######## fetch_mem_req_buffer ########
==> fetch_mem_req_buffer/sizes.png <==
The bar under the picture is 50 um long.
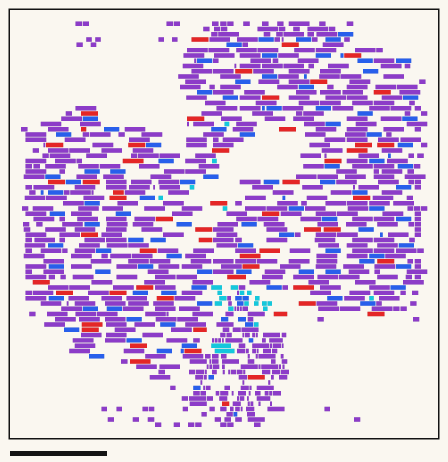

### config.mk
export PLATFORM = sky130hd
export DESIGN_NAME = fetch_mem_req_buffer
export DESIGN_NICKNAME = d
export VERILOG_FILES = /design/src/rtl/fetch_mem_req_buffer.sv
export SDC_FILE = /design/constraint.sdc
export NUM_CORES = 1
export LEC_CHECK = 0
export CAP_MARGIN = 40
export CORE_MARGIN = 5
export CORE_UTILIZATION = 35
export DETAILED_ROUTE_END_ITERATION = 16
export SYNTH_ARGS = -nofsm -noshare
export SYNTH_HDL_FRONTEND = slang
export SYNTH_SLANG_ARGS = --single-unit
### constraint.sdc
create_clock -name iCLOCK -period 7.2 [get_ports iCLOCK]
set_input_delay 0.72 -clock iCLOCK [delete_from_list [all_inputs] [get_ports iCLOCK]]
set_output_delay 0.72 -clock iCLOCK [all_outputs]
set_load 0.02 [all_outputs]
### src/rtl/fetch_mem_req_buffer.sv
// Fetch-side memory request buffer: forwards fetch requests, tracks in-flight
// requests with a credit counter, and queues in-order responses for the fetch stage.
module fetch_mem_req_buffer #(
  parameter int DEPTH   = 8,
  parameter int DEPTH_N = 3
) (
  input  logic        iCLOCK,
  input  logic        inRESET,
  input  logic        iFLUSH,
  input  logic        iFETCH_REQ,
  output logic        oFETCH_LOCK,
  input  logic [1:0]  iFETCH_MMUMOD,
  input  logic [31:0] iFETCH_ADDR,
  output logic        oINST_VALID,
  output logic        oINST_PAGEFAULT,
  output logic [13:0] oINST_MMU_FLAGS,
  output logic [31:0] oINST,
  input  logic        iINST_LOCK,
  output logic        oMEM_REQ,
  input  logic        iMEM_LOCK,
  output logic [1:0]  oMEM_MMUMOD,
  output logic [31:0] oMEM_ADDR,
  input  logic        iMEM_VALID,
  input  logic        iMEM_PAGEFAULT,
  input  logic [13:0] iMEM_MMU_FLAGS,
  input  logic [31:0] iMEM_DATA
);

  localparam logic [DEPTH_N+1:0] CAP = (DEPTH_N+2)'(DEPTH);

  logic [DEPTH_N:0]   outstanding;
  logic [DEPTH_N:0]   drop_cnt;
  logic [DEPTH_N:0]   count;
  logic [DEPTH_N-1:0] wr_ptr;
  logic [DEPTH_N-1:0] rd_ptr;
  logic [46:0]        fifo_mem [DEPTH];

  logic [DEPTH_N+1:0] used;
  logic               credit_ok;
  logic               accept;
  logic               resp;
  logic               discard;
  logic               push;
  logic               pop;

  // In-flight plus buffered entries can never exceed the FIFO size, so no overflow check.
  assign used      = {1'b0, outstanding} + {1'b0, count};
  assign credit_ok = used < CAP;

  assign oMEM_REQ    = iFETCH_REQ && credit_ok && !iFLUSH;
  assign oMEM_ADDR   = iFETCH_ADDR;
  assign oMEM_MMUMOD = iFETCH_MMUMOD;
  assign oFETCH_LOCK = iMEM_LOCK || !credit_ok;

  assign accept  = oMEM_REQ && !iMEM_LOCK;
  assign resp    = iMEM_VALID && (outstanding != '0);
  assign discard = resp && ((drop_cnt != '0) || iFLUSH);
  assign push    = resp && !discard;

  assign oINST_VALID = (count != '0) && !iINST_LOCK && !iFLUSH;
  assign pop         = oINST_VALID;
  assign {oINST_PAGEFAULT, oINST_MMU_FLAGS, oINST} = oINST_VALID ? fifo_mem[rd_ptr] : '0;

  always_ff @(posedge iCLOCK or negedge inRESET) begin
    if (!inRESET) begin
      outstanding <= '0;
      drop_cnt    <= '0;
      count       <= '0;
      wr_ptr      <= '0;
      rd_ptr      <= '0;
    end else begin
      outstanding <= outstanding + {{DEPTH_N{1'b0}}, accept} - {{DEPTH_N{1'b0}}, resp};
      if (iFLUSH) begin
        // everything still in flight after this cycle's response belongs to the flushed stream
        drop_cnt <= outstanding - {{DEPTH_N{1'b0}}, resp};
        count    <= '0;
        rd_ptr   <= wr_ptr;
      end else begin
        if (resp && (drop_cnt != '0))
          drop_cnt <= drop_cnt - 1'b1;
        if (push)
          wr_ptr <= wr_ptr + 1'b1;
        if (pop)
          rd_ptr <= rd_ptr + 1'b1;
        count <= count + {{DEPTH_N{1'b0}}, push} - {{DEPTH_N{1'b0}}, pop};
      end
    end
  end

  always_ff @(posedge iCLOCK) begin
    if (push)
      fifo_mem[wr_ptr] <= {iMEM_PAGEFAULT, iMEM_MMU_FLAGS, iMEM_DATA};
  end

endmodule
######## ps2_key_matrix_flat ########
<file path="src/rtl/ps2_key_matrix_if.sv">
// Byte-decoder, map-ROM and CPU-scan signals of the PS/2 key matrix engine.
// The slave modport is the matrix engine; master is whatever drives it.
interface ps2_key_matrix_if #(
    parameter int ROWS = 14,
    parameter int COLS = 7
);
    localparam int ROW_W = $clog2(ROWS);
    localparam int COL_W = $clog2(COLS);

    logic [7:0]       rx_data;
    logic             rx_valid;
    logic             rx_error;
    logic             map_req;
    logic [8:0]       map_code;
    logic [ROW_W-1:0] map_row;
    logic [COL_W-1:0] map_col;
    logic             map_hit;
    logic [ROWS-1:0]  ka;
    logic [COLS-1:0]  kd;
    logic             key_reset;
    logic             overrun;

    modport slave (
        input  rx_data, rx_valid, rx_error, map_row, map_col, map_hit, ka,
        output map_req, map_code, kd, key_reset, overrun
    );

    modport master (
        output rx_data, rx_valid, rx_error, map_row, map_col, map_hit, ka,
        input  map_req, map_code, kd, key_reset, overrun
    );
endinterface

</file>
<file path="src/rtl/ps2_key_matrix.sv">
// PS/2 scancode to ROWS x COLS key matrix: prefix tracking, map-ROM lookup,
// active-low CPU scan port and a stretched reset request on PAUSE/BREAK.
module ps2_key_matrix #(
    parameter int ROWS       = 14,
    parameter int COLS       = 7,
    parameter int RST_CYCLES = 16,
    parameter int CLR_ON_ERR = 1
) (
    input  logic                clk,
    input  logic                reset,
    ps2_key_matrix_if.slave     bus
);
    localparam int CNT_W = $clog2(RST_CYCLES + 1);

    typedef enum logic [1:0] {IDLE, LOOK, APPLY, PAUSE} state_t;

    state_t                     state_q, state_d;
    logic                       ext_q, ext_d;
    logic                       rel_q, rel_d;
    logic [2:0]                 idx_q, idx_d;
    logic [ROWS-1:0][COLS-1:0]  pressed_q, pressed_d;
    logic [CNT_W-1:0]           cnt_q, cnt_d;
    logic                       map_req_q, map_req_d;
    logic [8:0]                 map_code_q, map_code_d;
    logic                       overrun_q, overrun_d;
    logic [COLS-1:0]            kd;

    // Bytes following E1 in the PAUSE/BREAK make sequence.
    function automatic logic [7:0] pause_byte(input logic [2:0] i);
        case (i)
            3'd0:    return 8'h14;
            3'd1:    return 8'h77;
            3'd2:    return 8'hE1;
            3'd3:    return 8'hF0;
            3'd4:    return 8'h14;
            3'd5:    return 8'hF0;
            default: return 8'h77;
        endcase
    endfunction

    always_comb begin
        state_d    = state_q;
        ext_d      = ext_q;
        rel_d      = rel_q;
        idx_d      = idx_q;
        pressed_d  = pressed_q;
        map_req_d  = 1'b0;
        map_code_d = map_code_q;
        overrun_d  = 1'b0;
        cnt_d      = (cnt_q != '0) ? cnt_q - CNT_W'(1) : cnt_q;

        if (bus.rx_error) begin
            state_d = IDLE;
            ext_d   = 1'b0;
            rel_d   = 1'b0;
            idx_d   = '0;
            if (CLR_ON_ERR != 0) pressed_d = '0;
        end else begin
            case (state_q)
                IDLE: if (bus.rx_valid) begin
                    case (bus.rx_data)
                        8'hE0: ext_d = 1'b1;
                        8'hF0: rel_d = 1'b1;
                        8'hE1: begin
                            state_d = PAUSE;
                            idx_d   = '0;
                            ext_d   = 1'b0;
                            rel_d   = 1'b0;
                        end
                        8'h00, 8'hFF: begin
                            ext_d = 1'b0;
                            rel_d = 1'b0;
                        end
                        default: begin
                            // A prefixed AA is an ordinary key code, not a BAT result.
                            if (bus.rx_data == 8'hAA && !ext_q && !rel_q) begin
                                pressed_d = '0;
                            end else begin
                                map_req_d  = 1'b1;
                                map_code_d = {ext_q, bus.rx_data};
                                state_d    = LOOK;
                            end
                        end
                    endcase
                end
                LOOK: begin
                    overrun_d = bus.rx_valid;
                    state_d   = APPLY;
                end
                APPLY: begin
                    overrun_d = bus.rx_valid;
                    // Loop bounds reject out-of-range ROM coordinates.
                    for (int r = 0; r < ROWS; r++)
                        for (int c = 0; c < COLS; c++)
                            if (bus.map_hit && int'(bus.map_row) == r && int'(bus.map_col) == c)
                                pressed_d[r][c] = ~rel_q;
                    ext_d   = 1'b0;
                    rel_d   = 1'b0;
                    state_d = IDLE;
                end
                PAUSE: if (bus.rx_valid) begin
                    if (bus.rx_data == pause_byte(idx_q)) begin
                        if (idx_q == 3'd6) begin
                            cnt_d   = CNT_W'(RST_CYCLES);
                            state_d = IDLE;
                        end else begin
                            idx_d = idx_q + 3'd1;
                        end
                    end else begin
                        state_d = IDLE;
                    end
                end
                default: state_d = IDLE;
            endcase
        end
    end

    always_ff @(posedge clk or posedge reset) begin
        if (reset) begin
            state_q    <= IDLE;
            ext_q      <= 1'b0;
            rel_q      <= 1'b0;
            idx_q      <= '0;
            pressed_q  <= '0;
            cnt_q      <= '0;
            map_req_q  <= 1'b0;
            map_code_q <= '0;
            overrun_q  <= 1'b0;
        end else begin
            state_q    <= state_d;
            ext_q      <= ext_d;
            rel_q      <= rel_d;
            idx_q      <= idx_d;
            pressed_q  <= pressed_d;
            cnt_q      <= cnt_d;
            map_req_q  <= map_req_d;
            map_code_q <= map_code_d;
            overrun_q  <= overrun_d;
        end
    end

    // Selected rows wire-AND onto the active-low column lines.
    always_comb begin
        kd = '1;
        for (int c = 0; c < COLS; c++)
            for (int r = 0; r < ROWS; r++)
                if (!bus.ka[r] && pressed_q[r][c]) kd[c] = 1'b0;
    end

    assign bus.kd        = kd;
    assign bus.map_req   = map_req_q;
    assign bus.map_code  = map_code_q;
    assign bus.key_reset = (cnt_q != '0);
    assign bus.overrun   = overrun_q;
endmodule

</file>
<file path="src/flat_wrapper.sv">
// flat-port wrapper written by rule: the top's interface ports become plain ports
module ps2_key_matrix_flat 
#(
    parameter int ROWS       = 14,
    parameter int COLS       = 7,
    parameter int RST_CYCLES = 16,
    parameter int CLR_ON_ERR = 1
)
  (clk, reset, bus_rx_data, bus_rx_valid, bus_rx_error, bus_map_row, bus_map_col, bus_map_hit, bus_ka, bus_map_req, bus_map_code, bus_kd, bus_key_reset, bus_overrun);
  ps2_key_matrix_if #(.ROWS(ROWS), .COLS(COLS)) bus_i ();
  input  logic clk;
  input  logic reset;
  input wire logic [$bits(bus_i.rx_data)-1:0] bus_rx_data;
  input wire logic [$bits(bus_i.rx_valid)-1:0] bus_rx_valid;
  input wire logic [$bits(bus_i.rx_error)-1:0] bus_rx_error;
  input wire logic [$bits(bus_i.map_row)-1:0] bus_map_row;
  input wire logic [$bits(bus_i.map_col)-1:0] bus_map_col;
  input wire logic [$bits(bus_i.map_hit)-1:0] bus_map_hit;
  input wire logic [$bits(bus_i.ka)-1:0] bus_ka;
  output wire logic [$bits(bus_i.map_req)-1:0] bus_map_req;
  output wire logic [$bits(bus_i.map_code)-1:0] bus_map_code;
  output wire logic [$bits(bus_i.kd)-1:0] bus_kd;
  output wire logic [$bits(bus_i.key_reset)-1:0] bus_key_reset;
  output wire logic [$bits(bus_i.overrun)-1:0] bus_overrun;
  assign bus_i.rx_data = bus_rx_data;
  assign bus_i.rx_valid = bus_rx_valid;
  assign bus_i.rx_error = bus_rx_error;
  assign bus_i.map_row = bus_map_row;
  assign bus_i.map_col = bus_map_col;
  assign bus_i.map_hit = bus_map_hit;
  assign bus_i.ka = bus_ka;
  assign bus_map_req = bus_i.map_req;
  assign bus_map_code = bus_i.map_code;
  assign bus_kd = bus_i.kd;
  assign bus_key_reset = bus_i.key_reset;
  assign bus_overrun = bus_i.overrun;
  ps2_key_matrix #(.ROWS(ROWS), .COLS(COLS), .RST_CYCLES(RST_CYCLES), .CLR_ON_ERR(CLR_ON_ERR)) u_core (.clk(clk), .reset(reset), .bus(bus_i));
endmodule
</file>
<file path="config.mk">
export PLATFORM = sky130hd
export DESIGN_NAME = ps2_key_matrix_flat
export DESIGN_NICKNAME = d
export VERILOG_FILES = /design/src/rtl/ps2_key_matrix_if.sv /design/src/rtl/ps2_key_matrix.sv /design/src/flat_wrapper.sv
export SDC_FILE = /design/constraint.sdc
export NUM_CORES = 1
export LEC_CHECK = 0
export CORE_ASPECT_RATIO = 1.25
export CORE_MARGIN = 3
export CORE_UTILIZATION = 36
export CTS_BUF_LIST = sky130_fd_sc_hd__clkbuf_2
export DETAILED_ROUTE_END_ITERATION = 6
export PLACE_DENSITY = 0.53
export SLEW_MARGIN = 20
export SYNTH_ARGS = -nofsm -noshare
export SYNTH_HDL_FRONTEND = slang
export SYNTH_SLANG_ARGS = --single-unit
</file>
<file path="constraint.sdc">
create_clock -name clk -period 5.05 [get_ports clk]
set_clock_uncertainty 0.05 [all_clocks]
set_input_delay 0.7575 -clock clk [delete_from_list [all_inputs] [get_ports clk]]
set_output_delay 0.7575 -clock clk [all_outputs]
set_load 0.03 [all_outputs]
</file>
######## logic_axi4_stream_merge_unit ########
==> src/rtl/logic_axi4_stream_merge_unit.sv <==
// Packet-atomic 2:1 AXI4-Stream merger with a registered output stage.
// Arbitration is round-robin or fixed-priority and only changes hands between packets.
module logic_axi4_stream_merge_unit #(
    parameter int TDATA_BYTES = 1,
    parameter int TDEST_WIDTH = 1,
    parameter int TUSER_WIDTH = 1,
    parameter int TID_WIDTH   = 1,
    parameter int USE_TLAST   = 1,
    parameter int USE_TKEEP   = 1,
    parameter int USE_TSTRB   = 1,
    parameter int PRIORITY    = 0,
    localparam int DW = (TDATA_BYTES > 0) ? 8 * TDATA_BYTES : 1,
    localparam int KW = (TDATA_BYTES > 0) ? TDATA_BYTES : 1,
    localparam int UW = (TUSER_WIDTH > 0) ? TUSER_WIDTH : 1,
    localparam int EW = (TDEST_WIDTH > 0) ? TDEST_WIDTH : 1,
    localparam int IW = (TID_WIDTH > 0) ? TID_WIDTH : 1
) (
    input  logic               aclk,
    input  logic               areset,
    input  logic [1:0]         rx_tvalid,
    output logic [1:0]         rx_tready,
    input  logic [1:0][DW-1:0] rx_tdata,
    input  logic [1:0][KW-1:0] rx_tkeep,
    input  logic [1:0][KW-1:0] rx_tstrb,
    input  logic [1:0]         rx_tlast,
    input  logic [1:0][UW-1:0] rx_tuser,
    input  logic [1:0][EW-1:0] rx_tdest,
    input  logic [1:0][IW-1:0] rx_tid,
    output logic               tx_tvalid,
    input  logic               tx_tready,
    output logic [DW-1:0]      tx_tdata,
    output logic [KW-1:0]      tx_tkeep,
    output logic [KW-1:0]      tx_tstrb,
    output logic               tx_tlast,
    output logic [UW-1:0]      tx_tuser,
    output logic [EW-1:0]      tx_tdest,
    output logic [IW-1:0]      tx_tid
);

    typedef enum logic [1:0] {
        ST_IDLE  = 2'd0,
        ST_LOCK0 = 2'd1,
        ST_LOCK1 = 2'd2
    } state_t;

    state_t          r_state;
    state_t          w_state_next;
    logic            r_rr_next;
    logic            w_rr_next_next;
    logic            r_tx_tvalid;
    logic            w_load;
    logic            w_grant;
    logic            w_xfer;
    logic [1:0]      w_last;

    logic [DW-1:0]   r_tdata;
    logic [KW-1:0]   r_tkeep;
    logic [KW-1:0]   r_tstrb;
    logic            r_tlast;
    logic [UW-1:0]   r_tuser;
    logic [EW-1:0]   r_tdest;
    logic [IW-1:0]   r_tid;

    // Without tlast every beat is a whole packet, so the FSM never locks.
    assign w_last = rx_tlast | ((USE_TLAST != 0) ? 2'b00 : 2'b11);
    assign w_load = !r_tx_tvalid || tx_tready;

    genvar gi;
    generate
        for (gi = 0; gi < 2; gi++) begin : g_ready
            assign rx_tready[gi] = !areset && w_load && (w_grant == 1'(gi));
        end
    endgenerate

    always_comb begin
        w_grant        = r_rr_next;
        w_xfer         = 1'b0;
        w_state_next   = r_state;
        w_rr_next_next = r_rr_next;

        // A locked packet owns the output whatever the other input does.
        case (r_state)
            ST_LOCK0: w_grant = 1'b0;
            ST_LOCK1: w_grant = 1'b1;
            default: begin
                if (PRIORITY != 0) begin
                    if (rx_tvalid[1]) begin
                        w_grant = 1'b1;
                    end else if (rx_tvalid[0]) begin
                        w_grant = 1'b0;
                    end
                end else if (!rx_tvalid[r_rr_next] && rx_tvalid[!r_rr_next]) begin
                    w_grant = !r_rr_next;
                end
            end
        endcase

        w_xfer = !areset && w_load && rx_tvalid[w_grant];

        if (w_xfer) begin
            if (w_last[w_grant]) begin
                w_state_next   = ST_IDLE;
                w_rr_next_next = !w_grant;
            end else begin
                w_state_next = w_grant ? ST_LOCK1 : ST_LOCK0;
            end
        end
    end

    always_ff @(posedge aclk) begin
        if (areset) begin
            r_state     <= ST_IDLE;
            r_rr_next   <= 1'b0;
            r_tx_tvalid <= 1'b0;
        end else begin
            r_state   <= w_state_next;
            r_rr_next <= w_rr_next_next;
            if (w_load) begin
                r_tx_tvalid <= w_xfer;
            end
        end
    end

    // Payload has no reset; it is only meaningful while tx_tvalid is high.
    always_ff @(posedge aclk) begin
        if (w_xfer) begin
            r_tdata <= rx_tdata[w_grant];
            r_tkeep <= rx_tkeep[w_grant];
            r_tstrb <= rx_tstrb[w_grant];
            r_tlast <= w_last[w_grant];
            r_tuser <= rx_tuser[w_grant];
            r_tdest <= rx_tdest[w_grant];
            r_tid   <= rx_tid[w_grant];
        end
    end

    assign tx_tvalid = r_tx_tvalid;
    assign tx_tdata  = (TDATA_BYTES > 0) ? r_tdata : '0;
    assign tx_tkeep  = (TDATA_BYTES > 0 && USE_TKEEP != 0) ? r_tkeep : '1;
    assign tx_tstrb  = (TDATA_BYTES > 0 && USE_TSTRB != 0) ? r_tstrb : '1;
    assign tx_tlast  = (USE_TLAST != 0) ? r_tlast : 1'b1;
    assign tx_tuser  = (TUSER_WIDTH > 0) ? r_tuser : '0;
    assign tx_tdest  = (TDEST_WIDTH > 0) ? r_tdest : '0;
    assign tx_tid    = (TID_WIDTH > 0) ? r_tid : '0;

endmodule

==> config.mk <==
export PLATFORM = sky130hd
export DESIGN_NAME = logic_axi4_stream_merge_unit
export DESIGN_NICKNAME = d
export VERILOG_FILES = /design/src/rtl/logic_axi4_stream_merge_unit.sv
export SDC_FILE = /design/constraint.sdc
export NUM_CORES = 1
export LEC_CHECK = 0
export ABC_AREA = 1
export CAP_MARGIN = 20
export CELL_PAD_IN_SITES_DETAIL_PLACEMENT = 0
export CELL_PAD_IN_SITES_GLOBAL_PLACEMENT = 2
export CORE_UTILIZATION = 21
export CTS_CLUSTER_DIAMETER = 200
export CTS_CLUSTER_SIZE = 24
export DETAILED_ROUTE_END_ITERATION = 12
export PLACE_DENSITY = 0.87
export SYNTH_ARGS = -nofsm -noshare
export SYNTH_HDL_FRONTEND = slang
export SYNTH_SLANG_ARGS = --single-unit
export TNS_END_PERCENT = 5
==> constraint.sdc <==
create_clock -name aclk -period 3.8 [get_ports aclk]
set_clock_uncertainty 0.1 [all_clocks]
set_input_delay 1.14 -clock aclk [delete_from_list [all_inputs] [get_ports aclk]]
set_output_delay 1.14 -clock aclk [all_outputs]
set_load 0.05 [all_outputs]
==> ps2_key_matrix_flat/detail.png <==
Window x 79 to 109, y 24 to 54 um. Cells in gray, sequential cells in the stronger gray; small squares are vias.
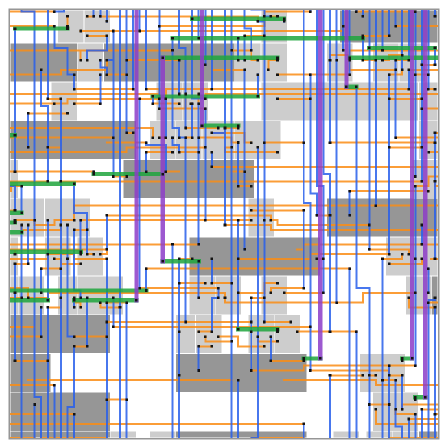
legend:
  orange:
    layer: metal 1
  blue:
    layer: metal 2
  purple:
    layer: metal 4
  green:
    layer: metal 3
cells with their middle in the window: 50
sequential cells in the window: 10
netlist names of flops here include: u_core.pressed_q (10)
most frequent: o21ai_0 (17), a21oi_1 (10), dfrtp_1 (10)

==> out/qor.yml, ps2_key_matrix_flat <==
ys_async_sr_fraction: 1.000
io_buffers: 52
dpl.hpwl_um: 15140
routed.top_layer: "met4"
topCellsByArea: "dfrtp_1, o21ai_0, a21oi_1, a22o_1, ha_1"
worstReg2RegStart: "u_core.idx_q[0]$_DFFE_PP0P_"
clk_pin_slew_ns: 0.18
edf_count: 0
whs_ns: 0.4670
wl_met3_um: 1913
die_y_um: 155.6
min_period_over_period: 0.7821
maxSlewHeadroom: 0.2976
ff2ff_path_depth: 8
chipWidth_um: 125.7
synth-main-ff-cell: "dfrtp_1"
r2r_end: "u_core.cnt_q[1]$_DFF_PP0_"
final_cell_mix: "o21ai_0, dfrtp_1, a21oi_1"
status: "finished, final reports clean"
hp-class: "primary input to async pin"
clock.fmax_mhz: 253.2
logic_area_um2: 3181
ys_seq_frac: 0.4699
cap_violations: 0
p_leak_nw: 3.217
via_count: 6233
ys.flops: 121
critPathCaptureType: "output port"
drive_above_1_share: 0.07963
synth_cell_types: 57
ir_drop_uv: 121.5
met1_length_um: 9082
r2r_slack_ns: 2.07
fin_setup_tns_ns: 0
top_area_frac: 0.4699
htreeDepth: 4
largest_reg_flops: 98
## ps2_key_matrix_flat: critical path, stage by stage
cell,delay (ns)
clkdlybuf4s50_1,0.46
inv_1,0.14
a22o_1,0.27
a221o_1,0.27
a221o_1,0.28
nor4_1,0.24
clkdlybuf4s50_1,0.73
## ps2_key_matrix_flat: area by class of cell
class / instances / area share
well taps: 224 / 0.03780
clock inverters: 15 / 0.02143
inverters: 25 / 0.01333
diodes: 1 / 0.0003375
flip-flops and latches: 121 / 0.4084
clock buffers: 17 / 0.01147
multi-input cells: 528 / 0.4290
repair buffers: 60 / 0.07830
## ps2_key_matrix_flat: how the worst min path moves through the flow
stage | depth (start not counted) | slack (ns) | end
final | 2 | 0.47 | u_core.cnt_q[4]$_DFF_PP0_
after global placement | 1 | 0.41 | u_core.cnt_q[4]$_DFF_PP0_
after floorplan | 1 | 0.40 | u_core.cnt_q[4]$_DFF_PP0_
after global routing | 2 | 0.44 | u_core.cnt_q[1]$_DFF_PP0_
after CTS | 1 | 0.47 | u_core.cnt_q[4]$_DFF_PP0_
after detailed placement | 1 | 0.43 | u_core.cnt_q[4]$_DFF_PP0_
==> fetch_mem_req_buffer/clk_routes.png <==
The bar under the picture is 50 um long.
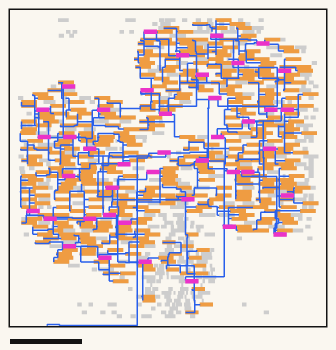
legend:
  magenta:
    item: clock drivers
    count: 42
  blue:
    item: clock wires
    length: 4690 um
  orange:
    item: flip-flops
    count: 394
routed clock nets: 43
clk_skew: 0.02737 ns
Clk. pwr: 2.17 mW

About fetch_mem_req_buffer/sizes.png:
legend:
  purple:
    size: _0 and _1 cells
    cells: 654
    share: 77%
  cyan:
    size: _3 and _4 cells
    cells: 23
    share: 2.7%
  blue:
    size: _2 cells
    cells: 112
    share: 13%
  red:
    size: _6 and larger
    cells: 56
    share: 6.6%
Worst Slack Setup Final: 2.771 ns
Layout area overhead: 19.44%
Non-CTS buffers: 122

==> out/qor.yml, fetch_mem_req_buffer <==
r2r_end: "fifo_mem[5][31]$_DFFE_PP_"
fp_nets: 829
ir_drop_uv: 163.4
required_ns: 6.48
path_class: "primary input to output port"
n_clock_buffer: 48
r2r_slack_ns: 3.66
slew_violations: 0
io_buffers: 103
hp-class: "primary input to async pin"
drtAntennaViolNets: 0
syn_area_per_cell_um2: 21.59
wl_met3_um: 1496
synth.largest_area_cell: "edfxtp_1"
aoi_share: 0.03063
grt_pass1_wl_um: 48200
p_int_mw: 4.525
crit_family: "buffers and inverters"
whs_ns: 0.4895
fin_setup_tns_ns: 0
inverters: 19
worstMarginPinSlew_ns: 0.8365
drt_first_iter_violations: 474
rsz0062_at_grt: "false"
avgRoutedWirePerCell_um: 21.98
xor_area_frac: 0.006770
tap-cell-count: 592
num-multi-input-gates: 237
pwr-share-clk: 0.358
synth_cell_types: 36
status: "finished, final reports clean"
fp_util: 0.3526
final_cell_mix: "edfxtp_1, clkdlybuf4s50_1, mux4_2"
switchingPower_mw: 1.531
cts_root_buffer: "clkbuf_16"
path_max_fanout: 31
arrival_ns: 3.71
gp_congestion: 0.7009
sh_comb_area: 0.1812
[fetch_mem_req_buffer: power by group through the flow]
stage,logic (mW),clock network [mW],registers (mW)
6_report,1.20,2.17,2.69
5_1_grt,1.32,2.33,2.70
4_1_cts,1.25,2.24,2.69
3_5_place_dp,1.24,0,2.74
3_3_place_gp,1.19,0,2.78
2_1_floorplan,0.916,0,2.66
[fetch_mem_req_buffer: sequential cells by signal, summed over array words and instances, names as in the netlist]
signal,cells
count,4
drop_cnt,4
fifo_mem,376
outstanding,4
rd_ptr,3
wr_ptr,3
[fetch_mem_req_buffer: stage by stage]
| stage | setup WS [ns] | total power, mW | utilization | instances | cell area, um2 |
|---|---|---|---|---|---|
| floorplan | 0.4024 | 3.574 | - | 719 | 15520 |
| global placement | 2.379 | 3.961 | 0.3878 | 1360 | 17080 |
| detailed placement | 2.527 | 3.979 | 0.3896 | 1364 | 17160 |
| CTS | 2.732 | 6.173 | 0.4211 | 1437 | 18540 |
| global route | 2.595 | 6.350 | 0.4211 | 1437 | 18540 |
| finish | 2.771 | 6.056 | 0.4211 | 1437 | 18540 |
==> logic_axi4_stream_merge_unit/detail.png <==
Window x 34 to 64, y 1 to 31 um. Cells in gray, sequential cells in the stronger gray; small squares are vias.
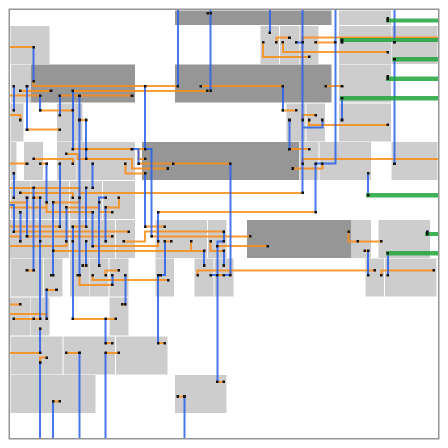
legend:
  orange:
    layer: metal 1
  green:
    layer: metal 3
  blue:
    layer: metal 2
most frequent: nand2_1 (12), clkdlybuf4s50_1 (11)
sequential cells in the window: 4
cells with their middle in the window: 52

==> logic_axi4_stream_merge_unit/flops_by_reg.png <==
The bar under the picture is 20 um long. Other sequential cells in the stronger gray, the rest of the logic in the fainter gray.
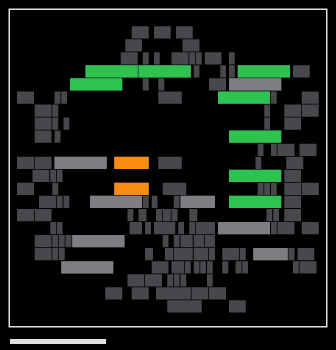
legend:
  orange:
    signal: r_state
    placed_flops: 2
  green:
    signal: tx_tdata
    placed_flops: 8
Finished Core Util: 0.3908
flop share of the area: 0.3396

==> out/qor.yml, logic_axi4_stream_merge_unit <==
dpl.hpwl_um: 1437
syn_area_per_cell_um2: 8.733
routed_wl_um: 1929
grt_usage: 0.09595
chipWidth_um: 65.84
fillers: 369
hold_depth: 2
fp_nets: 132
use_met2: 0.1582
flop_area_um2: 500.5
status: "finished, final reports clean"
combPwrFrac: 0.374
busiest_layer: "met2"
chip_area_um2: 4335
core_um2: 3771
pg_clk_uw: 134
slew_violations: 0
top_logic_kind: "simple AND/OR/NAND/NOR gates"
ys_async_sr_fraction: 0
syn2layout_area_growth_pct: 72.22
final_cell_mix: "clkdlybuf4s50_1, nand2_1, edfxtp_1"
worstMarginPinSlew_ns: 0.5025
clk_path_buf_depth: 2
ff2ff_path_depth: 12
syn-cell-area_um2: 855.8
required_ns: 2.56
==> logic_axi4_stream_merge_unit: metrics by stage <==
step                        util  setup slack (ns)  hold slack (ns)  area (um2)  cells
final                     0.3908            0.2433           0.4044        1474    199
after global routing      0.3908            0.1198           0.4290        1474    199
after CTS                 0.3908            0.2321           0.4053        1474    199
after detailed placement  0.3789            0.2424           0.3950        1429    195
after global placement    0.3789            0.2718           0.3693        1429    195
after floorplan                -            0.2389           0.3550       855.8     98
==> logic_axi4_stream_merge_unit: critical path, cell delays in order <==
cell and delay, ns:
clkdlybuf4s50_1 0.52, inv_1 0.05, nand2_1 0.05, nand2_1 0.06
nand2_2 0.10, nand2_4 0.06, nor2_1 0.17, buf_12 0.17
==> logic_axi4_stream_merge_unit: flip-flops by register name, indices dropped and copies added (netlist names) <==
name       count
r_state        2
tx_tkeep       1
tx_tstrb       1
tx_tlast       1
tx_tvalid      1
r_rr_next      1
tx_tuser       1
tx_tid         1
tx_tdest       1
tx_tdata       8
==> logic_axi4_stream_merge_unit: layer usage <==
metal	vias to the layer above	wire [um]
met4	0	27
li1	414	-
met1	346	831
met2	32	918
met3	2	151
met5	-	0

==> screenshots <==
Clock routing.
Plate I
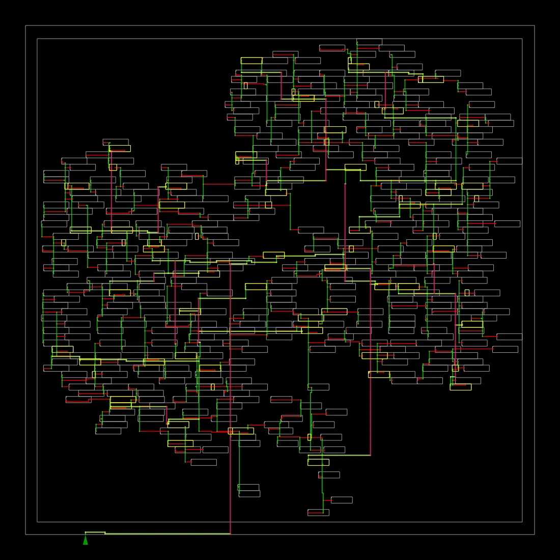
Plate II
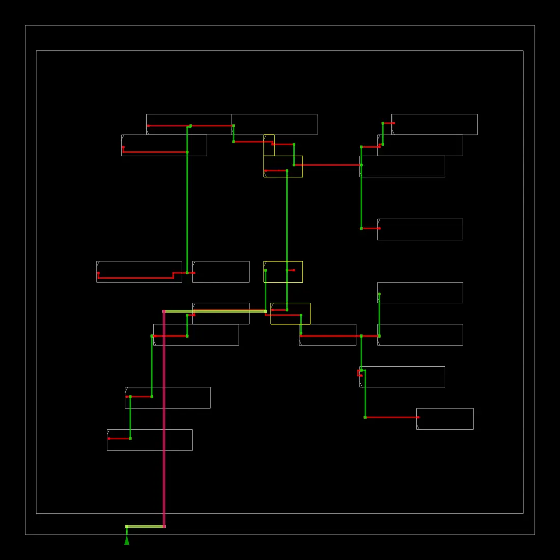
Plate III
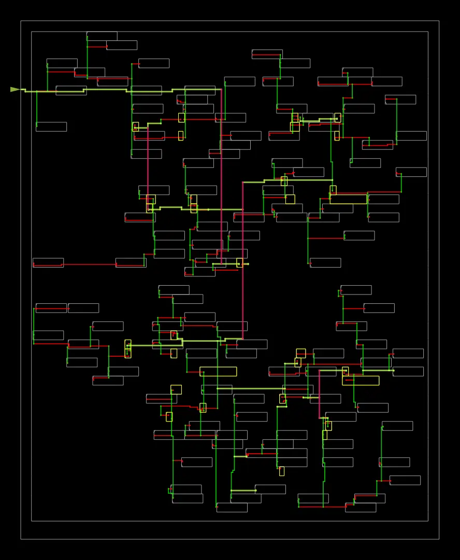
Plate II: logic_axi4_stream_merge_unit
Plate III: ps2_key_matrix_flat
Plate I: fetch_mem_req_buffer
Of these, most sequential cells: Plate I


######## pond_nd_ctrl ########
==> pond_nd_ctrl/flops_by_reg.png <==
The bar under the picture is 100 um long. Other sequential cells in the stronger gray, the rest of the logic in the fainter gray.
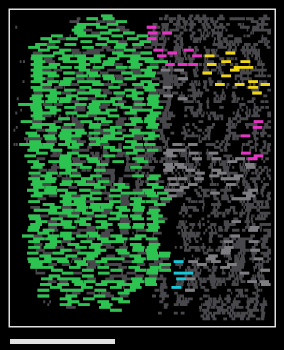

## config.mk

```make
export PLATFORM = sky130hd
export DESIGN_NAME = pond_nd_ctrl
export DESIGN_NICKNAME = d
export VERILOG_FILES = /design/src/rtl/pond_nd_ctrl.sv
export SDC_FILE = /design/constraint.sdc
export NUM_CORES = 1
export LEC_CHECK = 0
export CAP_MARGIN = 20
export CORE_ASPECT_RATIO = 1.2
export CORE_MARGIN = 3
export CORE_UTILIZATION = 42
export DETAILED_ROUTE_END_ITERATION = 8
export GPL_TIMING_DRIVEN = 0
export HOLD_SLACK_MARGIN = 0.12
export PLACE_DENSITY = 0.59
export SLEW_MARGIN = 40
export SYNTH_ARGS = -nofsm -noshare
export SYNTH_HDL_FRONTEND = slang
export SYNTH_SLANG_ARGS = --single-unit
```

## constraint.sdc

```tcl
create_clock -name clk -period 5.7 [get_ports clk]
set_clock_uncertainty 0.1 [all_clocks]
set_input_delay 0.855 -clock clk [delete_from_list [all_inputs] [get_ports clk]]
set_output_delay 0.855 -clock clk [all_outputs]
set_load 0.1 [all_outputs]
```

## src/rtl/pond_nd_ctrl.sv

```systemverilog
`timescale 1ns/1ps
// -----------------------------------------------------------------------------
// pond_nd_ctrl
//   Next-generation pond: a register-file scratchpad serviced by one write
//   accessor and one read accessor. Each accessor walks an ITER-deep loop nest
//   (selectable depth via *_dim) and produces an address and a firing schedule
//   from per-level stride deltas. The read port is registered (1-cycle latency)
//   with a valid strobe; a write and read that fire on the same address in the
//   same cycle forward the incoming write data. tile_en is a clock enable that
//   freezes all state; flush is a synchronous restart that keeps memory.
//
// Ports
//   clk, rst_n          clock, asynchronous active-low reset
//   tile_en             clock enable (0 freezes counters, memory, done flags)
//   flush               synchronous restart of counters/accessors/done flags
//   data_in             write data
//   wr_* / rd_*         accessor configuration (dim, ranges, address start and
//                       per-level strides, schedule start and per-level strides)
//   data_out            registered read data (holds when valid_out=0)
//   valid_out           data_out carries a fresh read this cycle
//   wr_done, rd_done    sticky loop-nest-complete flags
// -----------------------------------------------------------------------------

// -----------------------------------------------------------------------------
// pond_nd_accessor
//   One loop-nest schedule/address generator. Fires when the shared cycle
//   counter matches its current schedule point; on each fire it advances the
//   lowest level whose counter has not reached its range, clearing the levels
//   below it, and adds that level's stride deltas to the offsets. A fire with
//   no level left to advance is the final point and sets the sticky done flag.
//
// Ports
//   clk_i, rst_ni       clock, asynchronous active-low reset
//   tile_en_i, flush_i  clock enable, synchronous restart
//   cycle_i             shared cycle counter
//   dim_i ..            accessor configuration
//   addr_o              current address (start + offset, mod 2^ADDR_W)
//   fire_o              access happens this cycle
//   done_o              sticky completion flag
// -----------------------------------------------------------------------------
module pond_nd_accessor #(
   parameter int unsigned ADDR_W  = 5,
   parameter int unsigned DIM_W   = 2,
   parameter int unsigned ITER    = 3,
   parameter int unsigned CFG_W   = 6,
   parameter int unsigned CYCLE_W = 16
) (
   input  logic                      clk_i,
   input  logic                      rst_ni,
   input  logic                      tile_en_i,
   input  logic                      flush_i,
   input  logic [CYCLE_W-1:0]        cycle_i,
   input  logic [DIM_W-1:0]          dim_i,
   input  logic [ITER*CFG_W-1:0]     ranges_i,
   input  logic [ADDR_W-1:0]         addr_start_i,
   input  logic [ITER*ADDR_W-1:0]    addr_strides_i,
   input  logic [CYCLE_W-1:0]        sched_start_i,
   input  logic [ITER*CYCLE_W-1:0]   sched_strides_i,
   output logic [ADDR_W-1:0]         addr_o,
   output logic                      fire_o,
   output logic                      done_o
);

   logic [ITER-1:0][CFG_W-1:0] cnt_q, cnt_d;
   logic [ADDR_W-1:0]          addr_off_q, addr_off_d;
   logic [CYCLE_W-1:0]         sched_off_q, sched_off_d;
   logic                       done_q, done_d;

   logic [CYCLE_W-1:0]         sched;
   logic                       lvl_found;
   int unsigned                lvl;

   assign addr_o = addr_start_i + addr_off_q;
   assign sched  = sched_start_i + sched_off_q;
   assign fire_o = tile_en_i & ~flush_i & ~done_q & (dim_i != '0) & (cycle_i == sched);
   assign done_o = done_q;

   // Lowest active level whose counter has not yet reached its range.
   always_comb begin
      lvl_found = 1'b0;
      lvl       = 0;
      for (int unsigned i = 0; i < ITER; i++) begin
         if (!lvl_found && (i < 32'(dim_i)) &&
             (cnt_q[i] != ranges_i[i*CFG_W +: CFG_W])) begin
            lvl_found = 1'b1;
            lvl       = i;
         end
      end
   end

   always_comb begin
      cnt_d       = cnt_q;
      addr_off_d  = addr_off_q;
      sched_off_d = sched_off_q;
      done_d      = done_q;
      if (flush_i) begin
         cnt_d       = '0;
         addr_off_d  = '0;
         sched_off_d = '0;
         done_d      = 1'b0;
      end else if (fire_o) begin
         if (lvl_found) begin
            for (int unsigned j = 0; j < ITER; j++) begin
               if (j < lvl) begin
                  cnt_d[j] = '0;
               end else if (j == lvl) begin
                  cnt_d[j] = cnt_q[j] + CFG_W'(1);
               end
            end
            // Strides are deltas applied on a level change; wrap gives
            // negative steps for free.
            addr_off_d  = addr_off_q  + addr_strides_i[lvl*ADDR_W +: ADDR_W];
            sched_off_d = sched_off_q + sched_strides_i[lvl*CYCLE_W +: CYCLE_W];
         end else begin
            // Final point of the nest: counters hold, accessor goes idle.
            done_d = 1'b1;
         end
      end
   end

   always_ff @(posedge clk_i or negedge rst_ni) begin
      if (!rst_ni) begin
         cnt_q       <= '0;
         addr_off_q  <= '0;
         sched_off_q <= '0;
         done_q      <= 1'b0;
      end else begin
         cnt_q       <= cnt_d;
         addr_off_q  <= addr_off_d;
         sched_off_q <= sched_off_d;
         done_q      <= done_d;
      end
   end

endmodule

module pond_nd_ctrl #(
   parameter int unsigned DATA_WIDTH = 16,
   parameter int unsigned DEPTH      = 32,
   parameter int unsigned ITER       = 3,
   parameter int unsigned CFG_W      = 6,
   parameter int unsigned CYCLE_W    = 16,
   localparam int unsigned ADDR_W    = $clog2(DEPTH),
   localparam int unsigned DIM_W     = $clog2(ITER+1)
) (
   input  logic                      clk,
   input  logic                      rst_n,
   input  logic                      tile_en,
   input  logic                      flush,
   input  logic [DATA_WIDTH-1:0]     data_in,
   input  logic [DIM_W-1:0]          wr_dim,
   input  logic [ITER*CFG_W-1:0]     wr_ranges,
   input  logic [ADDR_W-1:0]         wr_addr_start,
   input  logic [ITER*ADDR_W-1:0]    wr_addr_strides,
   input  logic [CYCLE_W-1:0]        wr_sched_start,
   input  logic [ITER*CYCLE_W-1:0]   wr_sched_strides,
   input  logic [DIM_W-1:0]          rd_dim,
   input  logic [ITER*CFG_W-1:0]     rd_ranges,
   input  logic [ADDR_W-1:0]         rd_addr_start,
   input  logic [ITER*ADDR_W-1:0]    rd_addr_strides,
   input  logic [CYCLE_W-1:0]        rd_sched_start,
   input  logic [ITER*CYCLE_W-1:0]   rd_sched_strides,
   output logic [DATA_WIDTH-1:0]     data_out,
   output logic                      valid_out,
   output logic                      wr_done,
   output logic                      rd_done
);

   logic [CYCLE_W-1:0]    cycle_q, cycle_d;
   logic [ADDR_W-1:0]     wr_addr, rd_addr;
   logic                  wr_fire, rd_fire;

   logic [DATA_WIDTH-1:0] mem_q [DEPTH];
   logic [DATA_WIDTH-1:0] data_out_q, data_out_d;
   logic                  valid_out_q, valid_out_d;

   always_comb begin
      cycle_d = cycle_q;
      if (flush) begin
         cycle_d = '0;
      end else if (tile_en) begin
         cycle_d = cycle_q + CYCLE_W'(1);
      end
   end

   always_ff @(posedge clk or negedge rst_n) begin
      if (!rst_n) begin
         cycle_q <= '0;
      end else begin
         cycle_q <= cycle_d;
      end
   end

   pond_nd_accessor #(
      .ADDR_W  (ADDR_W),
      .DIM_W   (DIM_W),
      .ITER    (ITER),
      .CFG_W   (CFG_W),
      .CYCLE_W (CYCLE_W)
   ) u_wr_acc (
      .clk_i           (clk),
      .rst_ni          (rst_n),
      .tile_en_i       (tile_en),
      .flush_i         (flush),
      .cycle_i         (cycle_q),
      .dim_i           (wr_dim),
      .ranges_i        (wr_ranges),
      .addr_start_i    (wr_addr_start),
      .addr_strides_i  (wr_addr_strides),
      .sched_start_i   (wr_sched_start),
      .sched_strides_i (wr_sched_strides),
      .addr_o          (wr_addr),
      .fire_o          (wr_fire),
      .done_o          (wr_done)
   );

   pond_nd_accessor #(
      .ADDR_W  (ADDR_W),
      .DIM_W   (DIM_W),
      .ITER    (ITER),
      .CFG_W   (CFG_W),
      .CYCLE_W (CYCLE_W)
   ) u_rd_acc (
      .clk_i           (clk),
      .rst_ni          (rst_n),
      .tile_en_i       (tile_en),
      .flush_i         (flush),
      .cycle_i         (cycle_q),
      .dim_i           (rd_dim),
      .ranges_i        (rd_ranges),
      .addr_start_i    (rd_addr_start),
      .addr_strides_i  (rd_addr_strides),
      .sched_start_i   (rd_sched_start),
      .sched_strides_i (rd_sched_strides),
      .addr_o          (rd_addr),
      .fire_o          (rd_fire),
      .done_o          (rd_done)
   );

   // Scratchpad is deliberately not reset; contents survive flush.
   always_ff @(posedge clk) begin
      if (wr_fire) begin
         mem_q[wr_addr] <= data_in;
      end
   end

   // Registered read port. A same-cycle write to the read address bypasses
   // the array so the read sees the new word.
   always_comb begin
      data_out_d  = data_out_q;
      valid_out_d = rd_fire;
      if (rd_fire) begin
         if (wr_fire && (wr_addr == rd_addr)) begin
            data_out_d = data_in;
         end else begin
            data_out_d = mem_q[rd_addr];
         end
      end
   end

   always_ff @(posedge clk or negedge rst_n) begin
      if (!rst_n) begin
         data_out_q  <= '0;
         valid_out_q <= 1'b0;
      end else begin
         data_out_q  <= data_out_d;
         valid_out_q <= valid_out_d;
      end
   end

   assign data_out  = data_out_q;
   assign valid_out = valid_out_q;

endmodule

```

######## vote_tally_engine_flat ########
File: config.mk
export PLATFORM = sky130hd
export DESIGN_NAME = vote_tally_engine_flat
export DESIGN_NICKNAME = d
export VERILOG_FILES = /design/src/rtl/vote_tally_engine_if.sv /design/src/rtl/vote_tally_engine.sv /design/src/flat_wrapper.sv
export SDC_FILE = /design/constraint.sdc
export NUM_CORES = 1
export LEC_CHECK = 0
export ABC_CLOCK_PERIOD_IN_PS = 10130
export CORE_MARGIN = 2
export CORE_UTILIZATION = 40
export DETAILED_ROUTE_END_ITERATION = 10
export GPL_TIMING_DRIVEN = 0
export HOLD_SLACK_MARGIN = 0.15
export PLACE_DENSITY = 0.64
export SYNTH_ARGS = -nofsm -noshare
export SYNTH_HDL_FRONTEND = slang
export SYNTH_SLANG_ARGS = --single-unit
File: constraint.sdc
create_clock -name clk -period 10.13 [get_ports clk]
set_clock_uncertainty 0.15 [all_clocks]
set_input_delay 1.013 -clock clk [delete_from_list [all_inputs] [get_ports clk]]
set_output_delay 1.013 -clock clk [all_outputs]
set_load 0.01 [all_outputs]
File: src/rtl/vote_tally_engine_if.sv
// Panel, readout and result signals of vote_tally_engine.
// ballot_arm_i is present only when VOTE_ARM_EN is defined.
interface vote_tally_engine_if #(
  parameter int unsigned NUM_CAND = 4,
  parameter int unsigned CNT_W    = 8,
  parameter int unsigned SEL_W    = $clog2(NUM_CAND)
);
  logic                mode_i;
  logic [NUM_CAND-1:0] button_i;
`ifdef VOTE_ARM_EN
  logic                ballot_arm_i;
`endif
  logic [SEL_W-1:0]    rd_sel_i;
  logic [CNT_W-1:0]    rd_data_o;
  logic [CNT_W-1:0]    led_o;
  logic                vote_ack_o;
  logic                busy_o;
  logic [CNT_W-1:0]    total_votes_o;
  logic [SEL_W-1:0]    winner_o;
  logic                tie_o;

  modport master (
    output mode_i, button_i, rd_sel_i,
`ifdef VOTE_ARM_EN
    output ballot_arm_i,
`endif
    input  rd_data_o, led_o, vote_ack_o, busy_o, total_votes_o, winner_o, tie_o
  );

  modport slave (
    input  mode_i, button_i, rd_sel_i,
`ifdef VOTE_ARM_EN
    input  ballot_arm_i,
`endif
    output rd_data_o, led_o, vote_ack_o, busy_o, total_votes_o, winner_o, tie_o
  );
endinterface

File: src/rtl/vote_tally_engine.sv
// Multi-candidate ballot engine: per-button debounce, one vote per ballot, saturating tallies,
// registered winner/tie. Define VOTE_ARM_EN to require an officer arm before each vote.
module vote_tally_engine #(
  parameter int unsigned NUM_CAND     = 4,
  parameter int unsigned CNT_W        = 8,
  parameter int unsigned DEBOUNCE_CYC = 10,
  parameter int unsigned ACK_CYC      = 10,
  parameter int unsigned SEL_W        = $clog2(NUM_CAND)
) (
  input logic                clk,
  input logic                reset_n,
  vote_tally_engine_if.slave bus
);
  localparam int unsigned      DebW    = $clog2(DEBOUNCE_CYC + 1);
  localparam int unsigned      AckW    = $clog2(ACK_CYC + 1);
  localparam logic [DebW-1:0]  DebMax  = DebW'(DEBOUNCE_CYC);
  localparam logic [AckW-1:0]  AckLast = AckW'(ACK_CYC - 1);
  localparam logic [CNT_W-1:0] CntMax  = '1;

  typedef enum logic [1:0] {StIdle, StArmed, StAck} state_e;

  state_e                         state_q;
  logic [AckW-1:0]                ack_cnt_q;
  logic [NUM_CAND-1:0][DebW-1:0]  deb_q, deb_d;
  logic [NUM_CAND-1:0]            press_q, press_d;
  logic [NUM_CAND-1:0][CNT_W-1:0] tally_q;
  logic [CNT_W-1:0]               total_q, led_hold_q, best;
  logic                           vote_ack_q, mode_q, tie_q, tie_d, seen;
  logic [SEL_W-1:0]               winner_q, winner_d, press_idx;
  logic                           arm_req;

`ifdef VOTE_ARM_EN
  assign arm_req = bus.ballot_arm_i && !bus.mode_i;
`else
  assign arm_req = !bus.mode_i;
`endif

  // press_d fires on the edge the counter steps onto DebMax, so one pulse per held press.
  always_comb begin
    deb_d   = deb_q;
    press_d = '0;
    for (int i = 0; i < NUM_CAND; i++) begin
      if (!bus.button_i[i]) begin
        deb_d[i] = '0;
      end else if (deb_q[i] != DebMax) begin
        deb_d[i] = deb_q[i] + DebW'(1);
      end
      press_d[i] = bus.button_i[i] && (deb_q[i] == DebMax - DebW'(1));
    end
  end

  always_comb begin
    press_idx = '0;
    for (int i = NUM_CAND - 1; i >= 0; i--) begin
      if (press_q[i]) press_idx = SEL_W'(i);
    end
  end

  always_comb begin
    best     = '0;
    winner_d = '0;
    tie_d    = 1'b0;
    seen     = 1'b0;
    for (int i = 0; i < NUM_CAND; i++) begin
      if (tally_q[i] > best) begin
        best     = tally_q[i];
        winner_d = SEL_W'(i);
      end
    end
    for (int i = 0; i < NUM_CAND; i++) begin
      if ((best != '0) && (tally_q[i] == best)) begin
        tie_d = tie_d | seen;
        seen  = 1'b1;
      end
    end
  end

  always_ff @(posedge clk or negedge reset_n) begin
    if (!reset_n) begin
      state_q    <= StIdle;
      ack_cnt_q  <= '0;
      deb_q      <= '0;
      press_q    <= '0;
      tally_q    <= '0;
      total_q    <= '0;
      led_hold_q <= '0;
      vote_ack_q <= 1'b0;
      mode_q     <= 1'b0;
      winner_q   <= '0;
      tie_q      <= 1'b0;
    end else begin
      deb_q      <= deb_d;
      press_q    <= press_d;
      mode_q     <= bus.mode_i;
      winner_q   <= winner_d;
      tie_q      <= tie_d;
      vote_ack_q <= 1'b0;

      if (bus.mode_i && !mode_q) begin
        led_hold_q <= '0;
      end else if (bus.mode_i && (|press_q)) begin
        led_hold_q <= tally_q[press_idx];
      end

      case (state_q)
        StIdle: begin
          if (arm_req) state_q <= StArmed;
        end
        StArmed: begin
          if (bus.mode_i) begin
            state_q <= StIdle;
          end else if (|press_q) begin
            state_q    <= StAck;
            ack_cnt_q  <= '0;
            vote_ack_q <= 1'b1;
            if (tally_q[press_idx] != CntMax) begin
              tally_q[press_idx] <= tally_q[press_idx] + CNT_W'(1);
            end
            if (total_q != CntMax) total_q <= total_q + CNT_W'(1);
          end
        end
        StAck: begin
          if (ack_cnt_q == AckLast) begin
            state_q <= StIdle;
          end else begin
            ack_cnt_q <= ack_cnt_q + AckW'(1);
          end
        end
        default: state_q <= StIdle;
      endcase
    end
  end

  assign bus.busy_o        = (state_q == StAck);
  assign bus.vote_ack_o    = vote_ack_q;
  assign bus.total_votes_o = total_q;
  assign bus.winner_o      = winner_q;
  assign bus.tie_o         = tie_q;
  assign bus.led_o         = bus.mode_i ? led_hold_q : (bus.busy_o ? CntMax : '0);
  assign bus.rd_data_o     = (32'(bus.rd_sel_i) < NUM_CAND) ? tally_q[bus.rd_sel_i] : '0;

endmodule

File: src/flat_wrapper.sv
// flat-port wrapper written by rule: the top's interface ports become plain ports
module vote_tally_engine_flat 
#(
  parameter int unsigned NUM_CAND     = 4,
  parameter int unsigned CNT_W        = 8,
  parameter int unsigned DEBOUNCE_CYC = 10,
  parameter int unsigned ACK_CYC      = 10,
  parameter int unsigned SEL_W        = $clog2(NUM_CAND)
)
  (clk, reset_n, bus_mode_i, bus_button_i, bus_rd_sel_i, bus_rd_data_o, bus_led_o, bus_vote_ack_o, bus_busy_o, bus_total_votes_o, bus_winner_o, bus_tie_o);
  vote_tally_engine_if #(.NUM_CAND(NUM_CAND), .CNT_W(CNT_W), .SEL_W(SEL_W)) bus_i ();
  input logic clk;
  input logic reset_n;
  input wire logic [$bits(bus_i.mode_i)-1:0] bus_mode_i;
  input wire logic [$bits(bus_i.button_i)-1:0] bus_button_i;
  input wire logic [$bits(bus_i.rd_sel_i)-1:0] bus_rd_sel_i;
  output wire logic [$bits(bus_i.rd_data_o)-1:0] bus_rd_data_o;
  output wire logic [$bits(bus_i.led_o)-1:0] bus_led_o;
  output wire logic [$bits(bus_i.vote_ack_o)-1:0] bus_vote_ack_o;
  output wire logic [$bits(bus_i.busy_o)-1:0] bus_busy_o;
  output wire logic [$bits(bus_i.total_votes_o)-1:0] bus_total_votes_o;
  output wire logic [$bits(bus_i.winner_o)-1:0] bus_winner_o;
  output wire logic [$bits(bus_i.tie_o)-1:0] bus_tie_o;
  assign bus_i.mode_i = bus_mode_i;
  assign bus_i.button_i = bus_button_i;
  assign bus_i.rd_sel_i = bus_rd_sel_i;
  assign bus_rd_data_o = bus_i.rd_data_o;
  assign bus_led_o = bus_i.led_o;
  assign bus_vote_ack_o = bus_i.vote_ack_o;
  assign bus_busy_o = bus_i.busy_o;
  assign bus_total_votes_o = bus_i.total_votes_o;
  assign bus_winner_o = bus_i.winner_o;
  assign bus_tie_o = bus_i.tie_o;
  vote_tally_engine #(.NUM_CAND(NUM_CAND), .CNT_W(CNT_W), .DEBOUNCE_CYC(DEBOUNCE_CYC), .ACK_CYC(ACK_CYC), .SEL_W(SEL_W)) u_core (.clk(clk), .reset_n(reset_n), .bus(bus_i));
endmodule
######## blink_sched ########
$ cat config.mk
export PLATFORM = sky130hd
export DESIGN_NAME = blink_sched
export DESIGN_NICKNAME = d
export VERILOG_FILES = /design/src/rtl/blink_sched.sv
export SDC_FILE = /design/constraint.sdc
export NUM_CORES = 1
export LEC_CHECK = 0
export CELL_PAD_IN_SITES_DETAIL_PLACEMENT = 0
export CELL_PAD_IN_SITES_GLOBAL_PLACEMENT = 2
export CORE_MARGIN = 2
export CORE_UTILIZATION = 40
export CTS_BUF_LIST = sky130_fd_sc_hd__clkbuf_8 sky130_fd_sc_hd__clkbuf_16
export DETAILED_ROUTE_END_ITERATION = 12
export DONT_BUFFER_PORTS = 1
export GPL_TIMING_DRIVEN = 0
export PLACE_DENSITY = 0.88
export SYNTH_ARGS = -nofsm -noshare
export SYNTH_HDL_FRONTEND = slang
export SYNTH_SLANG_ARGS = --single-unit
export TNS_END_PERCENT = 5
$ cat constraint.sdc
create_clock -name clk -period 4.08 [get_ports clk]
set_clock_uncertainty 0.05 [all_clocks]
set_input_delay 0.612 -clock clk [delete_from_list [all_inputs] [get_ports clk]]
set_output_delay 0.612 -clock clk [all_outputs]
set_load 0.05 [all_outputs]
$ cat src/rtl/blink_sched.sv
// blink_sched: shares one LED blink engine between NREQ requesters.
// Requesters are arbitrated round-robin. The owner's burst of N blinks is
// sequenced from a free-running prescaler tick, followed by a dark gap and
// a one-cycle done pulse.
//
// Ports:
//   clk    - clock, all state on posedge
//   rst    - asynchronous active-low reset
//   req    - per-requester request level, held until done or grant drops
//   nblink - per-requester blink counts, slice i at [i*NBITS +: NBITS]
//   grant  - one-hot engine owner, zero when idle
//   done   - one-cycle completion pulse to the owner
//   led    - LED drive
//   flg    - registered prescaler tick
//   busy   - high whenever grant is nonzero
module blink_sched #(
   parameter int unsigned NREQ      = 4,
   parameter int unsigned CBITS     = 25,
   parameter int unsigned NBITS     = 4,
   parameter int unsigned GAP_TICKS = 2
) (
   input  logic                  clk,
   input  logic                  rst,
   input  logic [NREQ-1:0]       req,
   input  logic [NREQ*NBITS-1:0] nblink,
   output logic [NREQ-1:0]       grant,
   output logic [NREQ-1:0]       done,
   output logic                  led,
   output logic                  flg,
   output logic                  busy
);

   localparam int unsigned OW  = (NREQ > 1) ? $clog2(NREQ) : 1;
   localparam int unsigned OW1 = OW + 1;
   localparam int unsigned GW  = (GAP_TICKS > 1) ? $clog2(GAP_TICKS + 1) : 1;

   typedef enum logic [2:0] {
      S_IDLE,
      S_SYNC,
      S_ON,
      S_OFF,
      S_GAP,
      S_DONE
   } state_t;

   state_t            state, state_n;
   logic [CBITS-1:0]  cnt, cnt_n;
   logic [OW-1:0]     rr_ptr, rr_n;
   logic [OW-1:0]     owner, owner_n;
   logic [NBITS-1:0]  count, count_n;
   logic [NBITS-1:0]  remaining, rem_n;
   logic [GW-1:0]     gap, gap_n;
   logic [NREQ-1:0]   grant_n, done_n;
   logic              led_n, flg_n, busy_n;

   logic              tick;
   logic              pick_valid;
   logic [OW-1:0]     pick_idx;
   logic [OW1-1:0]    scan;
   logic [OW-1:0]     next_rr;
   logic              abort;

   assign tick    = &cnt;
   assign next_rr = (owner == OW'(NREQ - 1)) ? '0 : owner + OW'(1);
   assign abort   = ~req[owner];

   // Round-robin pick: scanning offsets high to low leaves the lowest offset
   // from rr_ptr as the winner.
   always_comb begin
      pick_valid = 1'b0;
      pick_idx   = '0;
      scan       = '0;
      for (int i = NREQ - 1; i >= 0; i--) begin
         scan = OW1'(rr_ptr) + OW1'(i);
         if (scan >= OW1'(NREQ)) scan = scan - OW1'(NREQ);
         if (req[scan[OW-1:0]]) begin
            pick_valid = 1'b1;
            pick_idx   = scan[OW-1:0];
         end
      end
   end

   // State register and all registered outputs.
   always_ff @(posedge clk or negedge rst) begin
      if (!rst) begin
         state     <= S_IDLE;
         cnt       <= '0;
         rr_ptr    <= '0;
         owner     <= '0;
         count     <= '0;
         remaining <= '0;
         gap       <= '0;
         grant     <= '0;
         done      <= '0;
         led       <= 1'b0;
         flg       <= 1'b0;
         busy      <= 1'b0;
      end else begin
         state     <= state_n;
         cnt       <= cnt_n;
         rr_ptr    <= rr_n;
         owner     <= owner_n;
         count     <= count_n;
         remaining <= rem_n;
         gap       <= gap_n;
         grant     <= grant_n;
         done      <= done_n;
         led       <= led_n;
         flg       <= flg_n;
         busy      <= busy_n;
      end
   end

   // Next-state and output logic.
   always_comb begin
      state_n = state;
      cnt_n   = cnt + CBITS'(1);
      flg_n   = tick;
      rr_n    = rr_ptr;
      owner_n = owner;
      count_n = count;
      rem_n   = remaining;
      gap_n   = gap;
      grant_n = grant;
      done_n  = '0;
      led_n   = led;
      busy_n  = busy;

      case (state)
         S_IDLE: begin
            led_n = 1'b0;
            if (pick_valid) begin
               grant_n = NREQ'(1) << pick_idx;
               busy_n  = 1'b1;
               owner_n = pick_idx;
               count_n = nblink[pick_idx*NBITS +: NBITS];
               state_n = S_SYNC;
            end
         end

         S_DONE: begin
            grant_n = '0;
            busy_n  = 1'b0;
            led_n   = 1'b0;
            rr_n    = next_rr;
            state_n = S_IDLE;
         end

         default: begin
            if (abort) begin
               // Owner withdrew: release without a done pulse; beats any tick.
               state_n = S_IDLE;
               led_n   = 1'b0;
               grant_n = '0;
               busy_n  = 1'b0;
               rr_n    = next_rr;
            end else begin
               case (state)
                  S_SYNC: begin
                     // Zero-length burst finishes one cycle after the grant.
                     if (count == '0) begin
                        state_n = S_DONE;
                        done_n  = grant;
                     end else if (tick) begin
                        state_n = S_ON;
                        led_n   = 1'b1;
                        rem_n   = count;
                     end
                  end
                  S_ON: begin
                     if (tick) begin
                        state_n = S_OFF;
                        led_n   = 1'b0;
                     end
                  end
                  S_OFF: begin
                     if (tick) begin
                        rem_n = remaining - NBITS'(1);
                        if (remaining == NBITS'(1)) begin
                           if (GAP_TICKS == 0) begin
                              state_n = S_DONE;
                              done_n  = grant;
                           end else begin
                              state_n = S_GAP;
                              gap_n   = GW'(GAP_TICKS);
                           end
                        end else begin
                           state_n = S_ON;
                           led_n   = 1'b1;
                        end
                     end
                  end
                  S_GAP: begin
                     led_n = 1'b0;
                     if (tick) begin
                        gap_n = gap - GW'(1);
                        if (gap == GW'(1)) begin
                           state_n = S_DONE;
                           done_n  = grant;
                        end
                     end
                  end
                  default: state_n = S_IDLE;
               endcase
            end
         end
      endcase
   end

endmodule

==> vote_tally_engine_flat/clocks.png <==
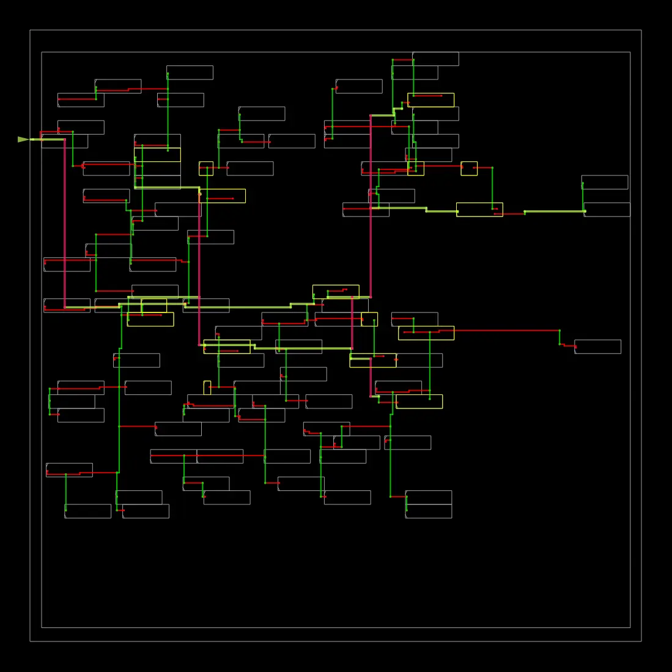
Flops: 79
total CTS buffers: 9

==> out/qor.yml, vote_tally_engine_flat <==
met1_length_um: 6013
ys.flops: 79
status: "finished, final reports clean"
fp_nets: 621
grt_pass1_wl_um: 23860
drt_first_iter_violations: 357
n_all_buffers: 63
ys_seq_frac: 0.3589
path_depth: 31
antenna_found_initial: 0
grtUsageMet3: 0.04652
fp_util: 0.4126
synth_cell_types: 59
gp_congestion: 1.002
r2r_slack_ns: 2.72
regMostFlops: "u_core.tally_q"
cts_root_buffer: "clkbuf_16"
synth.largest_area_cell: "dfrtp_1"
setup_slack_ns: 2.723
==> vote_tally_engine_flat: per-stage QoR <==
step | util | power (mW)
after CTS | 0.4802 | 0.7581
after detailed placement | 0.4573 | 0.4207
after floorplan | - | 0.3868
final | 0.4802 | 0.7514
after global routing | 0.4802 | 0.7820
after global placement | 0.4554 | 0.4127
==> vote_tally_engine_flat: layout by cell type (no fill, tap or decap), types with 5 or more instances in the layout <==
| cell | count |
|---|---|
| inv_1 | 39 |
| and2_1 | 9 |
| clkbuf_16 | 9 |
| a21oi_1 | 32 |
| ha_1 | 39 |
| clkbuf_1 | 22 |
| xor2_1 | 21 |
| nand2_1 | 50 |
| nand4_1 | 12 |
| mux2_2 | 14 |
| a21o_1 | 12 |
| dfrtp_1 | 79 |
| o21ai_1 | 5 |
| nand3_1 | 15 |
| and3_1 | 6 |
| clkdlybuf4s50_1 | 34 |
| mux4_2 | 8 |
| o221ai_1 | 5 |
| xnor2_1 | 46 |
| nor2b_1 | 12 |
| nor3_1 | 5 |
| o22ai_1 | 14 |
| o21ai_0 | 30 |
| mux2i_1 | 11 |
| nor2_1 | 28 |
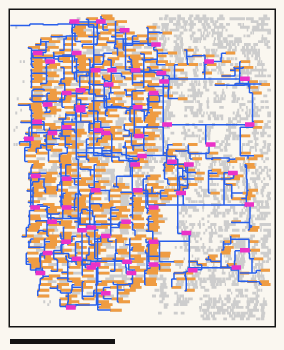
(pond_nd_ctrl/clk_routes.png)
The bar under the picture is 100 um long.
legend:
  magenta:
    item: clock drivers
    count: 67
  blue:
    item: clock wires
    length: 7540 um
  orange:
    item: flip-flops
    count: 625
routed clock nets: 68
clock group share of total power: 0.427
Clk. pwr: 4.33 mW
worst skew pair latency: 0.61 ns

## Picture notes: pond_nd_ctrl/flops_by_reg.png
legend:
  green:
    signal: mem_q
    placed_flops: 512
  cyan:
    signal: u_rd_acc.addr_off_q
    placed_flops: 5
  yellow:
    signal: u_wr_acc.sched_off_q
    placed_flops: 16
    where: north-east
  magenta:
    signal: u_wr_acc.cnt_q
    placed_flops: 18
not colored: 74
Finished Core Util: 0.5108
flop share of the area: 0.4993
Flop area: 18200 um2

==> out/qor.yml, pond_nd_ctrl <==
drtAntennaViolNets: 0
ff2ff_path_depth: 13
grt_pass1_wl_um: 124800
sw_frac_of_total: 0.2220
regMostFlops: "mem_q"
seqPwrFrac: 0.491
post-place-ws_ns: -1.307
syn-cell-area_um2: 30400
reg_top3: "mem_q x512, u_rd_acc.cnt_q x18, u_wr_acc.cnt_q x18"
ys.flops: 625
arrival_ns: 5.70
p_int_mw: 7.877
clk_path_buf_depth: 3
critPathCaptureType: "register"
fp_nets: 2402
combPwrFrac: 0.081
hold_start: "u_wr_acc.cnt_q[11]$_DFFE_PN0P_"
boundaryPins: 247
finalNetCount: 2722
top_cell: "edfxtp_1"
logic_area_um2: 11950
drc_errors: 0
dr.pass1.iters: 5
vias_per_cell: 5.722
htreeDepth: 3
grt-ovfl-total: 0
syn_inst: 2079
synth-main-ff-cell: "edfxtp_1"
top_area_frac: 0.5058
path_depth: 14
gp_congestion: 0.8994
clk_pin_slew_ns: 0.06
maxSlewHeadroom: 0.4067
status: "finished, final reports clean"
-- pond_nd_ctrl: repair_timing --
item                                    4_1_cts  5_1_grt
buffers inserted                              0        0
pin swaps                                     0        1
endpoints found under the setup margin        2      133
hold buffers                                  1        0
resized                                       6        8
hold endpoints to repair                      5        0
-- pond_nd_ctrl: cell families after synthesis --
group                      after synthesis  synth area share
adders and majority gates               95           0.04108
xor gates and xnor gates               136           0.04050
buffers and inverters                  133           0.01799
muxes                                  270            0.1560
and+or+nand+nor                        470           0.07401
DFF                                    625            0.5988
AOI/OAI and AO/OA                      350           0.07158
-- pond_nd_ctrl: metrics by stage --
step | power, mW | hold slack, ns | TNS (ns) | instance area, um2
after floorplan | 5.467 | 0.3654 | 0 | 30400
after global placement | 5.872 | 0.3954 | -590.63 | 34000
after detailed placement | 5.889 | 0.3950 | -123.56 | 34220
after CTS | 10.23 | 0.4049 | 0 | 36430
after global routing | 10.48 | 0.4187 | -0.07610 | 36450
final | 10.12 | 0.4050 | 0 | 36450
-- pond_nd_ctrl: routing by layer --
metal,track usage,part of all wire
met5,0,0
met4,0.08457,0.036
met3,0.03412,0.060
met2,0.3733,0.49
met1,0.2919,0.41
==> blink_sched/detail.png <==
Window x 50 to 80, y 7 to 37 um. Cells in gray, sequential cells in the stronger gray; small squares are vias.
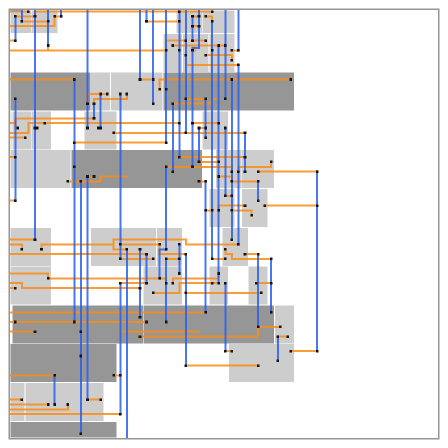
legend:
  blue:
    layer: metal 2
  orange:
    layer: metal 1
netlist names of flops here include: remaining (3), count (2)
sequential cells in the window: 6
most frequent: dfrtp_1 (6), inv_1 (4), a21oi_1 (4)
cells with their middle in the window: 34

==> out/qor.yml, blink_sched <==
status: "finished, final reports clean"
finish.instance_area_um2: 2959
worstMarginPinSlew_ns: 0.6903
flop_area_um2: 1326
final_cell_mix: "dfrtp_1, nand2_1, nand3_1"
largest_cell_class: "registers"
clk_latency_ns: 0.30
ys_async_sr_fraction: 1.000
dpl-instance-area_um2: 2845
finalNetCount: 293
io_buffers: 0
top_area_frac: 0.4831
clk_pin_slew_ns: 0.10
syn2layout_area_growth_pct: 7.794
crit_path_start: "cnt[15]$_DFF_PN0_"
seq_share: 0.4482
buffer_area_frac: 0.02283
layout_top_cell: "dfrtp_1"
hp-class: "primary input to async pin"
netlist_top_cells_count: "dfrtp_1, nand2_1, nand3_1"
p_total_mw: 1.487
syn_area_per_cell_um2: 10.64
chipWidth_um: 86.84
cts_made_buffers: 5
p_comb_uw: 449
clock_area_frac: 0.02918
vias_per_cell: 5.519
tap-cell-count: 80
min_period_ns: 2.308
drc_errors: 0
p_seq_uw: 750
p_leak_nw: 1.306
warnings: 27
n_clock_buffer: 5
grt-ovfl-total: 0
ys_area_um2: 2745
blink_sched: flip-flops by register name, indices dropped and copies added (netlist names):
register,flops
done,4
remaining,4
rr_ptr,2
grant,4
flg,1
led,1
gap,2
busy,1
state,3
count,4
owner,2
cnt,25
blink_sched: timing repair:
action / in CTS / in global routing
setup buffers: 0 / 0
hold buffers: 1 / 0
hold endpoints to repair: 53 / 0
blink_sched: worst max-delay path: cells and delay by family, from the launching register on:
kind             cells  cell delay (ns)
AND/OR/NAND/NOR      3             1.13
flip-flops           1             0.43
AND-OR/OR-AND        1             0.21
multiplexers         1             0.35
blink_sched: kinds of logic after synthesis:
group	after synthesis	synth area share
xor+xnor	23	0.07338
flops	53	0.4831
compound gates	42	0.09891
simple gates	99	0.2019
fa+ha+maj	5	0.02279
mux	15	0.08615
buf+inv	21	0.03373
blink_sched: per-layer routing:
metal,track usage,up-vias,wire length [um]
met3,0.03524,10,170
met2,0.2241,26,2352
met4,0.05540,0,104
met5,0,-,0
li1,-,939,-
met1,0.2191,940,2658

==> layout pictures side by side <==
Cells by drive strength.
image #1
The bar under the picture is 100 um long.
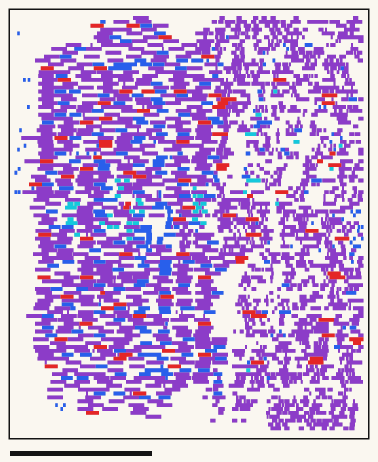
image #2
The bar under the picture is 20 um long.
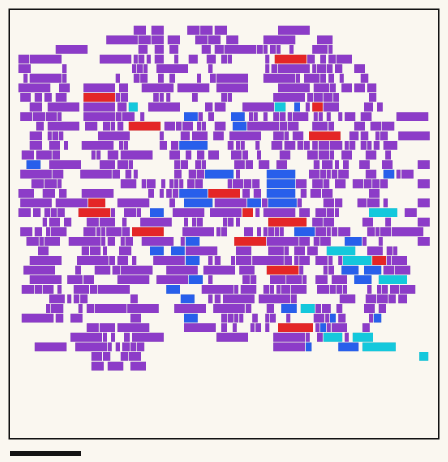
image #3
The bar under the picture is 20 um long.
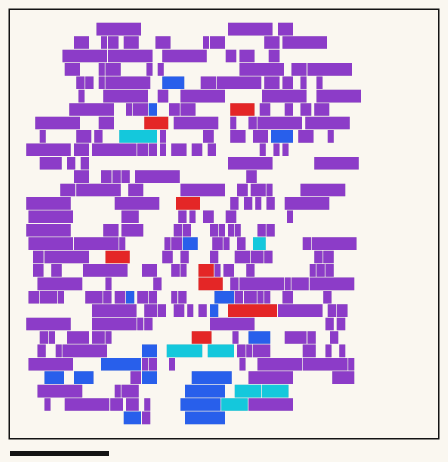
blink_sched: image #3
vote_tally_engine_flat: image #2
pond_nd_ctrl: image #1


######## game_flow_ctrl_flat ########
==> config.mk <==
export PLATFORM = sky130hd
export DESIGN_NAME = game_flow_ctrl_flat
export DESIGN_NICKNAME = d
export VERILOG_FILES = /design/src/rtl/game_flow_ctrl_if.sv /design/src/rtl/game_flow_ctrl.sv /design/src/flat_wrapper.sv
export SDC_FILE = /design/constraint.sdc
export NUM_CORES = 1
export LEC_CHECK = 0
export ABC_CLOCK_PERIOD_IN_PS = 6500
export CAP_MARGIN = 20
export CORE_ASPECT_RATIO = 0.75
export CORE_MARGIN = 2
export CORE_UTILIZATION = 24
export DETAILED_ROUTE_END_ITERATION = 7
export DONT_BUFFER_PORTS = 1
export GPL_TIMING_DRIVEN = 0
export PLACE_DENSITY = 0.43
export SETUP_SLACK_MARGIN = 0.5
export SYNTH_ARGS = -nofsm -noshare
export SYNTH_HDL_FRONTEND = slang
export SYNTH_SLANG_ARGS = --single-unit
==> constraint.sdc <==
create_clock -name clk -period 6.5 [get_ports clk]
set_clock_uncertainty 0.15 [all_clocks]
set_input_delay 1.3 -clock clk [delete_from_list [all_inputs] [get_ports clk]]
set_output_delay 1.3 -clock clk [all_outputs]
set_load 0.03 [all_outputs]
==> src/rtl/game_flow_ctrl_if.sv <==
// Event/pulse/status bundle between the auto-pets datapath (master) and game_flow_ctrl (slave).
interface game_flow_ctrl_if #(
    parameter int unsigned LIVES           = 5,
    parameter int unsigned WINS_TO_VICTORY = 10,
    parameter int unsigned TURN_W          = 5,
    parameter int unsigned OFF_W           = 12
);
    localparam int unsigned LIVES_W = $clog2(LIVES + 1);
    localparam int unsigned WINS_W  = $clog2(WINS_TO_VICTORY + 1);

    logic               start;
    logic               team_ready;
    logic               action_fight;
    logic               battle_done;
    logic               battle_win;
    logic               battle_tie;
    logic               pause_req;

    logic               load_regs;
    logic               decr_lives;
    logic               rewards;
    logic               battle_timeout;
    logic [2:0]         ps;
    logic [2:0]         ns;
    logic [LIVES_W-1:0] lives;
    logic [WINS_W-1:0]  wins;
    logic [TURN_W-1:0]  turn;
    logic [OFF_W-1:0]   read_off;

    modport master (
        output start, team_ready, action_fight, battle_done, battle_win, battle_tie, pause_req,
        input  load_regs, decr_lives, rewards, battle_timeout, ps, ns, lives, wins, turn, read_off
    );

    modport slave (
        input  start, team_ready, action_fight, battle_done, battle_win, battle_tie, pause_req,
        output load_regs, decr_lives, rewards, battle_timeout, ps, ns, lives, wins, turn, read_off
    );
endinterface

==> src/rtl/game_flow_ctrl.sv <==
// Auto-pets game-flow FSM: lives/wins/turn counters, battle watchdog, screen ROM offset.
// Optional pause state enabled by defining GAME_PAUSE_EN.
module game_flow_ctrl #(
    parameter int unsigned LIVES           = 5,
    parameter int unsigned WINS_TO_VICTORY = 10,
    parameter int unsigned SCREEN_H        = 480,
    parameter int unsigned OFF_W           = 12,
    parameter int unsigned BATTLE_TIMEOUT  = 1023,
    parameter int unsigned TURN_W          = 5
) (
    input  logic            clk,
    input  logic            reset,
    game_flow_ctrl_if.slave bus
);
    localparam int unsigned LIVES_W = $clog2(LIVES + 1);
    localparam int unsigned WINS_W  = $clog2(WINS_TO_VICTORY + 1);
    localparam int unsigned WD_W    = (BATTLE_TIMEOUT > 1) ? $clog2(BATTLE_TIMEOUT + 1) : 1;

    typedef enum logic [2:0] {
        S_START   = 3'd0,
        S_SETUP   = 3'd1,
        S_PLAN    = 3'd2,
        S_BATTLE  = 3'd3,
        S_DEAD    = 3'd4,
        S_VICTORY = 3'd5,
        S_PAUSE   = 3'd6
    } state_e;

    state_e               state_q, state_d;
    logic [LIVES_W-1:0]   lives_q, lives_d;
    logic [WINS_W-1:0]    wins_q, wins_d;
    logic [TURN_W-1:0]    turn_q, turn_d;
    logic [WD_W-1:0]      wd_q, wd_d;
    logic [OFF_W-1:0]     read_off_q;

    logic in_battle_c, wd_hit_c, win_c, tie_c, loss_c, exit_c, last_win_c, pause_hit_c;
    logic load_regs_c, decr_lives_c, rewards_c, battle_timeout_c;

    // Screen index to ROM offset; PAUSE shares code and index 6.
    function automatic logic [OFF_W-1:0] screen_off(input state_e s);
        int unsigned idx;
        case (s)
            S_SETUP:   idx = 1;
            S_PLAN:    idx = 3;
            S_BATTLE:  idx = 4;
            S_DEAD:    idx = 2;
            S_VICTORY: idx = 5;
            S_PAUSE:   idx = 6;
            default:   idx = 0;
        endcase
        return OFF_W'(idx * SCREEN_H);
    endfunction

    // Battle outcome decode; battle_done always outranks the watchdog and pause.
    assign in_battle_c = (state_q == S_BATTLE);
    assign wd_hit_c    = (BATTLE_TIMEOUT != 0) && (wd_q == WD_W'(BATTLE_TIMEOUT - 1));
    assign win_c       = in_battle_c && bus.battle_done && bus.battle_win;
    assign tie_c       = in_battle_c && bus.battle_done && !bus.battle_win && bus.battle_tie;
    assign loss_c      = in_battle_c && ((bus.battle_done && !bus.battle_win && !bus.battle_tie)
                                         || (!bus.battle_done && wd_hit_c));
    assign exit_c      = in_battle_c && (bus.battle_done || wd_hit_c);
    assign last_win_c  = ((wins_q + WINS_W'(1)) == WINS_W'(WINS_TO_VICTORY));

`ifdef GAME_PAUSE_EN
    state_e pause_ret_q, pause_ret_d;

    assign pause_hit_c = bus.pause_req && ((state_q == S_PLAN) || in_battle_c) && !exit_c;
    assign pause_ret_d = pause_hit_c ? state_q : pause_ret_q;

    always_ff @(posedge clk) begin
        if (reset) pause_ret_q <= S_PLAN;
        else       pause_ret_q <= pause_ret_d;
    end
`else
    logic unused_pause_req;

    assign pause_hit_c      = 1'b0;
    assign unused_pause_req = bus.pause_req;
`endif

    // State register.
    always_ff @(posedge clk) begin
        if (reset) state_q <= S_START;
        else       state_q <= state_d;
    end

    // Next-state logic.
    always_comb begin
        state_d = state_q;
        case (state_q)
            S_START: if (bus.start) state_d = S_SETUP;
            S_SETUP: if (bus.team_ready) state_d = S_PLAN;
            S_PLAN: begin
                if (pause_hit_c)           state_d = S_PAUSE;
                else if (bus.action_fight) state_d = S_BATTLE;
            end
            S_BATTLE: begin
                if (win_c)            state_d = last_win_c ? S_VICTORY : S_PLAN;
                else if (tie_c)       state_d = S_PLAN;
                else if (loss_c)      state_d = (lives_q <= LIVES_W'(1)) ? S_DEAD : S_PLAN;
                else if (pause_hit_c) state_d = S_PAUSE;
            end
            S_DEAD, S_VICTORY: if (bus.start) state_d = S_START;
            S_PAUSE: begin
`ifdef GAME_PAUSE_EN
                if (bus.pause_req) state_d = pause_ret_q;
`else
                state_d = S_START;
`endif
            end
            default: state_d = S_START;
        endcase
    end

    // Mealy pulse outputs.
    always_comb begin
        load_regs_c      = 1'b0;
        decr_lives_c     = 1'b0;
        rewards_c        = 1'b0;
        battle_timeout_c = 1'b0;
        if (state_q == S_START && bus.start) load_regs_c = 1'b1;
        if (loss_c)                          decr_lives_c = 1'b1;
        if (exit_c && state_d == S_PLAN)     rewards_c = 1'b1;
        if (in_battle_c && !bus.battle_done && wd_hit_c) battle_timeout_c = 1'b1;
    end

    // Counter next values.
    always_comb begin
        lives_d = lives_q;
        wins_d  = wins_q;
        turn_d  = turn_q;
        wd_d    = wd_q;
        if (load_regs_c) begin
            lives_d = LIVES_W'(LIVES);
            wins_d  = '0;
            turn_d  = '0;
        end
        if (decr_lives_c && lives_q != '0) lives_d = lives_q - LIVES_W'(1);
        if (win_c && wins_q < WINS_W'(WINS_TO_VICTORY)) wins_d = wins_q + WINS_W'(1);
        if (exit_c && turn_q != '1) turn_d = turn_q + TURN_W'(1);
        // Watchdog clears on a fresh fight, runs only while staying in BATTLE, holds in PAUSE.
        if (state_q == S_PLAN && state_d == S_BATTLE)
            wd_d = '0;
        else if (BATTLE_TIMEOUT != 0 && in_battle_c && state_d == S_BATTLE)
            wd_d = wd_q + WD_W'(1);
    end

    always_ff @(posedge clk) begin
        if (reset) begin
            lives_q    <= LIVES_W'(LIVES);
            wins_q     <= '0;
            turn_q     <= '0;
            wd_q       <= '0;
            read_off_q <= '0;
        end else begin
            lives_q    <= lives_d;
            wins_q     <= wins_d;
            turn_q     <= turn_d;
            wd_q       <= wd_d;
            read_off_q <= screen_off(state_d);
        end
    end

    assign bus.load_regs      = load_regs_c;
    assign bus.decr_lives     = decr_lives_c;
    assign bus.rewards        = rewards_c;
    assign bus.battle_timeout = battle_timeout_c;
    assign bus.ps             = state_q;
    assign bus.ns             = state_d;
    assign bus.lives          = lives_q;
    assign bus.wins           = wins_q;
    assign bus.turn           = turn_q;
    assign bus.read_off       = read_off_q;
endmodule
==> src/flat_wrapper.sv <==
// flat-port wrapper written by rule: the top's interface ports become plain ports
module game_flow_ctrl_flat 
#(
    parameter int unsigned LIVES           = 5,
    parameter int unsigned WINS_TO_VICTORY = 10,
    parameter int unsigned SCREEN_H        = 480,
    parameter int unsigned OFF_W           = 12,
    parameter int unsigned BATTLE_TIMEOUT  = 1023,
    parameter int unsigned TURN_W          = 5
)
  (clk, reset, bus_start, bus_team_ready, bus_action_fight, bus_battle_done, bus_battle_win, bus_battle_tie, bus_pause_req, bus_load_regs, bus_decr_lives, bus_rewards, bus_battle_timeout, bus_ps, bus_ns, bus_lives, bus_wins, bus_turn, bus_read_off);
  game_flow_ctrl_if #(.LIVES(LIVES), .WINS_TO_VICTORY(WINS_TO_VICTORY), .TURN_W(TURN_W), .OFF_W(OFF_W)) bus_i ();
  input  logic clk;
  input  logic reset;
  input wire logic [$bits(bus_i.start)-1:0] bus_start;
  input wire logic [$bits(bus_i.team_ready)-1:0] bus_team_ready;
  input wire logic [$bits(bus_i.action_fight)-1:0] bus_action_fight;
  input wire logic [$bits(bus_i.battle_done)-1:0] bus_battle_done;
  input wire logic [$bits(bus_i.battle_win)-1:0] bus_battle_win;
  input wire logic [$bits(bus_i.battle_tie)-1:0] bus_battle_tie;
  input wire logic [$bits(bus_i.pause_req)-1:0] bus_pause_req;
  output wire logic [$bits(bus_i.load_regs)-1:0] bus_load_regs;
  output wire logic [$bits(bus_i.decr_lives)-1:0] bus_decr_lives;
  output wire logic [$bits(bus_i.rewards)-1:0] bus_rewards;
  output wire logic [$bits(bus_i.battle_timeout)-1:0] bus_battle_timeout;
  output wire logic [$bits(bus_i.ps)-1:0] bus_ps;
  output wire logic [$bits(bus_i.ns)-1:0] bus_ns;
  output wire logic [$bits(bus_i.lives)-1:0] bus_lives;
  output wire logic [$bits(bus_i.wins)-1:0] bus_wins;
  output wire logic [$bits(bus_i.turn)-1:0] bus_turn;
  output wire logic [$bits(bus_i.read_off)-1:0] bus_read_off;
  assign bus_i.start = bus_start;
  assign bus_i.team_ready = bus_team_ready;
  assign bus_i.action_fight = bus_action_fight;
  assign bus_i.battle_done = bus_battle_done;
  assign bus_i.battle_win = bus_battle_win;
  assign bus_i.battle_tie = bus_battle_tie;
  assign bus_i.pause_req = bus_pause_req;
  assign bus_load_regs = bus_i.load_regs;
  assign bus_decr_lives = bus_i.decr_lives;
  assign bus_rewards = bus_i.rewards;
  assign bus_battle_timeout = bus_i.battle_timeout;
  assign bus_ps = bus_i.ps;
  assign bus_ns = bus_i.ns;
  assign bus_lives = bus_i.lives;
  assign bus_wins = bus_i.wins;
  assign bus_turn = bus_i.turn;
  assign bus_read_off = bus_i.read_off;
  game_flow_ctrl #(.LIVES(LIVES), .WINS_TO_VICTORY(WINS_TO_VICTORY), .SCREEN_H(SCREEN_H), .OFF_W(OFF_W), .BATTLE_TIMEOUT(BATTLE_TIMEOUT), .TURN_W(TURN_W)) u_core (.clk(clk), .reset(reset), .bus(bus_i));
endmodule
######## maxnet_plu ########
$ cat config.mk
export PLATFORM = sky130hd
export DESIGN_NAME = maxnet_plu
export DESIGN_NICKNAME = d
export VERILOG_FILES = /design/src/rtl/maxnet_pkg.sv /design/src/rtl/maxnet_update_lane.sv /design/src/rtl/maxnet_plu.sv
export SDC_FILE = /design/constraint.sdc
export NUM_CORES = 1
export LEC_CHECK = 0
export CAP_MARGIN = 10
export CORE_MARGIN = 8
export CORE_UTILIZATION = 45
export CTS_CLUSTER_DIAMETER = 30
export DETAILED_ROUTE_END_ITERATION = 6
export PLACE_DENSITY = 0.75
export SLEW_MARGIN = 20
export SYNTH_ARGS = -nofsm -noshare
export SYNTH_HDL_FRONTEND = slang
export SYNTH_SLANG_ARGS = --single-unit
$ cat constraint.sdc
create_clock -name clk -period 26.9 [get_ports clk]
set_input_delay 5.38 -clock clk [delete_from_list [all_inputs] [get_ports clk]]
set_output_delay 5.38 -clock clk [all_outputs]
set_load 0.05 [all_outputs]
$ cat src/rtl/maxnet_pkg.sv
`default_nettype none
// ============================================================================
// Module      : maxnet_pkg
// Description : Shared constants for the Maxnet processing unit: default
//               sizing, accumulator width and FSM state encoding.
// Revision    : 1.0 - initial release
// ============================================================================
package maxnet_pkg;

    localparam int c_N     = 4;
    localparam int c_W     = 16;
    localparam int c_FRAC  = 8;
    localparam int c_ACC_W = c_W + $clog2(c_N);

    localparam logic [1:0] c_IDLE   = 2'd0;
    localparam logic [1:0] c_SUM    = 2'd1;
    localparam logic [1:0] c_UPDATE = 2'd2;
    localparam logic [1:0] c_DONE   = 2'd3;

endpackage
`default_nettype wire

$ cat src/rtl/maxnet_update_lane.sv
`default_nettype none
// ============================================================================
// Module      : maxnet_update_lane
// Description : Combinational single-neuron inhibition step:
//               max(0, a - (eps * (acc - a)) >> FRAC) plus a nonzero flag.
// Revision    : 1.0 - initial release
// ============================================================================
module maxnet_update_lane
    import maxnet_pkg::*;
#(
    parameter int W     = c_W,
    parameter int FRAC  = c_FRAC,
    parameter int ACC_W = c_ACC_W
) (
    input  logic [W-1:0]     i_a,
    input  logic [ACC_W-1:0] i_acc,
    input  logic [W-1:0]     i_eps,
    output logic [W-1:0]     o_a_new,
    output logic             o_nonzero
);

    localparam int c_PROD_W = W + ACC_W;

    logic [ACC_W-1:0]    w_other;
    logic [c_PROD_W-1:0] w_prod_full;
    logic [c_PROD_W-1:0] w_prod;

    always_comb begin
        w_other     = i_acc - ACC_W'(i_a);
        w_prod_full = c_PROD_W'(i_eps) * c_PROD_W'(w_other);
        w_prod      = w_prod_full >> FRAC;
        // Full-width compare keeps large products from wrapping the subtraction.
        if (w_prod >= c_PROD_W'(i_a)) begin
            o_a_new = '0;
        end else begin
            o_a_new = i_a - w_prod[W-1:0];
        end
        o_nonzero = |o_a_new;
    end

endmodule
`default_nettype wire

$ cat src/rtl/maxnet_plu.sv
`default_nettype none
// ============================================================================
// Module      : maxnet_plu
// Description : Maxnet lateral-inhibition processing unit (one iteration per
//               start_plu). Optional winner_idx output: MAXNET_PLU_WINNER_IDX_EN.
// Revision    : 1.0 - initial release
// ============================================================================
module maxnet_plu
    import maxnet_pkg::*;
#(
    parameter int N    = c_N,
    parameter int W    = c_W,
    parameter int FRAC = c_FRAC
) (
    input  logic                     clk,
    input  logic                     rst,
    input  logic                     start_plu,
    input  logic [W-1:0]             eps,
    input  logic [N*W-1:0]           a_in,
    output logic [N*W-1:0]           a_out,
    output logic [$clog2(N+1)-1:0]   nonzero_cnt,
    output logic                     valid,
    output logic                     plu_done,
    output logic                     busy
`ifdef MAXNET_PLU_WINNER_IDX_EN
   ,output logic [$clog2(N)-1:0]     winner_idx
`endif
);

    localparam int c_IDX_W = $clog2(N);
    localparam int c_CNT_W = $clog2(N+1);
    localparam int c_ACCW  = W + $clog2(N);
    localparam logic [c_IDX_W-1:0] c_LAST = c_IDX_W'(N-1);

    logic [1:0]         r_state;
    logic [1:0]         w_state_next;
    logic [N*W-1:0]     r_a;
    logic [N*W-1:0]     r_res;
    logic [N*W-1:0]     w_res_next;
    logic [W-1:0]       r_eps;
    logic [W-1:0]       w_a_sel;
    logic [W-1:0]       w_lane_new;
    logic               w_lane_nz;
    logic [c_IDX_W-1:0] r_idx;
    logic [c_ACCW-1:0]  r_acc;
    logic [c_CNT_W-1:0] r_cnt;
    logic [c_CNT_W-1:0] w_cnt_next;
    logic               w_last;

    always_comb begin
        w_a_sel = '0;
        for (int i = 0; i < N; i++) begin
            if (r_idx == c_IDX_W'(i)) w_a_sel = r_a[i*W +: W];
        end
    end

    maxnet_update_lane #(
        .W     (W),
        .FRAC  (FRAC),
        .ACC_W (c_ACCW)
    ) u_lane (
        .i_a       (w_a_sel),
        .i_acc     (r_acc),
        .i_eps     (r_eps),
        .o_a_new   (w_lane_new),
        .o_nonzero (w_lane_nz)
    );

    generate
        for (genvar gi = 0; gi < N; gi++) begin : g_res
            assign w_res_next[gi*W +: W] = (r_idx == c_IDX_W'(gi)) ? w_lane_new : r_res[gi*W +: W];
        end
    endgenerate

    assign w_cnt_next = r_cnt + c_CNT_W'(w_lane_nz);
    assign w_last     = (r_idx == c_LAST);
    assign busy       = (r_state != c_IDLE);

`ifdef MAXNET_PLU_WINNER_IDX_EN
    logic [c_IDX_W-1:0] w_winner;

    always_comb begin
        w_winner = '0;
        for (int i = N-1; i >= 0; i--) begin
            if (w_res_next[i*W +: W] != '0) w_winner = c_IDX_W'(i);
        end
    end
`endif

    always_ff @(posedge clk) begin
        if (rst) r_state <= c_IDLE;
        else     r_state <= w_state_next;
    end

    always_comb begin
        w_state_next = r_state;
        case (r_state)
            c_IDLE:   if (start_plu) w_state_next = c_SUM;
            c_SUM:    if (w_last)    w_state_next = c_UPDATE;
            c_UPDATE: if (w_last)    w_state_next = c_DONE;
            c_DONE:                  w_state_next = c_IDLE;
            default:                 w_state_next = c_IDLE;
        endcase
    end

    always_ff @(posedge clk) begin
        if (rst) begin
            r_a         <= '0;
            r_res       <= '0;
            r_eps       <= '0;
            r_idx       <= '0;
            r_acc       <= '0;
            r_cnt       <= '0;
            a_out       <= '0;
            nonzero_cnt <= '0;
            valid       <= 1'b0;
            plu_done    <= 1'b0;
`ifdef MAXNET_PLU_WINNER_IDX_EN
            winner_idx  <= '0;
`endif
        end else begin
            plu_done <= 1'b0;
            case (r_state)
                c_IDLE: begin
                    if (start_plu) begin
                        r_a   <= a_in;
                        r_eps <= eps;
                        r_idx <= '0;
                        r_acc <= '0;
                        r_cnt <= '0;
                    end
                end
                c_SUM: begin
                    r_acc <= r_acc + c_ACCW'(w_a_sel);
                    r_idx <= w_last ? '0 : r_idx + c_IDX_W'(1);
                end
                c_UPDATE: begin
                    r_res <= w_res_next;
                    r_cnt <= w_cnt_next;
                    r_idx <= w_last ? '0 : r_idx + c_IDX_W'(1);
                    // Results load on the edge into DONE so they are visible alongside plu_done.
                    if (w_last) begin
                        a_out       <= w_res_next;
                        nonzero_cnt <= w_cnt_next;
                        valid       <= (w_cnt_next == c_CNT_W'(1));
                        plu_done    <= 1'b1;
`ifdef MAXNET_PLU_WINNER_IDX_EN
                        winner_idx  <= w_winner;
`endif
                    end
                end
                default: ;
            endcase
        end
    end

endmodule
`default_nettype wire

######## fifo_spi_reader ########
### config.mk
export PLATFORM = sky130hd
export DESIGN_NAME = fifo_spi_reader
export DESIGN_NICKNAME = d
export VERILOG_FILES = /design/src/rtl/fifo_spi_reader.sv
export SDC_FILE = /design/constraint.sdc
export NUM_CORES = 1
export LEC_CHECK = 0
export ABC_AREA = 1
export CAP_MARGIN = 15
export CORE_MARGIN = 1.5
export CORE_UTILIZATION = 52
export CTS_BUF_LIST = sky130_fd_sc_hd__clkbuf_8 sky130_fd_sc_hd__clkbuf_16
export DETAILED_ROUTE_END_ITERATION = 8
export PLACE_DENSITY = 0.85
export REMOVE_ABC_BUFFERS = 1
export SLEW_MARGIN = 20
export SYNTH_ARGS = -nofsm -noshare
export SYNTH_HDL_FRONTEND = slang
export SYNTH_SLANG_ARGS = --single-unit
### constraint.sdc
create_clock -name sys_clk -period 1.6 [get_ports sys_clk]
set_clock_uncertainty 0.15 [all_clocks]
set_input_delay 0.32 -clock sys_clk [delete_from_list [all_inputs] [get_ports sys_clk]]
set_output_delay 0.32 -clock sys_clk [all_outputs]
set_load 0.005 [all_outputs]
### src/rtl/fifo_spi_reader.sv
// SPI mode-0 master that drains MSB-first pixel words from the fifo_spi slave,
// pacing each word on a synchronised pixel_ready and strobing word_valid per word.
module fifo_spi_reader #(
  parameter int CLK_DIV  = 4,
  parameter int WORD_W   = 16,
  parameter int CS_SETUP = 2,
  parameter int CS_HOLD  = 2,
  parameter int GAP      = 4,
  parameter int TIMEOUT  = 65535
) (
  input  logic              sys_clk,
  input  logic              sys_rst,
  input  logic              start,
  input  logic [10:0]       frame_len,
  input  logic              abort,
  input  logic              pixel_ready,
  input  logic              spi_miso,
  output logic              spi_clk,
  output logic              fifo_cs,
  output logic              spi_mosi,
  output logic [WORD_W-1:0] word_data,
  output logic              word_valid,
  output logic              busy,
  output logic              done,
  output logic              err_timeout
);

  localparam int BW = (WORD_W > 1) ? $clog2(WORD_W) : 1;
  localparam logic [7:0]    SETUP_LAST = 8'(CS_SETUP - 1);
  localparam logic [7:0]    HOLD_LAST  = 8'(CS_HOLD - 1);
  localparam logic [7:0]    GAP_LAST   = 8'(GAP - 1);
  localparam logic [7:0]    DIV_LAST   = 8'(CLK_DIV - 1);
  localparam logic [BW-1:0] BIT_LAST   = BW'(WORD_W - 1);
  localparam logic [15:0]   TO_LAST    = 16'(TIMEOUT - 1);

  typedef enum logic [2:0] {
    S_IDLE, S_WAIT_RDY, S_SETUP, S_SHIFT, S_HOLD, S_GAP, S_FINISH
  } state_t;

  state_t            state;
  logic [1:0]        rdy_sync;
  logic [7:0]        step_cnt;
  logic [BW-1:0]     bit_cnt;
  logic [15:0]       timer;
  logic [11:0]       words_left;
  logic              abort_lat;
  logic [WORD_W-1:0] shreg;

  assign spi_mosi = 1'b0;

  always_ff @(posedge sys_clk or negedge sys_rst) begin
    if (!sys_rst) begin
      rdy_sync <= 2'b00;
    end else begin
      rdy_sync <= {rdy_sync[0], pixel_ready};
    end
  end

  // step_cnt is shared: SETUP/HOLD/GAP durations and the SCLK half-period divider.
  always_ff @(posedge sys_clk or negedge sys_rst) begin
    if (!sys_rst) begin
      state       <= S_IDLE;
      spi_clk     <= 1'b0;
      fifo_cs     <= 1'b1;
      word_data   <= '0;
      word_valid  <= 1'b0;
      busy        <= 1'b0;
      done        <= 1'b0;
      err_timeout <= 1'b0;
      step_cnt    <= '0;
      bit_cnt     <= '0;
      timer       <= '0;
      words_left  <= '0;
      abort_lat   <= 1'b0;
      shreg       <= '0;
    end else begin
      word_valid <= 1'b0;
      done       <= 1'b0;
      if (state != S_IDLE && abort) abort_lat <= 1'b1;
      case (state)
        S_IDLE: begin
          if (start) begin
            words_left  <= (frame_len == 11'd0) ? 12'd2048 : {1'b0, frame_len};
            busy        <= 1'b1;
            err_timeout <= 1'b0;
            abort_lat   <= 1'b0;
            timer       <= '0;
            state       <= S_WAIT_RDY;
          end
        end
        S_WAIT_RDY: begin
          if (abort || abort_lat) begin
            state <= S_FINISH;
          end else if (rdy_sync[1]) begin
            fifo_cs  <= 1'b0;
            step_cnt <= '0;
            timer    <= '0;
            state    <= S_SETUP;
          end else if (timer == TO_LAST) begin
            err_timeout <= 1'b1;
            state       <= S_FINISH;
          end else begin
            timer <= timer + 16'd1;
          end
        end
        S_SETUP: begin
          if (step_cnt == SETUP_LAST) begin
            step_cnt <= '0;
            bit_cnt  <= '0;
            state    <= S_SHIFT;
          end else begin
            step_cnt <= step_cnt + 8'd1;
          end
        end
        S_SHIFT: begin
          if (step_cnt == DIV_LAST) begin
            step_cnt <= '0;
            if (!spi_clk) begin
              spi_clk <= 1'b1;
              shreg   <= {shreg[WORD_W-2:0], spi_miso};
            end else begin
              spi_clk <= 1'b0;
              if (bit_cnt == BIT_LAST) state <= S_HOLD;
              else bit_cnt <= bit_cnt + 1'b1;
            end
          end else begin
            step_cnt <= step_cnt + 8'd1;
          end
        end
        S_HOLD: begin
          if (step_cnt == HOLD_LAST) begin
            fifo_cs    <= 1'b1;
            word_data  <= shreg;
            word_valid <= 1'b1;
            words_left <= words_left - 12'd1;
            step_cnt   <= '0;
            state      <= S_GAP;
          end else begin
            step_cnt <= step_cnt + 8'd1;
          end
        end
        S_GAP: begin
          if (step_cnt == GAP_LAST) begin
            step_cnt <= '0;
            timer    <= '0;
            state    <= (words_left == 12'd0 || abort_lat) ? S_FINISH : S_WAIT_RDY;
          end else begin
            step_cnt <= step_cnt + 8'd1;
          end
        end
        S_FINISH: begin
          done  <= 1'b1;
          busy  <= 1'b0;
          state <= S_IDLE;
        end
        default: state <= S_IDLE;
      endcase
    end
  end

endmodule

######## mem_stage ########
`src/rtl/mem_stage.sv`:
```
// mem_stage: pipeline memory-access stage with a req/ready data-memory port, front-end stall, branch resolve and write-back mux
module mem_stage #(
  parameter bit SIGN_EXT_BYTE = 1'b1,
  parameter int CNT_W         = 16
) (
  input  logic             clk,
  input  logic             reset,
  input  logic             valid_in,
  input  logic [31:0]      address_in,
  input  logic [31:0]      next_pc_in,
  input  logic             ALU_zero_in,
  input  logic [31:0]      data_in,
  input  logic [5:0]       control_in,
  input  logic [4:0]       rgD_index_in,
  output logic             mem_req,
  output logic             mem_we,
  output logic [31:0]      mem_addr,
  output logic [3:0]       mem_be,
  output logic [31:0]      mem_wdata,
  input  logic [31:0]      mem_rdata,
  input  logic             mem_ready,
  output logic             stall_out,
  output logic             wb_valid,
  output logic [31:0]      wb_data,
  output logic [4:0]       wb_rgD_index,
  output logic             wb_reg_write,
  output logic             pc_src,
  output logic [31:0]      branch_target,
  output logic             flush_out,
  output logic             misalign,
  output logic [CNT_W-1:0] stall_cycles
);
  typedef enum logic [1:0] {IDLE, REQ, DONE} state_t;
  state_t      state;
  logic [31:0] addr_q, wdata_q, rdata_q;
  logic [3:0]  be_q;
  logic        we_q, byte_q;
  logic        reg_write, mem_read, mem_write, mem_to_reg, branch, byte_acc;
  logic        idle, mem_op, go;
  logic [7:0]  lbyte;
  logic [31:0] load;
  assign {byte_acc, branch, mem_to_reg, mem_write, mem_read, reg_write} = control_in;
  assign idle     = state == IDLE;
  assign mem_op   = valid_in & (mem_read | mem_write);
  assign misalign = idle & mem_op & ~byte_acc & (address_in[1:0] != 2'b00);
  assign go       = idle & mem_op & ~misalign;
  assign lbyte    = rdata_q[{addr_q[1:0], 3'b000} +: 8];
  assign load     = byte_q ? {{24{SIGN_EXT_BYTE & lbyte[7]}}, lbyte} : rdata_q;
  assign stall_out     = go | (state == REQ);
  assign wb_valid      = valid_in & ~stall_out;
  // Inputs are frozen by the stall, so DONE still sees the issuing instruction's control.
  assign wb_data       = (state == DONE && mem_to_reg) ? load : address_in;
  assign wb_reg_write  = reg_write & ~mem_write & ~misalign;
  assign wb_rgD_index  = rgD_index_in;
  assign pc_src        = idle & valid_in & branch & ALU_zero_in;
  assign flush_out     = pc_src;
  assign branch_target = next_pc_in;
  assign mem_req       = state == REQ;
  assign mem_we        = we_q;
  assign mem_addr      = {addr_q[31:2], 2'b00};
  assign mem_be        = be_q;
  assign mem_wdata     = wdata_q;
  always_ff @(posedge clk) begin
    if (reset) begin
      state        <= IDLE;
      addr_q       <= '0;
      wdata_q      <= '0;
      rdata_q      <= '0;
      be_q         <= '0;
      we_q         <= 1'b0;
      byte_q       <= 1'b0;
      stall_cycles <= '0;
    end else begin
      if (stall_out && !(&stall_cycles)) stall_cycles <= stall_cycles + CNT_W'(1);
      if (go) begin
        state   <= REQ;
        addr_q  <= address_in;
        we_q    <= mem_write;
        byte_q  <= byte_acc;
        be_q    <= byte_acc ? 4'b0001 << address_in[1:0] : 4'b1111;
        wdata_q <= byte_acc ? {4{data_in[7:0]}} : data_in;
      end else if (state == REQ && mem_ready) begin
        state   <= DONE;
        rdata_q <= mem_rdata;
      end else if (state == DONE) begin
        state <= IDLE;
      end
    end
  end
endmodule
```
`config.mk`:
```
export PLATFORM = sky130hd
export DESIGN_NAME = mem_stage
export DESIGN_NICKNAME = d
export VERILOG_FILES = /design/src/rtl/mem_stage.sv
export SDC_FILE = /design/constraint.sdc
export NUM_CORES = 1
export LEC_CHECK = 0
export ABC_CLOCK_PERIOD_IN_PS = 2600
export CORE_ASPECT_RATIO = 0.8
export CORE_UTILIZATION = 29
export DETAILED_ROUTE_END_ITERATION = 12
export PLACE_DENSITY_LB_ADDON = 0.15
export REMOVE_ABC_BUFFERS = 1
export SLEW_MARGIN = 10
export SYNTH_ARGS = -nofsm -noshare
export SYNTH_HDL_FRONTEND = slang
export SYNTH_SLANG_ARGS = --single-unit
```
`constraint.sdc`:
```
create_clock -name clk -period 2.6 [get_ports clk]
set_clock_uncertainty 0.2 [all_clocks]
set_input_delay 0.52 -clock clk [delete_from_list [all_inputs] [get_ports clk]]
set_output_delay 0.52 -clock clk [all_outputs]
set_load 0.01 [all_outputs]
```
==> maxnet_plu/flops_by_reg.png <==
The bar under the picture is 50 um long. Other sequential cells in the stronger gray, the rest of the logic in the fainter gray.
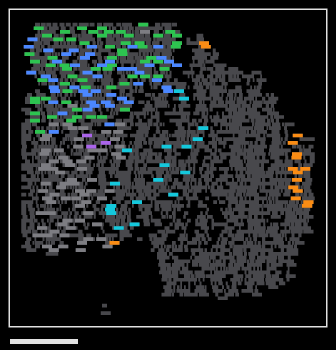
legend:
  orange:
    signal: r_eps
    placed_flops: 16
    where: east
  purple:
    signal: r_cnt
    placed_flops: 3
  blue:
    signal: r_res
    placed_flops: 48
  cyan:
    signal: r_acc
    placed_flops: 18
    where: center
  green:
    signal: a_out
    placed_flops: 64
Flop area: 4444 um2

==> maxnet_plu/clk_routes.png <==
The bar under the picture is 50 um long.
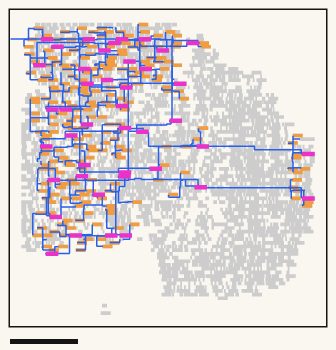
legend:
  magenta:
    item: clock drivers
    count: 42
  blue:
    item: clock wires
    length: 3450 um
  orange:
    item: flip-flops
    count: 222
routed clock nets: 43
clk_skew: 0.03881 ns
worst skew pair latency: 0.55 ns

==> out/qor.yml, maxnet_plu <==
ys.flops: 222
routed_wl_um: 60950
syn_area_per_cell_um2: 7.993
topCellsByArea: "fa_1, dfxtp_1, ha_1, nand2_1, a21oi_1"
r2r_end: "a_out[16]$_SDFFE_PP0P_"
stdcell_count: 3345
clk_path_buf_depth: 3
post-place-ws_ns: 13.10
aoi_share: 0.1506
fp_util: 0.4545
whs_ns: 0.4492
core_um2: 46360
status: "finished, final reports clean"
cts_tree: "done"
maxSlewHeadroom: 0.2664
seq_share: 0.1806
## maxnet_plu: registers in the layout, indices dropped and copies added, names as in the netlist
register	count
valid	1
r_acc	18
r_res	48
plu_done	1
r_a	64
r_cnt	3
r_idx	2
a_out	64
nonzero_cnt	3
r_state	2
r_eps	16
## maxnet_plu: worst max-delay path by stage
stage                                     start                endpoint  slack, ns  cells past startpoint
after global placement    r_idx[0]$_SDFFE_PP0P_      valid$_SDFFE_PP0P_      13.46                     53
after detailed placement  r_idx[0]$_SDFFE_PP0P_  a_out[34]$_SDFFE_PP0P_      13.10                     47
after floorplan           r_idx[0]$_SDFFE_PP0P_      valid$_SDFFE_PP0P_      14.55                     61
after global routing      r_idx[0]$_SDFFE_PP0P_  a_out[16]$_SDFFE_PP0P_      12.04                     43
after CTS                 r_idx[0]$_SDFFE_PP0P_  a_out[16]$_SDFFE_PP0P_      12.92                     47
final                     r_idx[0]$_SDFFE_PP0P_  a_out[16]$_SDFFE_PP0P_      12.82                     43
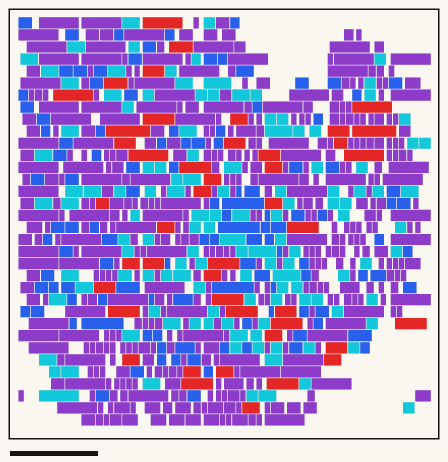
(fifo_spi_reader/sizes.png)
The bar under the picture is 20 um long.
legend:
  cyan:
    size: _3 and _4 cells
    cells: 126
    share: 17%
  blue:
    size: _2 cells
    cells: 115
    share: 15%
  purple:
    size: _0 and _1 cells
    cells: 461
    share: 62%
  red:
    size: _6 and larger
    cells: 45
    share: 6.0%
Final Cell Area: 6844 um2
Non-CTS buffers: 146
Layout area overhead: 49.70%
Worst Slack Setup Final: -0.3419 ns

==> out/qor.yml, fifo_spi_reader <==
fp_util: 0.5294
setup_slack_ns: -0.3419
grt-ovfl-total: 0
busiest_layer: "met2"
failed_checks: "negative setup slack"
status: "complete, but fails checks"
layout_top_cell: "nand2_1"
xor_area_frac: 0.01341
arrival_ns: 2.13
setup_viol: 78
ys.flops: 84
flop_area_um2: 2107
drc_errors: 0
grt_usage: 0.2872
-- fifo_spi_reader: kinds of logic after synthesis --
| family | count (synthesis) |
|---|---|
| flip-flops | 84 |
| AND/OR/NAND/NOR | 310 |
| adder cells (fa/ha/maj) | 6 |
| buffers and inverters | 88 |
| XOR/XNOR | 7 |
| other | 1 |
| AND-OR/OR-AND | 104 |
-- fifo_spi_reader: layer usage --
| layer | vias to the layer above | share of wire |
|---|---|---|
| li1 | 2225 | - |
| met1 | 2431 | 0.35 |
| met2 | 327 | 0.51 |
| met3 | 139 | 0.068 |
| met4 | 0 | 0.070 |
| met5 | - | 0 |
-- fifo_spi_reader: state kept, by name, summed over array words and instances, names as in the netlist --
register / count
shreg: 16
step_cnt: 8
words_left: 12
state: 3
word_data: 16
timer: 16
bit_cnt: 4
err_timeout: 1
busy: 1
spi_clk: 1
rdy_sync: 2
done: 1
abort_lat: 1
fifo_cs: 1
word_valid: 1
-- fifo_spi_reader: layout make-up --
type | count | share of cell area
clock buffers | 9 | 0.01810
multi-input cells | 429 | 0.3923
repair buffers | 146 | 0.2104
inverters | 72 | 0.04168
flip-flops and latches | 84 | 0.3079
well taps | 108 | 0.01974
clock inverters | 7 | 0.009872
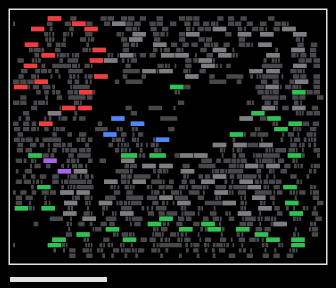
(mem_stage/flops_by_reg.png)
The bar under the picture is 50 um long. Other sequential cells in the stronger gray, the rest of the logic in the fainter gray.
legend:
  purple:
    signal: state
    placed_flops: 2
  red:
    signal: stall_cycles
    placed_flops: 16
    where: north-west
  blue:
    signal: mem_be
    placed_flops: 4
  green:
    signal: addr_q
    placed_flops: 32
not colored: 66
Finished Core Util: 0.4565
flop share of the area: 0.2628
Flop area: 2410 um2

==> mem_stage/sizes.png <==
The bar under the picture is 50 um long.
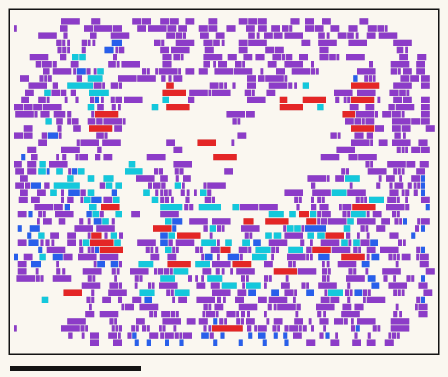
legend:
  purple:
    size: _0 and _1 cells
    cells: 787
    share: 80%
  red:
    size: _6 and larger
    cells: 34
    share: 3.5%
  blue:
    size: _2 cells
    cells: 75
    share: 7.7%
  cyan:
    size: _3 and _4 cells
    cells: 83
    share: 8.5%
Final Cell Area: 9170 um2
Non-CTS buffers: 283
Layout area overhead: 52.43%

==> out/qor.yml, mem_stage <==
status: "complete, but fails checks"
failed_checks: "negative setup slack"
routed_wl_um: 21330
min_period_over_period: 1.036
cp-endpoint: "wb_data[23]"
dr.pass1.iters: 4
rsz0062_at_grt: "true"
slowest_stage: "mux4_2"
r2r_slack_ns: 0.46
arrival_ns: 1.97
ys_area_um2: 6016
netlist_top_cells_count: "nand2_1, dfxtp_1, a21oi_1"
synth_warnings: 0
avgRoutedWirePerCell_um: 17.16
setup_slack_ns: -0.09309
antenna_found_initial: 0
ys_seq_frac: 0.3993
chip_area_um2: 21330
whs_ns: 0.2528
worstReg2RegStart: "state[0]$_SDFFE_PP0P_"
setup_viol: 27
hold_start: "addr_q[25]$_SDFFE_PP0P_"
edf_count: 0
fin_setup_tns_ns: -1.860
whs_endpoint: "addr_q[25]$_SDFFE_PP0P_"
syn_area_per_cell_um2: 7.654
stdcell_count: 1243
grt_pass1_vias: 5425
chipWidth_um: 163.0
cts_made_buffers: 17
routed.top_layer: "met4"
path_depth: 6
warnings: 27
clock.fmax_mhz: 371.3
-- mem_stage: layout make-up --
class                           count  area (um2)
Fill cell                        2005       10920
Multi-Input combinational cell    518        3117
Timing Repair Buffer              283        2650
Sequential cell                   120        2410
Clock buffer                       18       439.2
Tap cell                          264       330.3
Clock inverter                     14       126.4
Inverter                           26       97.59
-- mem_stage: logic make-up (layout without fill, tap and decap cells) --
kind of cell | after synthesis | count (layout) | share of synthesized area
flops | 120 | 120 | 0.3993
fa+ha+maj | 1 | 1 | 0.002080
buf+inv | 149 | 341 | 0.1377
mux | 36 | 36 | 0.06385
compound gates | 206 | 206 | 0.2001
other cells | 1 | 2 | 0.0006234
simple gates | 267 | 267 | 0.1876
xor+xnor | 6 | 6 | 0.008735
-- mem_stage: registers in the layout (all words and copies together) (netlist names) --
signal / count
addr_q: 32
stall_cycles: 16
mem_be: 4
rdata_q: 32
mem_we: 1
state: 2
byte_q: 1
mem_wdata: 32
==> game_flow_ctrl_flat/clk_routes.png <==
The bar under the picture is 20 um long.
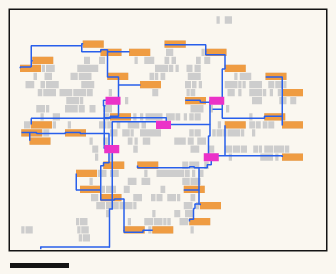
legend:
  blue:
    item: clock wires
    length: 576 um
  magenta:
    item: clock drivers
    count: 5
  orange:
    item: flip-flops
    count: 32
flops lie: spread over the die
worst skew pair latency: 0.28 ns

==> game_flow_ctrl_flat/flops_by_reg.png <==
The bar under the picture is 20 um long. Other sequential cells in the stronger gray, the rest of the logic in the fainter gray.
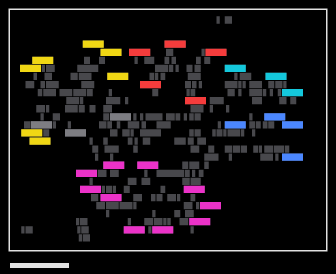
legend:
  blue:
    signal: u_core.bus.wins
    placed_flops: 4
    where: east
  cyan:
    signal: u_core.bus.lives
    placed_flops: 3
  magenta:
    signal: u_core.wd_q
    placed_flops: 10
  red:
    signal: u_core.bus.turn
    placed_flops: 5
    where: north
  yellow:
    signal: u_core.bus.read_off
    placed_flops: 7
not colored: 3
Flop area: 640.6 um2
flop share of the area: 0.3028

==> out/qor.yml, game_flow_ctrl_flat <==
worstReg2RegStart: "u_core.bus.wins[0]$_SDFFE_PP0P_"
top_cell: "dfxtp_1"
netlist_top_cells_count: "dfxtp_1, nor2_1, ha_1"
syn2layout_area_growth_pct: 11.84
drc_errors: 0
n_all_buffers: 10
cts_tree: "done"
rsz0062_at_grt: "false"
crit_chain: "and2_1 > and4_1 > a21oi_1 > a2bb2oi_1 > o21a_1 > ha_1 > ha_1 > fa_1 > a21o_1 > a21oi_1 > xor2_1 > nor2_1"
syn-cell-area_um2: 1892
hold_start: "u_core.wd_q[9]$_SDFFE_PP0P_"
logic_area_um2: 1162
rows: 28
cp-start-kind: "primary input"
htreeDepth: 2
top_area_frac: 0.3386
synth-main-ff-cell: "dfxtp_1"
buffer_area_frac: 0.02779
critPathMaxStageDelay_ns: 0.74
routed_wl_um: 4428
crit_path_start: "bus_battle_done"
status: "finished, final reports clean"
grt_pass1_wl_um: 7383
inverters: 12
ys.flops: 32
maxSlewHeadroom: 0.3489
slew_violations: 0
grtUsageMet3: 0.04976
synth_cell_types: 47
core_um2: 7777
[game_flow_ctrl_flat: sequential cells by signal (all words and copies together) (netlist names)]
signal	cells
u_core.bus.turn	5
u_core.bus.lives	3
u_core.bus.wins	4
u_core.bus.ps	3
u_core.wd_q	10
u_core.bus.read_off	7
[game_flow_ctrl_flat: critical path, delay by kind of cell]
family | cells | cell delay [ns]
AOI/OAI and AO/OA | 5 | 1.37
xor gates and xnor gates | 1 | 0.16
adders and majority gates | 3 | 1.05
and+or+nand+nor | 3 | 0.41
[game_flow_ctrl_flat: through the flow]
step                utilization  area, um2  cells  setup WS (ns)
finish                   0.2720       2116    332          2.218
global route             0.2720       2116    332          1.964
CTS                      0.2720       2116    332          2.205
detailed placement       0.2621       2038    325          1.944
global placement         0.2621       2038    325          1.903
floorplan                     -       1907    220          2.258
[game_flow_ctrl_flat: layer usage]
| layer | wire [um] | part of all wire | vias to the layer above |
|---|---|---|---|
| met4 | 57 | 0.013 | 0 |
| met2 | 1743 | 0.39 | 27 |
| met3 | 317 | 0.072 | 5 |
| met5 | 0 | 0 | - |
| met1 | 2309 | 0.52 | 635 |
| li1 | - | - | 759 |

######## icb_sram_slave ########
`src/rtl/icb_sram_slave.sv`:
```
// Aligned ICB slave onto a 1-cycle-latency single-port SRAM, with an in-order, credit-protected response FIFO.
// Optional feature macro: ICB_SRAM_RANGE_CHK_EN (flags addresses outside the SRAM window as errors).
module icb_sram_slave #(
    parameter int unsigned       WIDTH     = 32,
    parameter int unsigned       ADDR_W    = 32,
    parameter int unsigned       DW        = WIDTH / 8,
    parameter int unsigned       SRAM_AW   = 10,
    parameter logic [ADDR_W-1:0] BASE_ADDR = '0,
    parameter int unsigned       RSP_DEPTH = 4
) (
    input  logic               clk,
    input  logic               rst_n,

    input  logic               s_icb_cmd_valid,
    output logic               s_icb_cmd_ready,
    input  logic [ADDR_W-1:0]  s_icb_cmd_addr,
    input  logic               s_icb_cmd_read,
    input  logic [WIDTH-1:0]   s_icb_cmd_wdata,
    input  logic [DW-1:0]      s_icb_cmd_wmask,

    output logic               s_icb_rsp_valid,
    input  logic               s_icb_rsp_ready,
    output logic [WIDTH-1:0]   s_icb_rsp_rdata,
    output logic               s_icb_rsp_err,

    output logic               sram_cs,
    output logic               sram_we,
    output logic [SRAM_AW-1:0] sram_addr,
    output logic [WIDTH-1:0]   sram_wdata,
    output logic [DW-1:0]      sram_wem,
    input  logic [WIDTH-1:0]   sram_rdata
);

    localparam int unsigned BSH   = (DW > 1) ? $clog2(DW) : 0;
    localparam int unsigned FA    = $clog2(RSP_DEPTH);
    localparam int unsigned PTR_W = FA + 1;

    logic              accept;
    logic              access;
    logic              range_err;
    logic [ADDR_W-1:0] offset;
    logic [ADDR_W-1:0] word;

    logic              inflight;
    logic              infl_read;
    logic              infl_err;
    logic              push;
    logic              pop;
    logic [WIDTH-1:0]  push_data;

    logic [PTR_W-1:0]  wr_ptr;
    logic [PTR_W-1:0]  rd_ptr;
    logic [PTR_W-1:0]  fifo_count;
    logic [PTR_W:0]    credits_used;
    logic              fifo_full;
    logic              fifo_empty;
    logic [WIDTH:0]    fifo_mem [RSP_DEPTH];
    logic [WIDTH:0]    head;

    assign offset = s_icb_cmd_addr - BASE_ADDR;
    assign word   = offset >> BSH;

`ifdef ICB_SRAM_RANGE_CHK_EN
    assign range_err = (s_icb_cmd_addr < BASE_ADDR) || ((word >> SRAM_AW) != '0);
`else
    logic unused_word_hi;
    assign unused_word_hi = ^word;
    assign range_err      = 1'b0;
`endif

    assign accept = s_icb_cmd_valid & s_icb_cmd_ready;
    assign access = (s_icb_cmd_read || (s_icb_cmd_wmask != '0)) && !range_err;

    assign sram_cs    = accept & access;
    assign sram_we    = ~s_icb_cmd_read;
    assign sram_addr  = word[SRAM_AW-1:0];
    assign sram_wdata = s_icb_cmd_wdata;
    assign sram_wem   = s_icb_cmd_wmask;

    always_ff @(posedge clk or negedge rst_n) begin
        if (!rst_n) begin
            inflight  <= 1'b0;
            infl_read <= 1'b0;
            infl_err  <= 1'b0;
        end else begin
            inflight <= accept;
            if (accept) begin
                infl_read <= s_icb_cmd_read;
                infl_err  <= range_err;
            end
        end
    end

    // The inflight slot already holds a credit, so the FIFO can never be full here.
    assign push      = inflight & ~fifo_full;
    assign push_data = (infl_read && !infl_err) ? sram_rdata : '0;
    assign pop       = s_icb_rsp_valid & s_icb_rsp_ready;

    always_ff @(posedge clk) begin
        if (push) begin
            fifo_mem[wr_ptr[FA-1:0]] <= {infl_err, push_data};
        end
    end

    always_ff @(posedge clk or negedge rst_n) begin
        if (!rst_n) begin
            wr_ptr <= '0;
            rd_ptr <= '0;
        end else begin
            if (push) begin
                wr_ptr <= wr_ptr + 1'b1;
            end
            if (pop) begin
                rd_ptr <= rd_ptr + 1'b1;
            end
        end
    end

    assign fifo_empty = (wr_ptr == rd_ptr);
    assign fifo_full  = (wr_ptr[FA] != rd_ptr[FA]) && (wr_ptr[FA-1:0] == rd_ptr[FA-1:0]);
    assign fifo_count = wr_ptr - rd_ptr;

    assign credits_used    = {1'b0, fifo_count} + {{PTR_W{1'b0}}, inflight};
    assign s_icb_cmd_ready = credits_used < (PTR_W + 1)'(RSP_DEPTH);

    assign head            = fifo_mem[rd_ptr[FA-1:0]];
    assign s_icb_rsp_valid = ~fifo_empty;
    assign s_icb_rsp_rdata = head[WIDTH-1:0];

`ifdef ICB_SRAM_RANGE_CHK_EN
    assign s_icb_rsp_err = head[WIDTH];
`else
    logic unused_err;
    assign unused_err    = head[WIDTH];
    assign s_icb_rsp_err = 1'b0;
`endif

endmodule

```
`config.mk`:
```
export PLATFORM = sky130hd
export DESIGN_NAME = icb_sram_slave
export DESIGN_NICKNAME = d
export VERILOG_FILES = /design/src/rtl/icb_sram_slave.sv
export SDC_FILE = /design/constraint.sdc
export NUM_CORES = 1
export LEC_CHECK = 0
export CORE_MARGIN = 2
export CORE_UTILIZATION = 35
export DETAILED_ROUTE_END_ITERATION = 12
export GPL_TIMING_DRIVEN = 0
export SYNTH_ARGS = -nofsm -noshare
export SYNTH_HDL_FRONTEND = slang
export SYNTH_SLANG_ARGS = --single-unit
```
`constraint.sdc`:
```
create_clock -name clk -period 4.9 [get_ports clk]
set_clock_uncertainty 0.15 [all_clocks]
set_input_delay 1.47 -clock clk [delete_from_list [all_inputs] [get_ports clk]]
set_output_delay 1.47 -clock clk [all_outputs]
set_load 0.05 [all_outputs]
```
==> icb_sram_slave/clocks.png <==
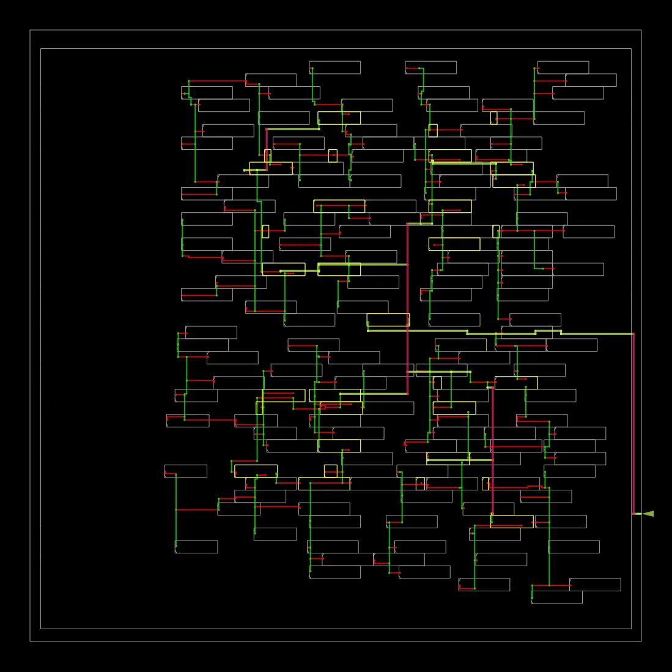
# clk buffers: 22
worst skew pair latency: 0.41 ns
Clk. pwr: 1.28 mW
Flops: 136

==> out/qor.yml <==
grt_max_degree: 29
n_all_buffers: 184
cts_sinks: 136
num-multi-input-gates: 97
syn_area_per_cell_um2: 19.27
cp-start-kind: "register"
chip_area_um2: 17390
clock.fmax_mhz: 217.7
warnings: 52
grt-ovfl-total: 0
top_cell: "edfxtp_1"
gp_congestion: 0.6793
min_period_ns: 4.593
grt_pass1_vias: 3256
worstMarginPinSlew_ns: 0.7468
syn-cell-area_um2: 5723
clk_path_buf_depth: 2
cp-endpoint: "s_icb_cmd_ready"
min_period_over_period: 0.9373
adder_share: 0.01880
synth_warnings: 0
cts_resized: 1
status: "finished, final reports clean"
ys_cells: 297
buffer_area_frac: 0.2171
finalNetCount: 554
grt_pass1_wl_um: 17310
critPathCaptureType: "output port"
seq_share: 0.5126
powerDensity_nw_per_um2: 677.8
cts_tree: "done"
dpl-instance-area_um2: 7298
topCellsByArea: "edfxtp_1, mux4_2, buf_4, and2_1, dfrtp_1"
flop_area_um2: 4044
htreeDepth: 4
top_logic_kind: "multiplexers"
whs_endpoint: "rd_ptr[2]$_DFFE_PN0P_"
crit_chain: "buf_2 > inv_1 > fa_1 > xor3_1 > and2_2 > clkdlybuf4s50_1"
layout_top_cell: "edfxtp_1"
drtAntennaViolNets: 0
rsz0062_at_grt: "false"
via_count: 3028
die_y_um: 131.9
finish.instance_area_um2: 7889
largest_cell_class: "registers"
==> icb_sram_slave/clk_routes.png <==
The bar under the picture is 50 um long.
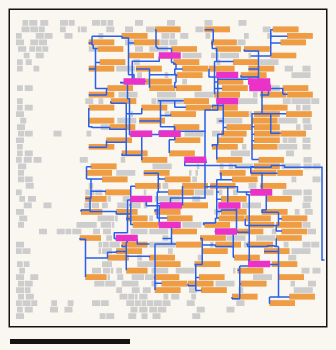
legend:
  magenta:
    item: clock drivers
    count: 17
  orange:
    item: flip-flops
    count: 136
  blue:
    item: clock wires
    length: 1500 um
routed clock nets: 18
clock group share of total power: 0.239

-- cells by family (layout without fill, tap and decap cells) --
group / count (synthesis) / after routing
AND-OR/OR-AND: 5 / 5
AND/OR/NAND/NOR: 41 / 41
XOR/XNOR: 7 / 7
flip-flops: 136 / 136
buffers and inverters: 64 / 221
multiplexers: 35 / 35
adder cells (fa/ha/maj): 8 / 8
other: 1 / 1
-- state kept, by name, indices dropped and copies added, names as in the netlist --
name       count
fifo_mem     128
infl_read      1
inflight       1
rd_ptr         3
wr_ptr         3
-- metal layers --
metal / vias up / share of wire / wire, um / track usage
met3: 12 / 0.058 / 663 / 0.04691
met2: 116 / 0.52 / 5874 / 0.2303
li1: 1385 / - / - / -
met1: 1515 / 0.42 / 4754 / 0.1533
met4: 0 / 0.0097 / 111 / 0.04771
met5: - / 0 / 0 / 0
-- power breakdown --
| group | total [mW] | switching [mW] | leakage, nW | internal [mW] |
|---|---|---|---|---|
| Sequential | 1.67 | 0.0729 | 1.28 | 1.60 |
| Combinational | 2.40 | 1.48 | 1.23 | 0.922 |
| Clock | 1.28 | 0.431 | 0.289 | 0.845 |


==> layout pictures side by side <==
Layout detail.
shot_01.png
Window x 159 to 189, y 43 to 73 um. Cells in gray, sequential cells in the stronger gray; small squares are vias.
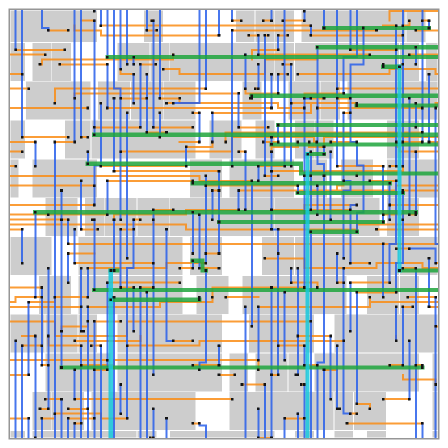
shot_02.png
Window x 65 to 95, y 5 to 35 um. Cells in gray, sequential cells in the stronger gray; small squares are vias.
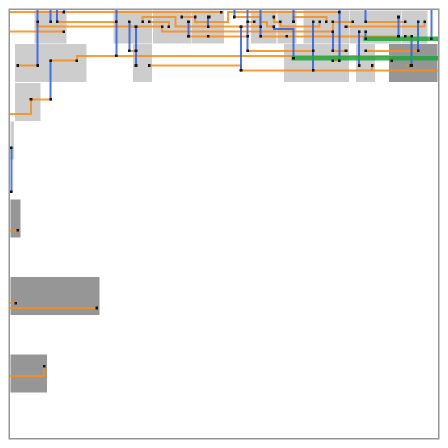
shot_03.png
Window x 76 to 106, y 15 to 45 um. Cells in gray, sequential cells in the stronger gray; small squares are vias.
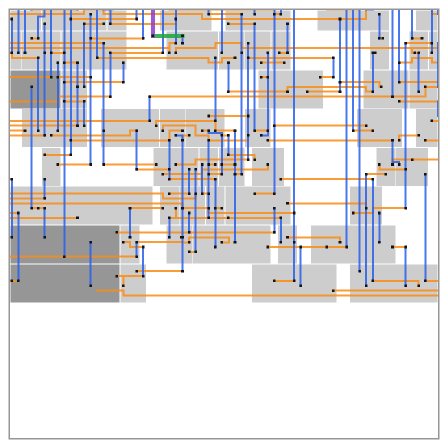
shot_04.png
Window x 84 to 114, y 18 to 48 um. Cells in gray, sequential cells in the stronger gray; small squares are vias.
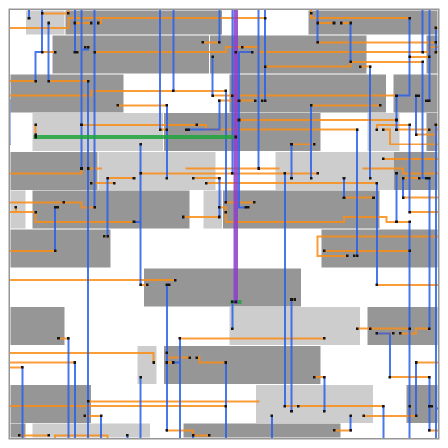
shot_05.png
Window x 58 to 88, y 9 to 39 um. Cells in gray, sequential cells in the stronger gray; small squares are vias.
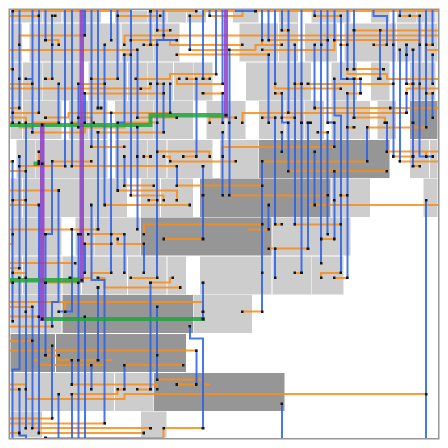
shot_06.png
Window x 150 to 180, y 40 to 70 um. Cells in gray, sequential cells in the stronger gray; small squares are vias.
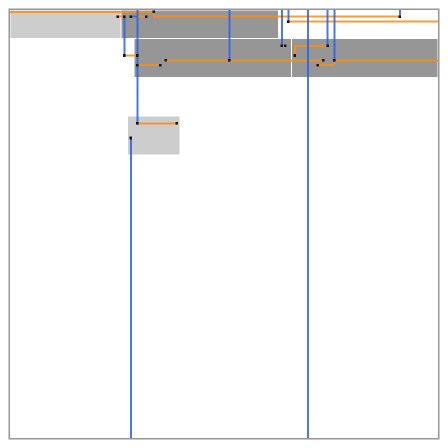
fetch_mem_req_buffer is shot_06.png.
vote_tally_engine_flat is shot_03.png.
fifo_spi_reader is shot_05.png.
icb_sram_slave is shot_04.png.
game_flow_ctrl_flat is shot_02.png.
maxnet_plu is shot_01.png.


==> gallery <==
Cells by drive strength.
(a)
The bar under the picture is 50 um long.
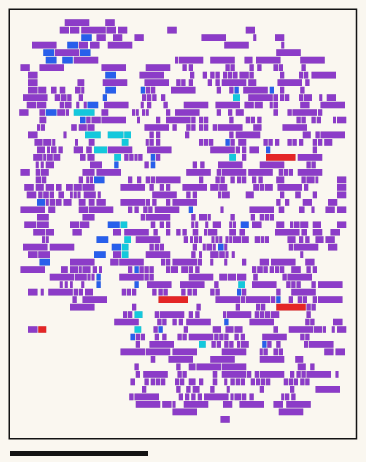
(b)
The bar under the picture is 50 um long.
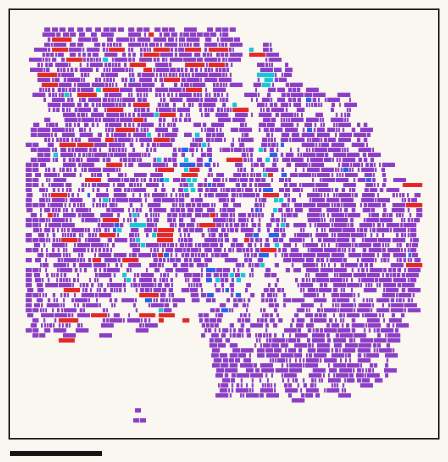
(c)
The bar under the picture is 50 um long.
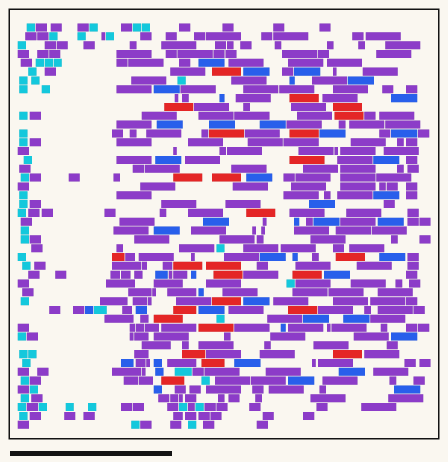
(d)
The bar under the picture is 20 um long.
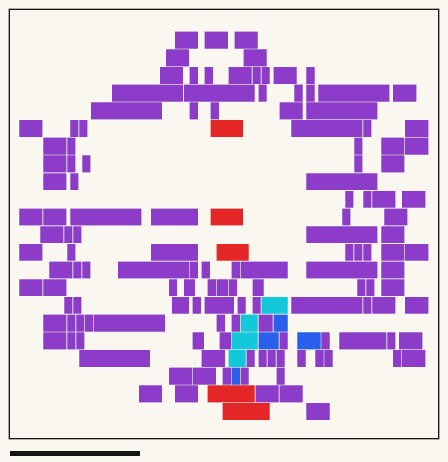
(e)
The bar under the picture is 20 um long.
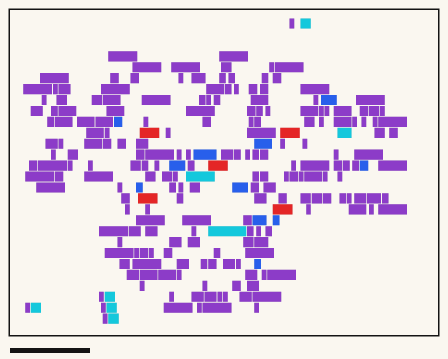
ps2_key_matrix_flat -> (a)
logic_axi4_stream_merge_unit -> (d)
icb_sram_slave -> (c)
maxnet_plu -> (b)
game_flow_ctrl_flat -> (e)
Of these, fewest cells: (d)
Of these, largest die: (b)

Power and IR drop assume default switching activity.
